==================== design 1
Fig. 1: design 1, clock wiring as the flow saved it
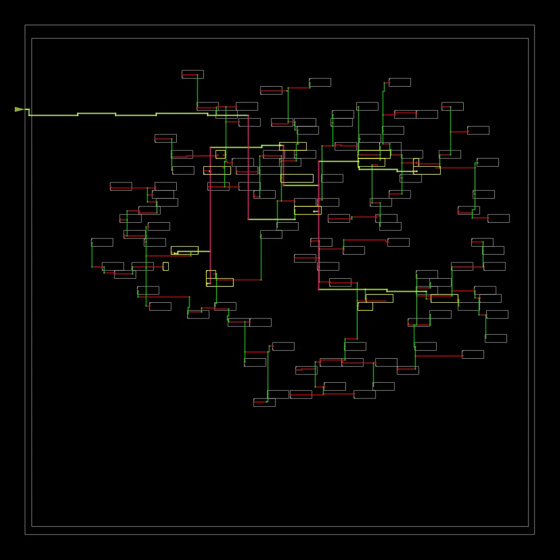

==> config.mk <==
export PLATFORM = sky130hd
export DESIGN_NAME = seq_fixed_mul
export DESIGN_NICKNAME = d
export VERILOG_FILES = /design/src/rtl/fixed_arith_pkg.sv /design/src/rtl/seq_fixed_mul.sv
export SDC_FILE = /design/constraint.sdc
export NUM_CORES = 1
export LEC_CHECK = 0
export CAP_MARGIN = 20
export CORE_MARGIN = 2
export CORE_UTILIZATION = 23
export CTS_BUF_LIST = sky130_fd_sc_hd__clkbuf_4 sky130_fd_sc_hd__clkbuf_8 sky130_fd_sc_hd__clkbuf_16
export DETAILED_ROUTE_END_ITERATION = 12
export SYNTH_ARGS = -nofsm -noshare
export SYNTH_HDL_FRONTEND = slang
export SYNTH_SLANG_ARGS = --single-unit
export TNS_END_PERCENT = 20
==> constraint.sdc <==
create_clock -name clk -period 3.25 [get_ports clk]
set_clock_uncertainty 0.05 [all_clocks]
set_input_delay 0.4875 -clock clk [delete_from_list [all_inputs] [get_ports clk]]
set_output_delay 0.4875 -clock clk [all_outputs]
set_load 0.01 [all_outputs]
==> src/rtl/fixed_arith_pkg.sv <==
// Shared fixed-point arithmetic definitions for the multiplier and divider:
// sequencer states, counter sizing and saturation limit helpers.
package fixed_arith_pkg;

  typedef enum logic [1:0] {
    IDLE,
    BUSY,
    FIX,
    DONE
  } fix_state_e;

  // Widest datapath the limit helpers can describe.
  localparam int unsigned MAX_W = 64;

  // Bits needed to count 0..w inclusive.
  function automatic int unsigned cnt_width(input int unsigned w);
    return $clog2(w + 1);
  endfunction

  // Largest positive two's complement value of width w, zero-extended to MAX_W.
  function automatic logic [MAX_W-1:0] sat_max(input int unsigned w);
    logic [MAX_W-1:0] r;
    r = '0;
    for (int unsigned i = 0; i + 1 < w; i++) r[i] = 1'b1;
    return r;
  endfunction

  // Most negative two's complement value of width w, zero-extended to MAX_W.
  function automatic logic [MAX_W-1:0] sat_min(input int unsigned w);
    logic [MAX_W-1:0] r;
    r = '0;
    r[w-1] = 1'b1;
    return r;
  endfunction

endpackage

==> src/rtl/seq_fixed_mul.sv <==
// Sequential signed fixed-point multiplier, shift-add, one multiplier bit
// per cycle. Operands and result are signed Q(DATA_WIDTH-BIN_POS).BIN_POS.
// Optional build macro SEQ_FIXED_MUL_SATURATE_EN clamps prod on overflow;
// otherwise prod is the wrapped low DATA_WIDTH bits.
module seq_fixed_mul
  import fixed_arith_pkg::*;
#(
  parameter int unsigned DATA_WIDTH = 16,
  parameter int unsigned BIN_POS    = 8
) (
  input  logic                  clk,
  input  logic                  rst,
  input  logic                  start,
  output logic                  ready,
  output logic                  complete,
  input  logic [DATA_WIDTH-1:0] a,
  input  logic [DATA_WIDTH-1:0] b,
  output logic [DATA_WIDTH-1:0] prod,
  output logic                  overflow
);

  localparam int unsigned W2 = 2 * DATA_WIDTH;
  localparam int unsigned CW = cnt_width(DATA_WIDTH);

`ifdef SEQ_FIXED_MUL_SATURATE_EN
  localparam logic [MAX_W-1:0]      SAT_MAX_FULL = sat_max(DATA_WIDTH);
  localparam logic [MAX_W-1:0]      SAT_MIN_FULL = sat_min(DATA_WIDTH);
  localparam logic [DATA_WIDTH-1:0] SAT_MAX      = SAT_MAX_FULL[DATA_WIDTH-1:0];
  localparam logic [DATA_WIDTH-1:0] SAT_MIN      = SAT_MIN_FULL[DATA_WIDTH-1:0];
`endif

  fix_state_e            state;
  logic [W2-1:0]         acc;
  logic [W2-1:0]         mcand;
  logic [DATA_WIDTH-1:0] mplier;
  logic [CW-1:0]         cnt;
  logic                  sign_q;

  logic [DATA_WIDTH-1:0] abs_a;
  logic [DATA_WIDTH-1:0] abs_b;
  logic [W2-1:0]         signed_full;
  logic [W2-1:0]         shifted;
  logic [W2-DATA_WIDTH:0] top_bits;
  logic [DATA_WIDTH-1:0] prod_next;
  logic                  ovf_next;

  // Operand magnitudes; negating the most negative value yields 2^(W-1) as unsigned.
  always_comb begin
    abs_a = a[DATA_WIDTH-1] ? -a : a;
    abs_b = b[DATA_WIDTH-1] ? -b : b;
  end

  // Sign fix-up, floor scaling and range check of the finished magnitude product.
  always_comb begin
    signed_full = sign_q ? -acc : acc;
    shifted     = $signed(signed_full) >>> BIN_POS;
    top_bits    = shifted[W2-1:DATA_WIDTH-1];
    ovf_next    = !((&top_bits) || !(|top_bits));
    prod_next   = shifted[DATA_WIDTH-1:0];
`ifdef SEQ_FIXED_MUL_SATURATE_EN
    if (ovf_next) prod_next = sign_q ? SAT_MIN : SAT_MAX;
`endif
  end

  // Sequencer and shift-add datapath with registered handshake outputs.
  always_ff @(posedge clk) begin
    if (!rst) begin
      state    <= IDLE;
      ready    <= 1'b0;
      complete <= 1'b0;
      prod     <= '0;
      overflow <= 1'b0;
      acc      <= '0;
      mcand    <= '0;
      mplier   <= '0;
      cnt      <= '0;
      sign_q   <= 1'b0;
    end else begin
      unique case (state)
        IDLE, DONE: begin
          ready <= 1'b1;
          if (start) begin
            sign_q   <= a[DATA_WIDTH-1] ^ b[DATA_WIDTH-1];
            mcand    <= W2'(abs_a);
            mplier   <= abs_b;
            acc      <= '0;
            cnt      <= '0;
            ready    <= 1'b0;
            complete <= 1'b0;
            state    <= BUSY;
          end
        end
        BUSY: begin
          if (mplier[0]) acc <= acc + mcand;
          mcand  <= mcand << 1;
          mplier <= mplier >> 1;
          cnt    <= cnt + 1'b1;
          if (cnt == CW'(DATA_WIDTH - 1)) state <= FIX;
        end
        FIX: begin
          prod     <= prod_next;
          overflow <= ovf_next;
          complete <= 1'b1;
          ready    <= 1'b1;
          state    <= DONE;
        end
        default: state <= IDLE;
      endcase
    end
  end

endmodule
==================== design 2
==> config.mk <==
export PLATFORM = sky130hd
export DESIGN_NAME = apb_request_arbiter
export DESIGN_NICKNAME = d
export VERILOG_FILES = /design/src/rtl/apb_request_arbiter.sv
export SDC_FILE = /design/constraint.sdc
export NUM_CORES = 1
export LEC_CHECK = 0
export CORE_UTILIZATION = 30
export DETAILED_ROUTE_END_ITERATION = 12
export PLACE_DENSITY = 0.77
export SYNTH_ARGS = -nofsm -noshare
export SYNTH_HDL_FRONTEND = slang
export SYNTH_SLANG_ARGS = --single-unit
==> constraint.sdc <==
create_clock -name clk -period 2.4 [get_ports clk]
set_input_delay 0.36 -clock clk [delete_from_list [all_inputs] [get_ports clk]]
set_output_delay 0.36 -clock clk [all_outputs]
set_load 0.05 [all_outputs]
==> src/rtl/apb_request_arbiter.sv <==
// apb_request_arbiter
// Round-robin arbiter that lets several command sources share one APB master.
// Each source holds a request until it receives a one-cycle response pulse.
// The arbiter grants one source, issues a single start pulse, waits for the
// master's done, and then returns the read data to the granted source.
module apb_request_arbiter #(
    parameter int NUM_REQ = 2,
    parameter int ID_W    = $clog2(NUM_REQ)
) (
    input  logic                 clk,
    input  logic                 rst,
    input  logic [NUM_REQ-1:0]   req_valid,
    input  logic [NUM_REQ*32-1:0] req_addr,
    input  logic [NUM_REQ*32-1:0] req_wdata,
    input  logic [NUM_REQ-1:0]   req_write,
    output logic [NUM_REQ-1:0]   resp_valid,
    output logic [31:0]          resp_rdata,
    output logic                 busy,
    output logic [ID_W-1:0]      grant_id,
    output logic [31:0]          m_addr,
    output logic [31:0]          m_wdata,
    output logic                 m_write_en,
    output logic                 m_start,
    input  logic                 m_done,
    input  logic [31:0]          m_rdata
);

    typedef enum logic [1:0] {
        S_IDLE,
        S_ISSUE,
        S_WAIT,
        S_RESP
    } state_t;

    state_t            state_q;
    state_t            state_d;
    logic [ID_W-1:0]   last_grant_q;
    logic [ID_W-1:0]   win_id;
    logic              win_found;
    logic              any_req;
    logic [31:0]       addr_arr  [NUM_REQ];
    logic [31:0]       wdata_arr [NUM_REQ];

    assign any_req = |req_valid;

    // Unpack the flat address/data buses into per-requester words
    always_comb begin
        for (int i = 0; i < NUM_REQ; i++) begin
            addr_arr[i]  = req_addr[32*i +: 32];
            wdata_arr[i] = req_wdata[32*i +: 32];
        end
    end

    // Round-robin search: first active requester after the last one served
    always_comb begin
        logic [ID_W-1:0] cand;
        win_found = 1'b0;
        win_id    = '0;
        cand      = '0;
        for (int k = 1; k <= NUM_REQ; k++) begin
            cand = ID_W'((int'(last_grant_q) + k) % NUM_REQ);
            if (!win_found && req_valid[cand]) begin
                win_found = 1'b1;
                win_id    = cand;
            end
        end
    end

    // Next-state logic for the grant / issue / wait / respond sequence
    always_comb begin
        state_d = state_q;
        case (state_q)
            S_IDLE:  if (any_req) state_d = S_ISSUE;
            S_ISSUE: state_d = S_WAIT;
            S_WAIT:  if (m_done) state_d = S_RESP;
            S_RESP:  state_d = S_IDLE;
            default: state_d = S_IDLE;
        endcase
    end

    // State register plus the latched grant, command and response data
    always_ff @(posedge clk) begin
        if (rst) begin
            state_q      <= S_IDLE;
            last_grant_q <= ID_W'(NUM_REQ - 1);
            grant_id     <= '0;
            m_addr       <= '0;
            m_wdata      <= '0;
            m_write_en   <= 1'b0;
            resp_rdata   <= '0;
        end else begin
            state_q <= state_d;
            if (state_q == S_IDLE && win_found) begin
                grant_id   <= win_id;
                m_addr     <= addr_arr[win_id];
                m_wdata    <= wdata_arr[win_id];
                m_write_en <= req_write[win_id];
            end
            if (state_q == S_WAIT && m_done) begin
                resp_rdata   <= m_write_en ? 32'h0 : m_rdata;
                last_grant_q <= grant_id;
            end
        end
    end

    // State-decoded outputs: start pulse, busy flag and response pulse
    always_comb begin
        busy       = (state_q != S_IDLE);
        m_start    = (state_q == S_ISSUE);
        resp_valid = '0;
        for (int i = 0; i < NUM_REQ; i++) begin
            resp_valid[i] = (state_q == S_RESP) && (grant_id == ID_W'(i));
        end
    end

endmodule

Fig. 2: design 1, metal 3
The bar under the picture is 50 um long.
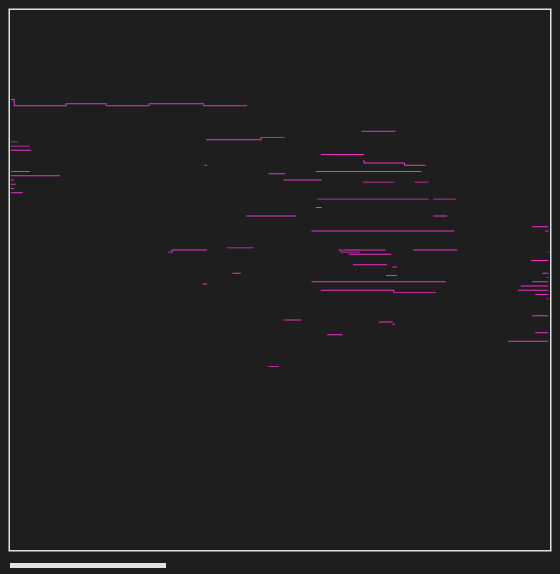
wire length on this layer: 612 um
nets with wire on the layer: 47
main direction: horizontal
share of all routed wire: 3.6%
longest straight run: 45.5 um
met3 Usage GRT: 2.29%
via count: 6035
Post-Route WL: 17000 um

## Picture notes: Fig. 1
Late-Pin Clk Latency: 360 ps
CLK BUF: 10
clk pwr: 0.00122 W

==> ci_impl_report.md, design 1 <==
## PnR job results

| Metric | Value |
|---|---|
| Max VDD drop | `approximately 0.00049 V` |
| Final Critical Period | `between 3000 and 4000 ps` |
| CTS-repair resized insts | `0` |
| CP max stage delay | `about 420 ps` |
| FP Core Util | `a little under a quarter` |
| Final hold violation count | `0` |
| GR Util met1 | `between 15 and 20%` |
| Reg-to-Reg Start | `acc[0]` |
| Post-route cell area | `approximately 8000 um^2` |
| Final #Nets | `~1000` |
| Unrepaired setup endpoints after global routing | `false` |
| Post-Layout Cell Count | `~1300` |
| Post-CTS Hold Fix Bufs | `0` |
| Share of cells above drive strength 1 | `roughly 4.5%` |
| Comb. cell area | `4190 um^2` |
| Number of post-CTS setup repair buffers | `0` |
| Crit-path leading delay family | `AND-OR/OR-AND gates` |
| Compound Share, Synth | `about a quarter` |
| Tapcells | `between 300 and 400` |
| Root buf cell | `clkbuf_16` |
| Crit-path max FO | `5` |
| # rows | `between 60 and 70` |
| Clk pin slew, worst setup/hold paths | `around 80 ps` |
| Grt total ovfl | `0` |
| Pwr dens | `~610 nW/um^2` |
| I/O Pins | `54` |
| DR vias/cell | `around 4.7` |
| # DRC | `0` |
| Finished Core Util | `roughly 28%` |
| Final period util | `between 90 and 100%` |
| Sequential power | `approximately 0.0017 W` |
| Largest net degree at the start of global routing | `between 60 and 70` |
| Status | `completed` |
| Metal1 wirelength | `8410 um` |
| Reg-to-reg endpoint | `acc[28]` |
| GRT met2 Usage | `a little under a fifth` |
| Synth Area in Adders | `around 7.5%` |
| Post-DP HPWL | `roughly 13000 um` |
| Switching power | `~0.0019 W` |
| EDFF count, synth | `0` |
| Total placed cells including tap cells | `roughly 1300` |
| Clock tree buffer depth | `2` |
| Ys async rst share | `0%` |
| ANT cells | `0` |
| Clock power share | `between 20 and 30%` |
| Hold WC Path Type | `reg2reg` |
| Seq area share | `a little over a quarter` |
| Crit path arrival time | `3220 ps` |
| Buffers and inverters on the worst path | `1` |
[design 1: placed cells by master, fill, tap and decap left out, types with 4 or more instances in the layout]
master	instances
ha_1	37
o21ai_1	4
clkdlybuf4s50_1	53
nand3_1	9
a211oi_1	18
nor3_1	17
o31ai_1	10
inv_1	24
nor2_1	83
o21ai_0	71
dfxtp_1	107
a22oi_1	32
clkbuf_16	9
xnor2_1	23
o41ai_1	6
a21o_1	8
nand2b_1	4
and3_1	7
xor2_1	50
o211ai_1	11
buf_4	13
a21oi_1	73
nor4_1	6
nand2_1	144
mux2i_1	4
a31oi_1	4
nor2b_1	5
nand4_1	7
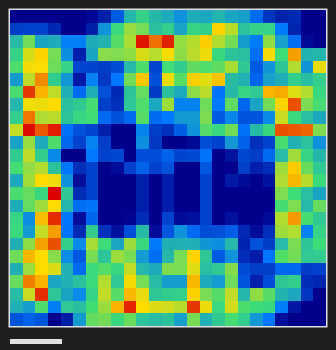
Fig. 3. Wiring heat map (design 2).
The bar under the picture is 20 um long. 25 x 25 tiles, from dark blue (low) to red (high), scaled to the fullest tile. Values are wire area over tile area, all layers added.
emptiest ninth of the die: center
fullest tile: 0.44
tiles over half the peak: 31%
Post-Route WL: 14800 um
GRT Total Usage: 19.5%

==> ci_impl_report.md, design 2 <==
## PnR job results

| Metric | Value |
|---|---|
| Status | `completed` |
| Final period util | `~92%` |
| Crit Path Category | `reg2out` |
| Critical path capture point type | `output port` |
| Fmax | `~450 MHz` |
| Root buf cell | `clkbuf_16` |
| Synth area leaders | `dfxtp_1, a21oi_1, a211oi_1` |
| Largest cell class by area | `non-clock buffers` |
| Tool warning count | `29` |
| Most frequent logic cell in the layout | `clkdlybuf4s50_1` |
| Number of cells on the worst reg-to-reg path | `6` |
| Clock power share | `between 10% and 20%` |
| Post-synth net total | `between 700 and 800` |
| Core Area | `14000 um^2` |
| Buffers and inverters on the worst path | `1` |
| Vias in the first global route | `between 4000 and 5000` |
| Tapcells | `around 180` |
| ANT cells | `0` |
| Final TNS setup | `0 ps` |
| Top non-seq family | `AND-OR/OR-AND gates` |
| Sequential power | `around 0.0025 W` |
| Simple share | `between 20% and 30%` |
| Leak | `roughly 2.8 nW` |
| Fillers | `roughly 1300` |
| Hold EP | `resp_rdata[9]` |
| WP data required | `a little over 2000 ps` |
| HP Start | `resp_rdata[9]` |
| Sequential Area | `just over 2000 um^2` |
| First drt pass iteration count | `8` |
| CP startpoint | `state_q[1]` |
| # rows | `43` |
| Grt total ovfl | `0` |
| Top Usage Layer GRT | `met2` |
## design 2: cell usage after synthesis (all sizes together)
cell	instances
nor2	66
a211o	1
o21a	2
nand2	98
ha	4
and2	1
mux2i	1
o21ai	1
a21oi	98
dfxtp	101
a22oi	1
a21boi	1
nand4b	32
buf	24
nor2b	1
a211oi	65
and3	1
o32a	1
a21bo	1
nand2b	2
clkbuf	29
inv	4
## design 2: worst reg2reg max path: cells and delay by family, from the launching register on
kind | cells | cell delay, ps
and+or+nand+nor | 2 | 380
AOI/OAI and AO/OA | 1 | 150
adders and majority gates | 1 | 220
buffers and inverters | 2 | 440
DFF | 1 | 380

==> gallery <==
Signal wires on met1.
shot_01.png
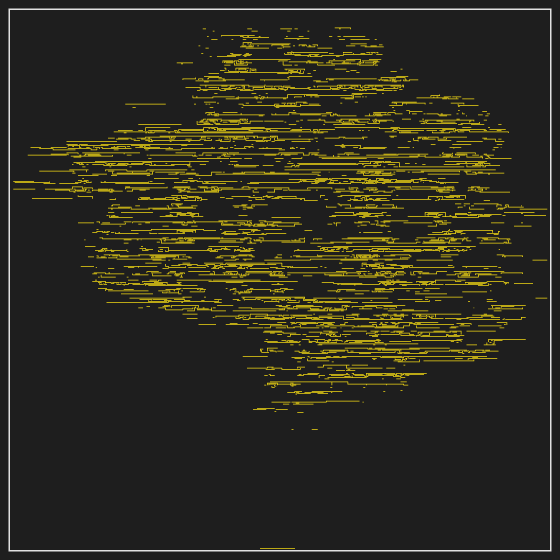
shot_02.png
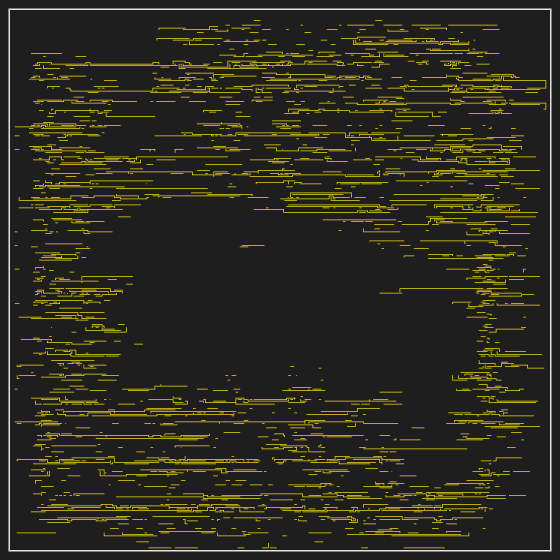
shot_01.png comes from design 1.
shot_02.png comes from design 2.

Key to shot_01.png:
share of all routed wire: 50%
wire length on this layer: 8410 um


==================== design 3
Fig. 4: design 3, wiring heat map
The bar under the picture is 50 um long. 36 x 36 tiles, from dark blue (low) to red (high), scaled to the fullest tile. Values are wire area over tile area, all layers added.
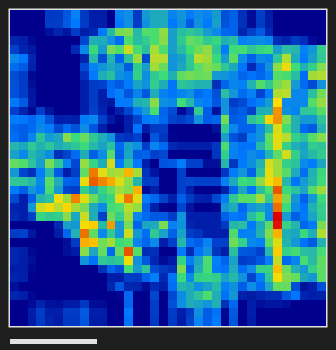

### src/rtl/sysinfo_fetch.sv
// Wishbone master that reads the five system-info registers (clock frequency, UART base/IRQ,
// DRAM base/size) from a responder at BASE_ADR and latches them, with retry and timeout handling.
module sysinfo_fetch #(
    parameter logic [31:0] BASE_ADR  = 32'h0,
    parameter int unsigned TIMEOUT   = 16,
    parameter int unsigned MAX_RETRY = 3
) (
    input  logic        clk,
    input  logic        rst,
    input  logic        start,
    output logic [31:0] adr_o,
    output logic [31:0] dat_o,
    output logic        cyc_o,
    output logic        stb_o,
    output logic        we_o,
    output logic [3:0]  sel_o,
    input  logic        ack_i,
    input  logic        err_i,
    input  logic        rty_i,
    input  logic [31:0] dat_i,
    output logic [31:0] freq,
    output logic [31:0] uart_base,
    output logic [31:0] uart_irq,
    output logic [31:0] dram_base,
    output logic [31:0] dram_size,
    output logic        busy,
    output logic        valid,
    output logic        error,
    output logic [2:0]  err_index
);

    typedef enum logic [2:0] {IDLE, REQ, GAP, DONE, FAIL} state_t;

    localparam logic [15:0] TMO_LAST  = 16'(TIMEOUT - 1);
    localparam logic [7:0]  RETRY_LIM = 8'(MAX_RETRY);

    state_t      state;
    logic [2:0]  index;
    logic [7:0]  retry_cnt;
    logic [15:0] tmo_cnt;
    logic        advance;

    assign dat_o = 32'h0;
    assign we_o  = 1'b0;
    assign sel_o = 4'hf;

    function automatic logic [31:0] reg_adr(input logic [2:0] idx);
        return BASE_ADR + {27'd0, idx, 2'b00};
    endfunction

    // advance remembers whether the GAP that follows should move to the next register
    // (after an ack) or reissue the same one (after a retry).
    always_ff @(posedge clk or posedge rst) begin
        if (rst) begin
            state     <= IDLE;
            index     <= 3'd0;
            retry_cnt <= 8'd0;
            tmo_cnt   <= 16'd0;
            advance   <= 1'b0;
            adr_o     <= 32'h0;
            cyc_o     <= 1'b0;
            stb_o     <= 1'b0;
            freq      <= 32'h0;
            uart_base <= 32'h0;
            uart_irq  <= 32'h0;
            dram_base <= 32'h0;
            dram_size <= 32'h0;
            busy      <= 1'b0;
            valid     <= 1'b0;
            error     <= 1'b0;
            err_index <= 3'd0;
        end else begin
            case (state)
                IDLE, DONE, FAIL: begin
                    if (start) begin
                        state     <= REQ;
                        index     <= 3'd0;
                        retry_cnt <= 8'd0;
                        tmo_cnt   <= 16'd0;
                        valid     <= 1'b0;
                        error     <= 1'b0;
                        busy      <= 1'b1;
                        cyc_o     <= 1'b1;
                        stb_o     <= 1'b1;
                        adr_o     <= reg_adr(3'd0);
                    end
                end
                REQ: begin
                    if (err_i || (rty_i && retry_cnt >= RETRY_LIM) ||
                        (!rty_i && !ack_i && tmo_cnt == TMO_LAST)) begin
                        state     <= FAIL;
                        error     <= 1'b1;
                        err_index <= index;
                        busy      <= 1'b0;
                        cyc_o     <= 1'b0;
                        stb_o     <= 1'b0;
                    end else if (rty_i) begin
                        state     <= GAP;
                        retry_cnt <= retry_cnt + 8'd1;
                        advance   <= 1'b0;
                        cyc_o     <= 1'b0;
                        stb_o     <= 1'b0;
                    end else if (ack_i) begin
                        case (index)
                            3'd0:    freq      <= dat_i;
                            3'd1:    uart_base <= dat_i;
                            3'd2:    uart_irq  <= dat_i;
                            3'd3:    dram_base <= dat_i;
                            3'd4:    dram_size <= dat_i;
                            default: ;
                        endcase
                        cyc_o <= 1'b0;
                        stb_o <= 1'b0;
                        if (index == 3'd4) begin
                            state <= DONE;
                            valid <= 1'b1;
                            busy  <= 1'b0;
                        end else begin
                            state     <= GAP;
                            retry_cnt <= 8'd0;
                            advance   <= 1'b1;
                        end
                    end else begin
                        tmo_cnt <= tmo_cnt + 16'd1;
                    end
                end
                GAP: begin
                    state   <= REQ;
                    tmo_cnt <= 16'd0;
                    cyc_o   <= 1'b1;
                    stb_o   <= 1'b1;
                    if (advance) begin
                        index <= 3'(index + 3'd1);
                        adr_o <= reg_adr(3'(index + 3'd1));
                    end else begin
                        adr_o <= reg_adr(index);
                    end
                end
                default: state <= IDLE;
            endcase
        end
    end

endmodule

### config.mk
export PLATFORM = sky130hd
export DESIGN_NAME = sysinfo_fetch
export DESIGN_NICKNAME = d
export VERILOG_FILES = /design/src/rtl/sysinfo_fetch.sv
export SDC_FILE = /design/constraint.sdc
export NUM_CORES = 1
export LEC_CHECK = 0
export CAP_MARGIN = 40
export CORE_MARGIN = 10
export CORE_UTILIZATION = 35
export CTS_CLUSTER_SIZE = 10
export DETAILED_ROUTE_END_ITERATION = 12
export PLACE_DENSITY = 0.64
export SLEW_MARGIN = 0
export SYNTH_ARGS = -nofsm -noshare
export SYNTH_HDL_FRONTEND = slang
export SYNTH_SLANG_ARGS = --single-unit
### constraint.sdc
create_clock -name clk -period 9.5 [get_ports clk]
set_input_delay 2.85 -clock clk [delete_from_list [all_inputs] [get_ports clk]]
set_output_delay 2.85 -clock clk [all_outputs]
set_load 0.02 [all_outputs]
==================== design 4
`config.mk`:
```
export PLATFORM = sky130hd
export DESIGN_NAME = tconv_fifo_ctrl_flat
export DESIGN_NICKNAME = d
export VERILOG_FILES = /design/src/rtl/tconv_fifo_ctrl_if.sv /design/src/rtl/tconv_fifo_ctrl.sv /design/src/flat_wrapper.sv
export SDC_FILE = /design/constraint.sdc
export NUM_CORES = 1
export LEC_CHECK = 0
export CAP_MARGIN = 15
export CORE_MARGIN = 5
export CORE_UTILIZATION = 30
export CTS_CLUSTER_DIAMETER = 40
export DETAILED_ROUTE_END_ITERATION = 6
export PLACE_DENSITY = 0.64
export SLEW_MARGIN = 20
export SYNTH_ARGS = -nofsm -noshare
export SYNTH_HDL_FRONTEND = slang
export SYNTH_SLANG_ARGS = --single-unit
```
`constraint.sdc`:
```
create_clock -name clk -period 2.05 [get_ports clk]
set_input_delay 0.205 -clock clk [delete_from_list [all_inputs] [get_ports clk]]
set_output_delay 0.205 -clock clk [all_outputs]
set_load 0.02 [all_outputs]
```
`src/rtl/tconv_fifo_ctrl_if.sv`:
```
// Handshake and FIFO-control bundle for the transposed-convolution row FIFO
// sequencer. The master side is the sequencer; the slave side is the
// environment (upstream row source, downstream MAC array and the FIFO).
interface tconv_fifo_ctrl_if;
    logic in_valid;
    logic in_ready;
    logic out_ready;
    logic out_valid;
    logic wr_clr;
    logic rd_clr;
    logic wr_en;
    logic wr_inc;
    logic rd_en;
    logic rd_inc;

    modport master (
        input  in_valid,
        input  out_ready,
        output in_ready,
        output out_valid,
        output wr_clr,
        output rd_clr,
        output wr_en,
        output wr_inc,
        output rd_en,
        output rd_inc
    );

    modport slave (
        output in_valid,
        output out_ready,
        input  in_ready,
        input  out_valid,
        input  wr_clr,
        input  rd_clr,
        input  wr_en,
        input  wr_inc,
        input  rd_en,
        input  rd_inc
    );
endinterface

```
`src/rtl/tconv_fifo_ctrl.sv`:
```
// Row FIFO sequencer for transposed convolution: loads one feature-map row of
// ROW_LEN elements, replays it RD_PASSES times (one per kernel row), and
// repeats for NUM_ROWS rows per frame. FIFO strobes are combinational decodes
// of the state and the handshake inputs; out_valid tracks the FIFO's one-cycle
// read latency.
module tconv_fifo_ctrl #(
    parameter int ROW_LEN   = 10,
    parameter int NUM_ROWS  = 4,
    parameter int RD_PASSES = 3,
    parameter int CNT_W     = 4
) (
    input  logic                 clk,
    input  logic                 rst,
    input  logic                 start,
    tconv_fifo_ctrl_if.master    bus,
    output logic                 busy,
    output logic                 done,
    output logic [CNT_W-1:0]     row_idx,
    output logic [CNT_W-1:0]     pass_idx
);

    localparam logic [CNT_W-1:0] LAST_ELEM = CNT_W'(ROW_LEN - 1);
    localparam logic [CNT_W-1:0] LAST_ROW  = CNT_W'(NUM_ROWS - 1);
    localparam logic [CNT_W-1:0] LAST_PASS = CNT_W'(RD_PASSES - 1);

    typedef enum logic [2:0] {
        IDLE  = 3'd0,
        WCLR  = 3'd1,
        WRITE = 3'd2,
        RCLR  = 3'd3,
        READ  = 3'd4,
        DONE  = 3'd5
    } state_t;

    state_t           state_q, state_d;
    logic [CNT_W-1:0] elem_cnt_q, elem_cnt_d;
    logic [CNT_W-1:0] row_q, row_d;
    logic [CNT_W-1:0] pass_q, pass_d;

    // Strobe decodes shared between the FSM and the read-valid register.
    logic wr_en_c;
    logic rd_en_c;
    logic vld_p1;

    // State and counter registers; async reset returns to IDLE with counters cleared.
    always_ff @(posedge clk or posedge rst) begin
        if (rst) begin
            state_q    <= IDLE;
            elem_cnt_q <= '0;
            row_q      <= '0;
            pass_q     <= '0;
        end else begin
            state_q    <= state_d;
            elem_cnt_q <= elem_cnt_d;
            row_q      <= row_d;
            pass_q     <= pass_d;
        end
    end

    // Next-state, counter updates and FIFO/handshake strobe decode.
    always_comb begin
        state_d      = state_q;
        elem_cnt_d   = elem_cnt_q;
        row_d        = row_q;
        pass_d       = pass_q;
        wr_en_c      = 1'b0;
        rd_en_c      = 1'b0;
        bus.in_ready = 1'b0;
        bus.wr_clr   = 1'b0;
        bus.rd_clr   = 1'b0;
        done         = 1'b0;

        case (state_q)
            IDLE: begin
                if (start) begin
                    state_d = WCLR;
                end
            end

            WCLR: begin
                // Both pointers restart for a fresh row.
                bus.wr_clr = 1'b1;
                bus.rd_clr = 1'b1;
                elem_cnt_d = '0;
                pass_d     = '0;
                state_d    = WRITE;
            end

            WRITE: begin
                bus.in_ready = 1'b1;
                wr_en_c      = bus.in_valid;
                if (bus.in_valid) begin
                    if (elem_cnt_q == LAST_ELEM) begin
                        elem_cnt_d = '0;
                        state_d    = RCLR;
                    end else begin
                        elem_cnt_d = elem_cnt_q + 1'b1;
                    end
                end
            end

            RCLR: begin
                // Rewind the read pointer before each replay pass.
                bus.rd_clr = 1'b1;
                state_d    = READ;
            end

            READ: begin
                rd_en_c = bus.out_ready;
                if (bus.out_ready) begin
                    if (elem_cnt_q == LAST_ELEM) begin
                        elem_cnt_d = '0;
                        if (pass_q != LAST_PASS) begin
                            pass_d  = pass_q + 1'b1;
                            state_d = RCLR;
                        end else if (row_q != LAST_ROW) begin
                            row_d   = row_q + 1'b1;
                            state_d = WCLR;
                        end else begin
                            state_d = DONE;
                        end
                    end else begin
                        elem_cnt_d = elem_cnt_q + 1'b1;
                    end
                end
            end

            DONE: begin
                done    = 1'b1;
                row_d   = '0;
                state_d = IDLE;
            end

            default: begin
                state_d = IDLE;
            end
        endcase
    end

    // FIFO read data lands one cycle after rd_en, so valid is delayed to match.
    always_ff @(posedge clk or posedge rst) begin
        if (rst) begin
            vld_p1 <= 1'b0;
        end else begin
            vld_p1 <= rd_en_c;
        end
    end

    // The FIFO's pointer increments always follow its enables.
    assign bus.wr_en     = wr_en_c;
    assign bus.wr_inc    = wr_en_c;
    assign bus.rd_en     = rd_en_c;
    assign bus.rd_inc    = rd_en_c;
    assign bus.out_valid = vld_p1;

    assign busy     = (state_q != IDLE);
    assign row_idx  = row_q;
    assign pass_idx = pass_q;

    // Sequencer invariants: counters stay in range, write and read never overlap.
    a_elem_range: assert property (@(posedge clk) disable iff (rst) elem_cnt_q <= LAST_ELEM);
    a_row_range:  assert property (@(posedge clk) disable iff (rst) row_q <= LAST_ROW);
    a_pass_range: assert property (@(posedge clk) disable iff (rst) pass_q <= LAST_PASS);
    a_no_overlap: assert property (@(posedge clk) disable iff (rst) !(bus.in_ready && rd_en_c));

endmodule
```
`src/flat_wrapper.sv`:
```
// flat-port wrapper written by rule: the top's interface ports become plain ports
module tconv_fifo_ctrl_flat 
#(
    parameter int ROW_LEN   = 10,
    parameter int NUM_ROWS  = 4,
    parameter int RD_PASSES = 3,
    parameter int CNT_W     = 4
)
  (clk, rst, start, busy, done, row_idx, pass_idx, bus_in_valid, bus_out_ready, bus_in_ready, bus_out_valid, bus_wr_clr, bus_rd_clr, bus_wr_en, bus_wr_inc, bus_rd_en, bus_rd_inc);
  tconv_fifo_ctrl_if bus_i ();
  input  logic clk;
  input  logic rst;
  input  logic start;
  output logic busy;
  output logic done;
  output logic [CNT_W-1:0] row_idx;
  output logic [CNT_W-1:0] pass_idx;
  input wire logic [$bits(bus_i.in_valid)-1:0] bus_in_valid;
  input wire logic [$bits(bus_i.out_ready)-1:0] bus_out_ready;
  output wire logic [$bits(bus_i.in_ready)-1:0] bus_in_ready;
  output wire logic [$bits(bus_i.out_valid)-1:0] bus_out_valid;
  output wire logic [$bits(bus_i.wr_clr)-1:0] bus_wr_clr;
  output wire logic [$bits(bus_i.rd_clr)-1:0] bus_rd_clr;
  output wire logic [$bits(bus_i.wr_en)-1:0] bus_wr_en;
  output wire logic [$bits(bus_i.wr_inc)-1:0] bus_wr_inc;
  output wire logic [$bits(bus_i.rd_en)-1:0] bus_rd_en;
  output wire logic [$bits(bus_i.rd_inc)-1:0] bus_rd_inc;
  assign bus_i.in_valid = bus_in_valid;
  assign bus_i.out_ready = bus_out_ready;
  assign bus_in_ready = bus_i.in_ready;
  assign bus_out_valid = bus_i.out_valid;
  assign bus_wr_clr = bus_i.wr_clr;
  assign bus_rd_clr = bus_i.rd_clr;
  assign bus_wr_en = bus_i.wr_en;
  assign bus_wr_inc = bus_i.wr_inc;
  assign bus_rd_en = bus_i.rd_en;
  assign bus_rd_inc = bus_i.rd_inc;
  tconv_fifo_ctrl #(.ROW_LEN(ROW_LEN), .NUM_ROWS(NUM_ROWS), .RD_PASSES(RD_PASSES), .CNT_W(CNT_W)) u_core (.clk(clk), .rst(rst), .start(start), .bus(bus_i), .busy(busy), .done(done), .row_idx(row_idx), .pass_idx(pass_idx));
endmodule
```
==================== design 5
## config.mk

```make
export PLATFORM = sky130hd
export DESIGN_NAME = mult_iter_unit
export DESIGN_NICKNAME = d
export VERILOG_FILES = /design/src/rtl/mult_iter_pkg.sv /design/src/rtl/mult_iter_step.sv /design/src/rtl/mult_iter_unit.sv
export SDC_FILE = /design/constraint.sdc
export NUM_CORES = 1
export LEC_CHECK = 0
export CAP_MARGIN = 10
export CORE_MARGIN = 2
export CORE_UTILIZATION = 50
export CTS_CLUSTER_DIAMETER = 150
export DETAILED_ROUTE_END_ITERATION = 16
export PLACE_DENSITY = 0.67
export SYNTH_ARGS = -nofsm -noshare
export SYNTH_HDL_FRONTEND = slang
export SYNTH_HIERARCHICAL = 1
export SYNTH_SLANG_ARGS = --single-unit
```

## constraint.sdc

```tcl
create_clock -name clk -period 10.7 [get_ports clk]
set_clock_uncertainty 0.05 [all_clocks]
set_input_delay 1.07 -clock clk [delete_from_list [all_inputs] [get_ports clk]]
set_output_delay 1.07 -clock clk [all_outputs]
set_load 0.02 [all_outputs]
```

## src/rtl/mult_iter_pkg.sv

```systemverilog
// Shared types and helpers for the iterative multiplier: FSM states,
// signedness codes and the step-counter width calculation.
package mult_iter_pkg;

    typedef enum logic [1:0] {
        IDLE = 2'b00,
        CALC = 2'b01,
        DONE = 2'b10
    } mult_state_e;

    localparam logic [1:0] SS_UU = 2'b00;
    localparam logic [1:0] SS_SU = 2'b01;
    localparam logic [1:0] SS_SS = 2'b11;

    // Width of a counter that walks 0..(xlen/radix_bits)-1; never narrower than one bit.
    function automatic int count_bits(input int xlen, input int radix_bits);
        int steps;
        steps = xlen / radix_bits;
        if (steps <= 1) begin
            return 1;
        end else begin
            return $clog2(steps);
        end
    endfunction

endpackage

```

## src/rtl/mult_iter_step.sv

```systemverilog
// One radix digit of the shift-add multiplier: builds the partial product of the
// (pre-shifted) multiplicand and a RADIX_BITS digit and adds it to the accumulator.
module mult_iter_step #(
    parameter int XLEN       = 32,
    parameter int RADIX_BITS = 4
) (
    input  logic [2*XLEN-1:0]     acc_i,
    input  logic [2*XLEN-1:0]     mcand_i,
    input  logic [RADIX_BITS-1:0] digit_i,
    output logic [2*XLEN-1:0]     acc_o
);

    logic [2*XLEN-1:0] pp_s;

    // Partial product as a sum of multiplicand copies selected by the digit bits.
    always_comb begin
        pp_s = '0;
        for (int j = 0; j < RADIX_BITS; j++) begin
            if (digit_i[j]) begin
                pp_s = pp_s + (mcand_i << j);
            end else begin
                pp_s = pp_s;
            end
        end
        acc_o = acc_i + pp_s;
    end

endmodule

```

## src/rtl/mult_iter_unit.sv

```systemverilog
// Iterative MUL/MULH/MULHSU/MULHU unit: unsigned magnitude shift-add over
// XLEN/RADIX_BITS cycles, sign fix-up at the end, start/valid handshake.
module mult_iter_unit
    import mult_iter_pkg::*;
#(
    parameter int XLEN       = 32,
    parameter int RADIX_BITS = 4,
    parameter int ZERO_FAST  = 1
) (
    input  logic            clk,
    input  logic            rst_n,
    input  logic            enable_i,
    input  logic            mul_hi_i,
    input  logic [1:0]      short_signed_i,
    input  logic [XLEN-1:0] op_a_i,
    input  logic [XLEN-1:0] op_b_i,
    input  logic            ex_ready_i,
    input  logic            flush_i,
    output logic            ready_o,
    output logic            valid_o,
    output logic [XLEN-1:0] result_o
);

    localparam int W2    = 2 * XLEN;
    localparam int N     = XLEN / RADIX_BITS;
    localparam int CNT_W = count_bits(XLEN, RADIX_BITS);
    localparam logic [CNT_W-1:0] CNT_LAST = CNT_W'(N - 1);
    localparam logic [CNT_W-1:0] CNT_ONE  = CNT_W'(1);

    mult_state_e     state_q, state_d;
    logic [CNT_W-1:0] cnt_q, cnt_d;
    logic [W2-1:0]   acc_q, acc_d;
    logic [W2-1:0]   mcand_q, mcand_d;
    logic [XLEN-1:0] mplier_q, mplier_d;
    logic            neg_q, neg_d;
    logic            hi_q, hi_d;
    logic            valid_q, valid_d;
    logic [XLEN-1:0] result_q, result_d;

    logic            accept_s;
    logic            a_neg_s;
    logic            b_neg_s;
    logic            zero_s;
    logic [XLEN-1:0] mag_a_s;
    logic [XLEN-1:0] mag_b_s;
    logic [W2-1:0]   step_acc_s;
    logic [W2-1:0]   final_s;

    // Code 2'b10 is not a legal mode; bit 0 alone marks a signed a, and b is
    // signed only for the full signed/signed code, so 2'b10 degrades to unsigned.
    assign a_neg_s  = short_signed_i[0] & op_a_i[XLEN-1];
    assign b_neg_s  = (short_signed_i == SS_SS) & op_b_i[XLEN-1];
    assign mag_a_s  = a_neg_s ? (-op_a_i) : op_a_i;
    assign mag_b_s  = b_neg_s ? (-op_b_i) : op_b_i;
    assign zero_s   = (op_a_i == '0) | (op_b_i == '0);

    assign ready_o  = (state_q == IDLE) | ((state_q == DONE) & ex_ready_i);
    assign accept_s = enable_i & ready_o & ~flush_i;
    assign valid_o  = valid_q;
    assign result_o = result_q;

    mult_iter_step #(
        .XLEN       (XLEN),
        .RADIX_BITS (RADIX_BITS)
    ) u_step (
        .acc_i   (acc_q),
        .mcand_i (mcand_q),
        .digit_i (mplier_q[RADIX_BITS-1:0]),
        .acc_o   (step_acc_s)
    );

    assign final_s = neg_q ? (-step_acc_s) : step_acc_s;

    // Next-state and datapath control; flush has priority over everything.
    always_comb begin
        state_d  = state_q;
        cnt_d    = cnt_q;
        acc_d    = acc_q;
        mcand_d  = mcand_q;
        mplier_d = mplier_q;
        neg_d    = neg_q;
        hi_d     = hi_q;
        valid_d  = valid_q;
        result_d = result_q;

        if (flush_i) begin
            state_d  = IDLE;
            cnt_d    = '0;
            acc_d    = '0;
            mcand_d  = '0;
            mplier_d = '0;
            neg_d    = 1'b0;
            valid_d  = 1'b0;
        end else if (accept_s) begin
            cnt_d    = '0;
            acc_d    = '0;
            mcand_d  = {{XLEN{1'b0}}, mag_a_s};
            mplier_d = mag_b_s;
            neg_d    = a_neg_s ^ b_neg_s;
            hi_d     = mul_hi_i;
            if ((ZERO_FAST != 0) && zero_s) begin
                state_d  = DONE;
                valid_d  = 1'b1;
                result_d = '0;
            end else begin
                state_d  = CALC;
                valid_d  = 1'b0;
            end
        end else begin
            case (state_q)
                IDLE: begin
                    state_d = IDLE;
                end
                CALC: begin
                    acc_d    = step_acc_s;
                    mcand_d  = mcand_q << RADIX_BITS;
                    mplier_d = mplier_q >> RADIX_BITS;
                    if (cnt_q == CNT_LAST) begin
                        cnt_d    = '0;
                        state_d  = DONE;
                        valid_d  = 1'b1;
                        result_d = hi_q ? final_s[W2-1:XLEN] : final_s[XLEN-1:0];
                    end else begin
                        cnt_d    = cnt_q + CNT_ONE;
                        state_d  = CALC;
                    end
                end
                DONE: begin
                    if (ex_ready_i) begin
                        state_d = IDLE;
                        valid_d = 1'b0;
                    end else begin
                        state_d = DONE;
                    end
                end
                default: begin
                    state_d = IDLE;
                    valid_d = 1'b0;
                end
            endcase
        end
    end

    // State, datapath and output registers.
    always_ff @(posedge clk or negedge rst_n) begin
        if (!rst_n) begin
            state_q  <= IDLE;
            cnt_q    <= '0;
            acc_q    <= '0;
            mcand_q  <= '0;
            mplier_q <= '0;
            neg_q    <= 1'b0;
            hi_q     <= 1'b0;
            valid_q  <= 1'b0;
            result_q <= '0;
        end else begin
            state_q  <= state_d;
            cnt_q    <= cnt_d;
            acc_q    <= acc_d;
            mcand_q  <= mcand_d;
            mplier_q <= mplier_d;
            neg_q    <= neg_d;
            hi_q     <= hi_d;
            valid_q  <= valid_d;
            result_q <= result_d;
        end
    end

endmodule
```

==================== design 6
$ cat config.mk
export PLATFORM = sky130hd
export DESIGN_NAME = regfile_bypass
export DESIGN_NICKNAME = d
export VERILOG_FILES = /design/src/rtl/regfile_bypass.sv
export SDC_FILE = /design/constraint.sdc
export NUM_CORES = 1
export LEC_CHECK = 0
export CAP_MARGIN = 20
export CORE_ASPECT_RATIO = 1.5
export CORE_UTILIZATION = 40
export CTS_BUF_LIST = sky130_fd_sc_hd__clkbuf_8
export DETAILED_ROUTE_END_ITERATION = 16
export DONT_BUFFER_PORTS = 1
export PLACE_DENSITY = 0.52
export SETUP_SLACK_MARGIN = 0.2
export SYNTH_ARGS = -nofsm -noshare
export SYNTH_HDL_FRONTEND = slang
export SYNTH_SLANG_ARGS = --single-unit
$ cat constraint.sdc
create_clock -name clk -period 2.8 [get_ports clk]
set_input_delay 0.56 -clock clk [delete_from_list [all_inputs] [get_ports clk]]
set_output_delay 0.56 -clock clk [all_outputs]
set_load 0.005 [all_outputs]
$ cat src/rtl/regfile_bypass.sv
// regfile_bypass
//   Parametrised register file with two write ports, write-to-read forwarding
//   on both read ports, optional hard-wired zero register, a per-register
//   pending scoreboard for multi-cycle producers and a registered debug port.
//
// Ports
//   clk, n_rst           clock (rising edge), asynchronous active-low reset
//   ra1/ra2 -> rd1/rd2   combinational read with forwarding from this cycle's writes
//   busy1/busy2          addressed register is pending and not written this cycle
//   we0/wa0/wd0          write port 0
//   we1/wa1/wd1          write port 1 (wins over port 0 on the same address)
//   claim/claim_addr     mark a register pending (producer issued)
//   claim_err/err_clr    sticky double-claim flag and its clear
//   dbg_addr -> dbg_data registered, pre-write view of rf[dbg_addr]
module regfile_bypass #(
  parameter int DATA_W   = 32,
  parameter int ADDR_W   = 3,
  parameter int ZERO_REG = 0
) (
  input  logic              clk,
  input  logic              n_rst,
  input  logic [ADDR_W-1:0] ra1,
  input  logic [ADDR_W-1:0] ra2,
  output logic [DATA_W-1:0] rd1,
  output logic [DATA_W-1:0] rd2,
  output logic              busy1,
  output logic              busy2,
  input  logic              we0,
  input  logic              we1,
  input  logic [ADDR_W-1:0] wa0,
  input  logic [ADDR_W-1:0] wa1,
  input  logic [DATA_W-1:0] wd0,
  input  logic [DATA_W-1:0] wd1,
  input  logic              claim,
  input  logic [ADDR_W-1:0] claim_addr,
  output logic              claim_err,
  input  logic              err_clr,
  input  logic [ADDR_W-1:0] dbg_addr,
  output logic [DATA_W-1:0] dbg_data
);

  localparam int DEPTH = 1 << ADDR_W;

  logic [DATA_W-1:0] rf [DEPTH];
  logic [DEPTH-1:0]  pending;
  logic [DEPTH-1:0]  wr_hit;
  logic              we0_eff;
  logic              we1_eff;
  logic              claim_eff;
  logic              err_set;

  // True for the hard-wired zero register when it is enabled.
  function automatic logic is_zero(input logic [ADDR_W-1:0] a);
    return (ZERO_REG != 0) && (a == '0);
  endfunction

  // Forwarding read: port 1 beats port 0, both beat storage.
  function automatic logic [DATA_W-1:0] fwd_read(
    input logic [ADDR_W-1:0] ra,
    input logic              w0,
    input logic [ADDR_W-1:0] a0,
    input logic [DATA_W-1:0] d0,
    input logic              w1,
    input logic [ADDR_W-1:0] a1,
    input logic [DATA_W-1:0] d1,
    input logic [DATA_W-1:0] stored
  );
    if (is_zero(ra))           return '0;
    else if (w1 && (a1 == ra)) return d1;
    else if (w0 && (a0 == ra)) return d0;
    else                       return stored;
  endfunction

  // Any enabled write port targeting each register this cycle. Writes to a
  // hard-wired zero register still count here; pending[0] can never be set
  // in that configuration, so it makes no observable difference.
  always_comb begin
    wr_hit = '0;
    for (int a = 0; a < DEPTH; a++) begin
      wr_hit[a] = (we0 && (wa0 == ADDR_W'(a))) || (we1 && (wa1 == ADDR_W'(a)));
    end
  end

  assign we0_eff   = we0 && !is_zero(wa0);
  assign we1_eff   = we1 && !is_zero(wa1);
  assign claim_eff = claim && !is_zero(claim_addr);
  // A double claim is only an error if the earlier producer is not retiring
  // in the very same cycle.
  assign err_set   = claim_eff && pending[claim_addr] && !wr_hit[claim_addr];

  always_comb begin
    rd1 = fwd_read(ra1, we0, wa0, wd0, we1, wa1, wd1, rf[ra1]);
    rd2 = fwd_read(ra2, we0, wa0, wd0, we1, wa1, wd1, rf[ra2]);
  end

  // Forwarded data is valid this cycle, so a register being written is not busy.
  assign busy1 = !is_zero(ra1) && pending[ra1] && !wr_hit[ra1];
  assign busy2 = !is_zero(ra2) && pending[ra2] && !wr_hit[ra2];

  // Storage; port 1 is assigned last so it wins an address collision.
  always_ff @(posedge clk or negedge n_rst) begin
    if (!n_rst) begin
      for (int a = 0; a < DEPTH; a++) rf[a] <= '0;
    end else begin
      if (we0_eff) rf[wa0] <= wd0;
      if (we1_eff) rf[wa1] <= wd1;
    end
  end

  // Scoreboard: a claim beats a retiring write to the same register.
  always_ff @(posedge clk or negedge n_rst) begin
    if (!n_rst) begin
      pending   <= '0;
      claim_err <= 1'b0;
    end else begin
      for (int a = 0; a < DEPTH; a++) begin
        if (claim_eff && (claim_addr == ADDR_W'(a))) pending[a] <= 1'b1;
        else if (wr_hit[a])                          pending[a] <= 1'b0;
      end
      if (err_set)      claim_err <= 1'b1;
      else if (err_clr) claim_err <= 1'b0;
    end
  end

  // ---- stage p0 -> p1: debug read, sampled before this edge's writes ----
  always_ff @(posedge clk or negedge n_rst) begin
    if (!n_rst) dbg_data <= '0;
    else        dbg_data <= is_zero(dbg_addr) ? '0 : rf[dbg_addr];
  end

endmodule

Fig. 5: design 4, metal 3
The bar under the picture is 20 um long.
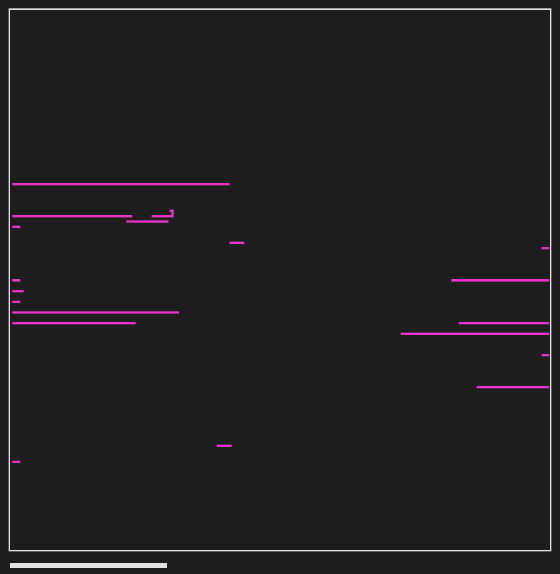
main direction: horizontal
share of all routed wire: 6.0%
wire length on this layer: 147 um
longest straight run: 27.4 um
met3 Usage GRT: 3.73%
via count: 866
Post-Route WL: 2430 um

==> ci_impl_report.md, design 4 <==
## PnR job results

| Metric | Value |
|---|---|
| Top non-seq family | `simple AND/OR/NAND/NOR gates` |
| Grt total ovfl | `0` |
| Final #Nets | `between 100 and 150` |
| Yosys top cell by area | `dfrtp_1` |
| First drt pass iteration count | `4` |
| Syn avg cell area | `around 10 um^2` |
| Final TNS setup | `0 ps` |
| R2R Setup Slk | `roughly 330 ps` |
| Post-DP Area | `1290 um^2` |
| Finished Core Util | `40.8%` |
| Metal1 wirelength | `1170 um` |
| GR Util met1 | `about 14%` |
| Total placed cells including tap cells | `roughly 170` |
| Sink Count | `16` |
| Compound Share, Synth | `16.4%` |
| Post-synthesis cell count | `between 100 and 150` |
| Status | `completed` |
| FP Core Util | `a little under a third` |
| Reg-to-reg endpoint | `u_core.pass_idx[3]` |
| Pwr dens | `1060 nW/um^2` |
| CTS H-tree lvls | `1` |
| Sequential cell area fraction in the yosys report | `~39%` |
| Final Critical Period | `about 1900 ps` |
| Synth-to-layout area growth | `31.3%` |
| Post-synth net total | `112` |
| Chip Area, Yosys | `about 1000 um^2` |
| Antenna Nets Post-Route | `0` |
| I/O Pins | `23` |
| WP data required | `1850 ps` |
| Fmax | `around 520 MHz` |
-- design 4: final cells by class --
| cell class | count | share of cell area, % |
|---|---|---|
| timing repair buffer | 27 | 19.2 |
| sequential | 16 | 29.7 |
| tap | 46 | 4.23 |
| multi-input combinational | 73 | 42.0 |
| inverter | 8 | 2.21 |
| clock buffer | 4 | 2.67 |
-- design 4: power by group --
group / internal (W) / switching [W]
logic: 0.000374 / 0.000381
registers: 0.000372 / 0.0000986
clock network: 0.000108 / 0.000108
-- design 4: timing repair --
action,CTS,global route
setup buffers,0,3
setup endpoints to repair,8,4
resized,6,3
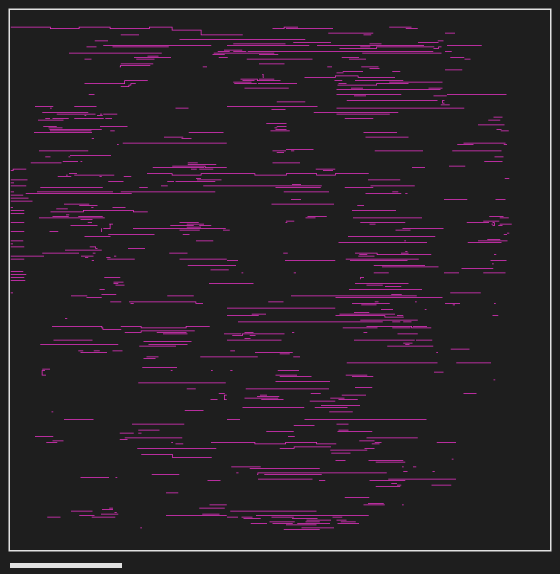
Fig. 6. Metal 3 (design 5).
The bar under the picture is 50 um long.
wire length on this layer: 6310 um
share of all routed wire: 6.8%
met3 Usage GRT: 4.12%
via count: 28904
Post-Route WL: 93400 um

==> ci_impl_report.md, design 5 <==
## PnR job results

| Metric | Value |
|---|---|
| Status | `completed` |
| Largest cell class by area | `combinational gates` |
| Most Frequent Cell on Critical Path | `a21o_1` |
| Setup ws final | `between 200 and 300 ps` |
| Synth area leaders | `dfrtp_1, ha_1, mux2i_1` |
| Invs w/o clock | `between 100 and 150` |
| Reg-to-Reg Start | `mplier_q[0]` |
| Top flop regs | `acc_q x64, mcand_q x64` |
| Worst hold margin | `433 ps` |
| Core Area | `~55000 um^2` |
| Chip Area, Yosys | `28000 um^2` |
| CLK BUF | `18` |
| Nonclk buf count | `about 530` |
| Met2 WL | `slightly below 40000 um` |
| EDFF count, synth | `0` |
| HP Start | `result_o[6]` |
| Signal buf overhead | `between 10% and 20%` |
| CTS-repair resized insts | `19` |
| Yosys warnings | `6` |
| Tool warning count | `32` |
| FP Core Util | `about 51%` |
| Global-route wire length before repair | `~150000 um` |
| WL per Instance | `19.7 um` |
| Flop count | `roughly 200` |
| Buffers and inverters on the worst path | `5` |
| GRT Total Usage | `a little under a third` |
| Setup crit end | `result_o[25]` |
| Max VDD drop | `~0.00013 V` |
| R2R Setup Slk | `roughly 260 ps` |
| # DRC | `0` |
| Ys flop type | `dfrtp_1` |
| Area fraction in mux cells | `around a tenth` |
| IO buf count | `~110` |
| Worst slew margin | `30.5%` |
| Mapped cell area | `about 28000 um^2` |
| Max_cap viols | `0` |
| Fmax | `95.8 MHz` |
| Final TNS setup | `0 ps` |
| I/O Pins | `~110` |
| Compound Share, Synth | `26.3%` |
| Syn avg cell area | `between 7 and 8 um^2` |
| Clk pin slew, worst setup/hold paths | `about 80 ps` |
| Top non-seq family | `AND-OR/OR-AND gates` |
| CP startpoint | `mplier_q[0]` |
| Final Slew Violations | `0` |
| Final hold violation count | `0` |
## design 5: report_power, final
part / internal, W / leakage, nW / switching [W]
Sequential: 0.000782 / 2.73 / 0.0000350
Combinational: 0.000503 / 13.1 / 0.000729
Clock: 0.000342 / 0.295 / 0.000365
## design 5: per-stage QoR
| stage | instance area [um^2] | power (W) | utilization [%] |
|---|---|---|---|
| final | 34400 | 0.00276 | 62.3 |
| after CTS | 33100 | 0.00269 | 60.0 |
| after detailed placement | 32400 | 0.00197 | 58.7 |
| after global placement | 32400 | 0.00197 | 58.7 |
| after global routing | 34400 | 0.00289 | 62.3 |
| after floorplan | 28400 | 0.00156 | - |
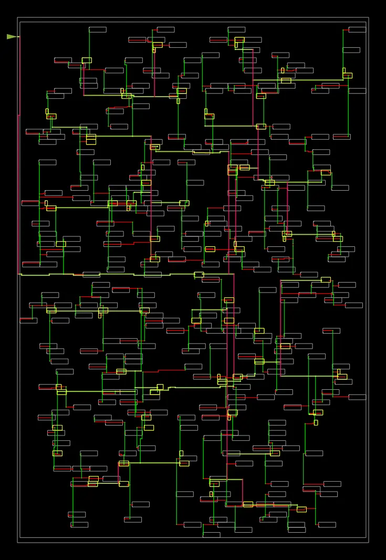
Fig. 7. Clock wiring as the flow saved it (design 6).
Sink Count: 297
Worst Skew: 26.3 ps

==> ci_impl_report.md, design 6 <==
## PnR job results

| Metric | Value |
|---|---|
| Top routing layer in use | `met4` |
| Setup violations, final | `0` |
| Initial drt markers | `roughly 1100` |
| CP max stage cell | `mux4_2` |
| Clk pin slew, worst setup/hold paths | `about 60 ps` |
| Post-synthesis cell count | `just under 2000` |
| Status | `complete, but fails checks` |
| Worst hold margin | `-360 ps` |
| DR vias/cell | `about 6.2` |
| Late-Pin Clk Latency | `around 640 ps` |
| Final hold violation count | `297` |
| Grt total ovfl | `0` |
| Synth Area in Adders | `0%` |
| Failing checks | `negative hold slack` |
| Fmax | `between 300 and 400 MHz` |
| Post-DP HPWL | `39800 um` |
design 6: power by group:
group	switching, W	total [W]	leakage (nW)	internal [W]
Sequential	0.000939	0.00622	3.50	0.00528
Combinational	0.00158	0.00441	5.43	0.00283
Clock	0.00195	0.00396	0.572	0.00201
Total	0.00447	0.0146	9.51	0.0101
design 6: metrics by stage:
stage               utilization (%)  worst slack, ps
finish                         46.2             53.8
global route                   46.2            -47.0
CTS                            45.6             9.18
detailed placement             41.9              247
global placement               41.9              194
floorplan                         -              276
design 6: state kept, by name (all words and copies together), names as in the netlist:
signal,count
rf,256
pending,8
claim_err,1
dbg_data,32
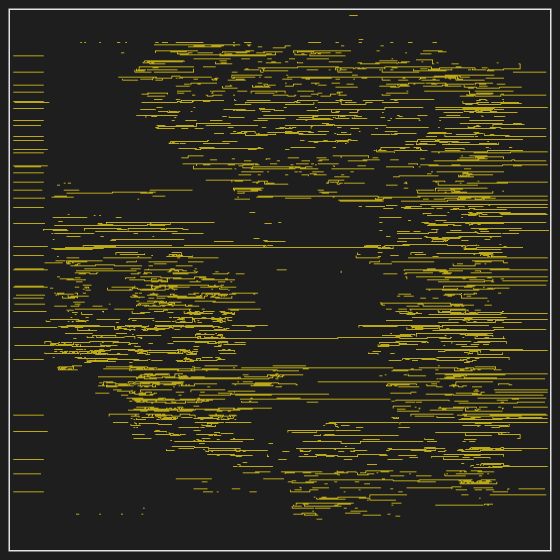
Fig. 8. Signal wires on met1 (design 3).
wire length on this layer: 10900 um
share of all routed wire: 46%
nets with wire on the layer: 784
main direction: horizontal
longest straight run: 106 um

## Picture notes: Fig. 4
tiles over half the peak: 15%
nearly empty tiles: 18%
densest ninth of the die: east
emptiest ninth of the die: north-west
fullest tile: 0.44
mean over tiles: 0.12

==> ci_impl_report.md, design 3 <==
## PnR job results

| Metric | Value |
|---|---|
| Status | `completed` |
| Post-Layout Cell Count | `about 1200` |
| Post-route cell area | `about 12000 um^2` |
| Tool warning count | `29` |
| Met2 WL | `between 10000 and 15000 um` |
| CTS H-tree lvls | `1` |
| Core Area | `25900 um^2` |
| Fmax | `193 MHz` |
| FP Core Util | `35.4%` |
| CLK BUF | `32` |
| Largest cell class by area | `flip-flops and latches` |
| Comb. cell area | `around 3600 um^2` |
| WL met3 | `between 1500 and 2000 um` |
| Worst-path cell chain | `clkdlybuf4s50_1 -> or4_1 -> nor3_1 -> a21boi_2 -> and3_4 -> nand2_8 -> mux2_2` |
| Clk pwr | `about 0.00083 W` |
| Setup violations, final | `0` |
| Number of cells on the worst reg-to-reg path | `7` |
| Ys async rst share | `100%` |
| Dpl ws | `approximately 3800 ps` |
| Worst slew margin | `47.0%` |
| Top-area cell share | `54.8%` |
| Final hold violation count | `0` |
| Sink Count | `201` |
| I/O Pins | `approximately 280` |
| Reg-to-Reg Start | `retry_cnt[0]` |
| Global-route wire length before repair | `around 37000 um` |
==> design 3: kinds of logic (layout without fill, tap and decap cells) <==
logic type               after synthesis  count (layout)  synth area share (%)
flip-flops                           201             201                  54.8
multiplexers                         161             161                  23.5
AND/OR/NAND/NOR                      105             105                  6.55
buffers and inverters                 98             256                  8.58
AND-OR/OR-AND                         67              67                  4.97
adder cells (fa/ha/maj)                7               7                 0.955
XOR/XNOR                               6               6                 0.573
other                                  2              66                0.0819

==> gallery <==
Placement by cell class.
Fill, decap, tap and diode cells in gray.
Plate I
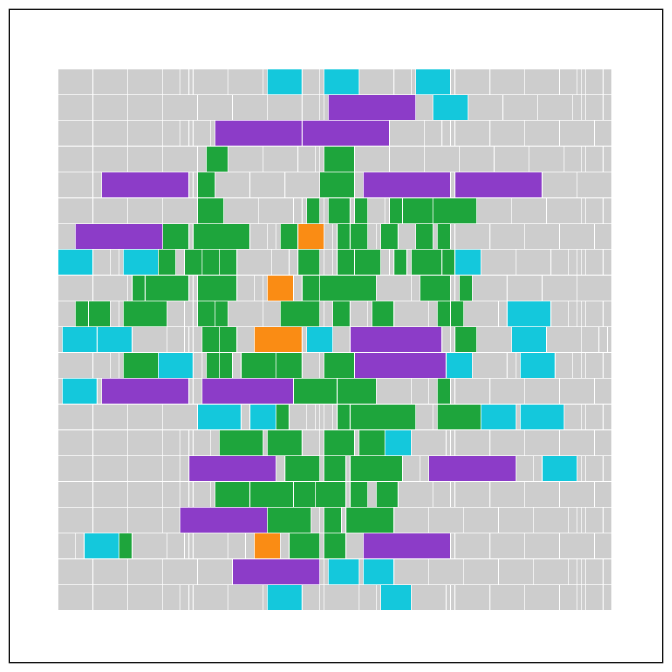
Plate II
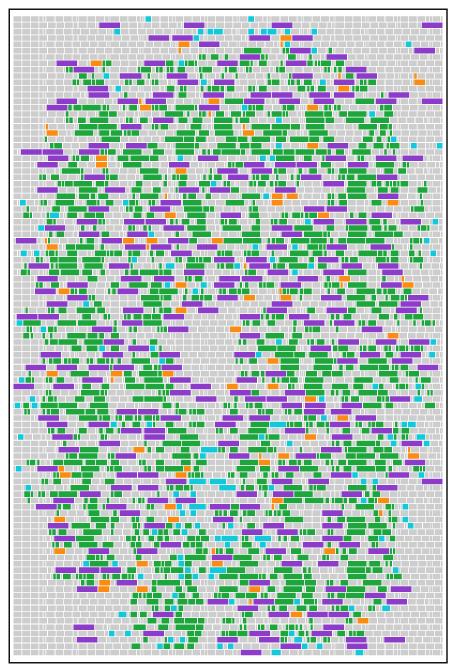
Plate III
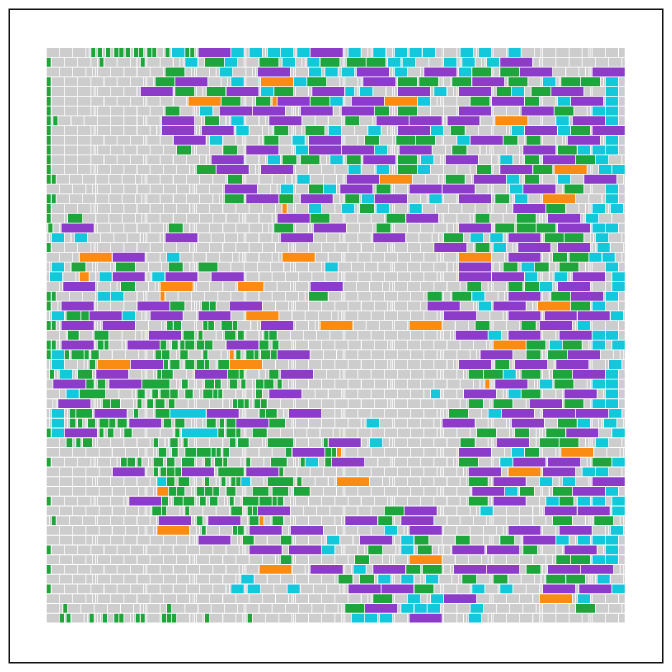
Plate IV
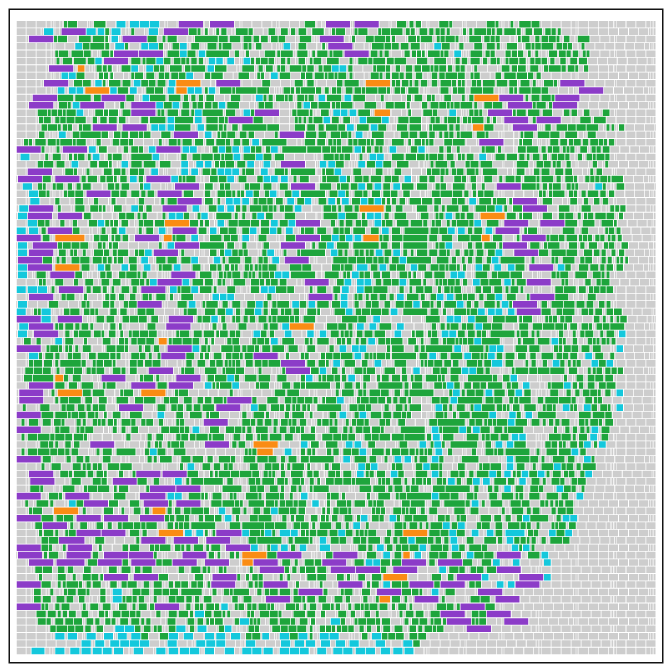
- Plate II = design 6
- Plate I = design 4
- Plate IV = design 5
- Plate III = design 3
Of these, fewest sequential cells: Plate I

Key to Plate III:
[orange] clock drivers and dummy loads | cells: 35 | share of their area: 6.0%
[purple] registers | cells: 201 | share of their area: 44%
[cyan] remaining buffers and delay cells | cells: 214 | share of their area: 19%
[green] remaining logic cells | cells: 419 | share of their area: 32%



==> layout pictures side by side <==
Metal 3.
(a)
The bar under the picture is 50 um long.
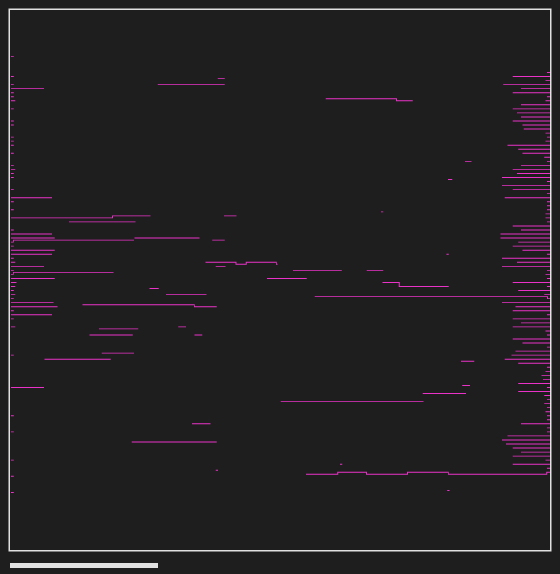
(b)
The bar under the picture is 50 um long.
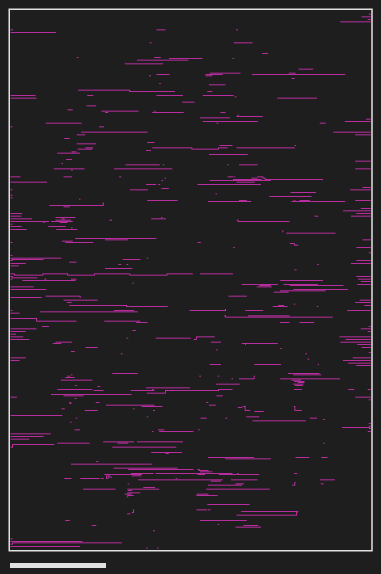
(c)
The bar under the picture is 20 um long.
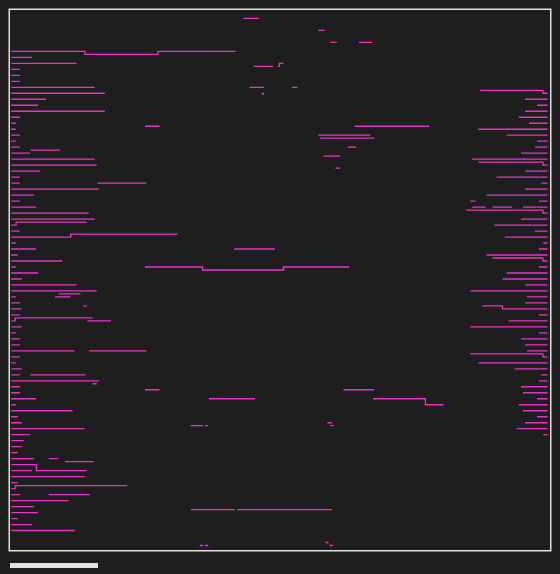
- design 3 = (a)
- design 6 = (b)
- design 2 = (c)
The one with the largest die is (b).
The one with the smallest die is (c).


==> layout pictures side by side <==
Signal wires on met1.
picture 1
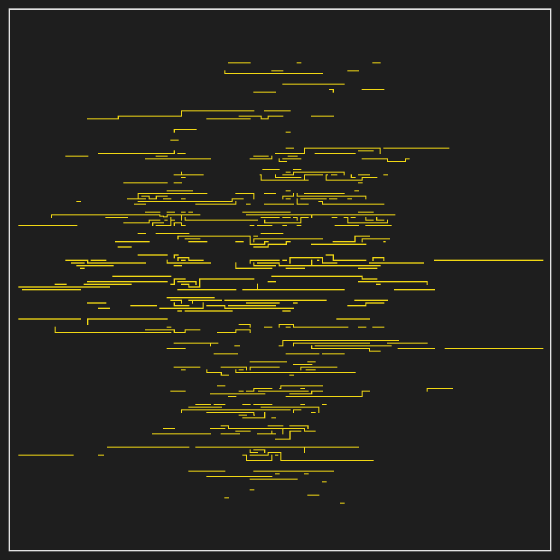
picture 2
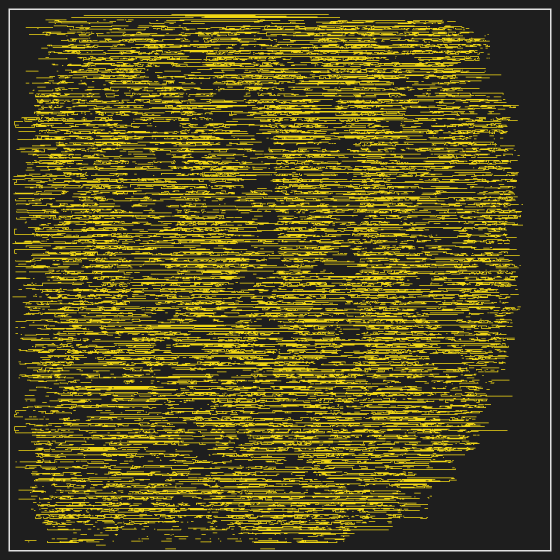
picture 3
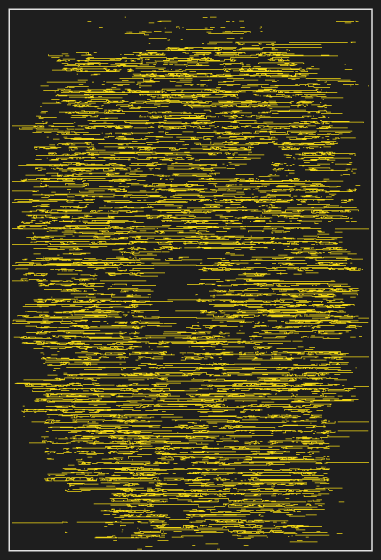
Design 5 is picture 2.
Design 4 is picture 1.
Design 6 is picture 3.

Power is estimated from default activity; no workload was simulated.
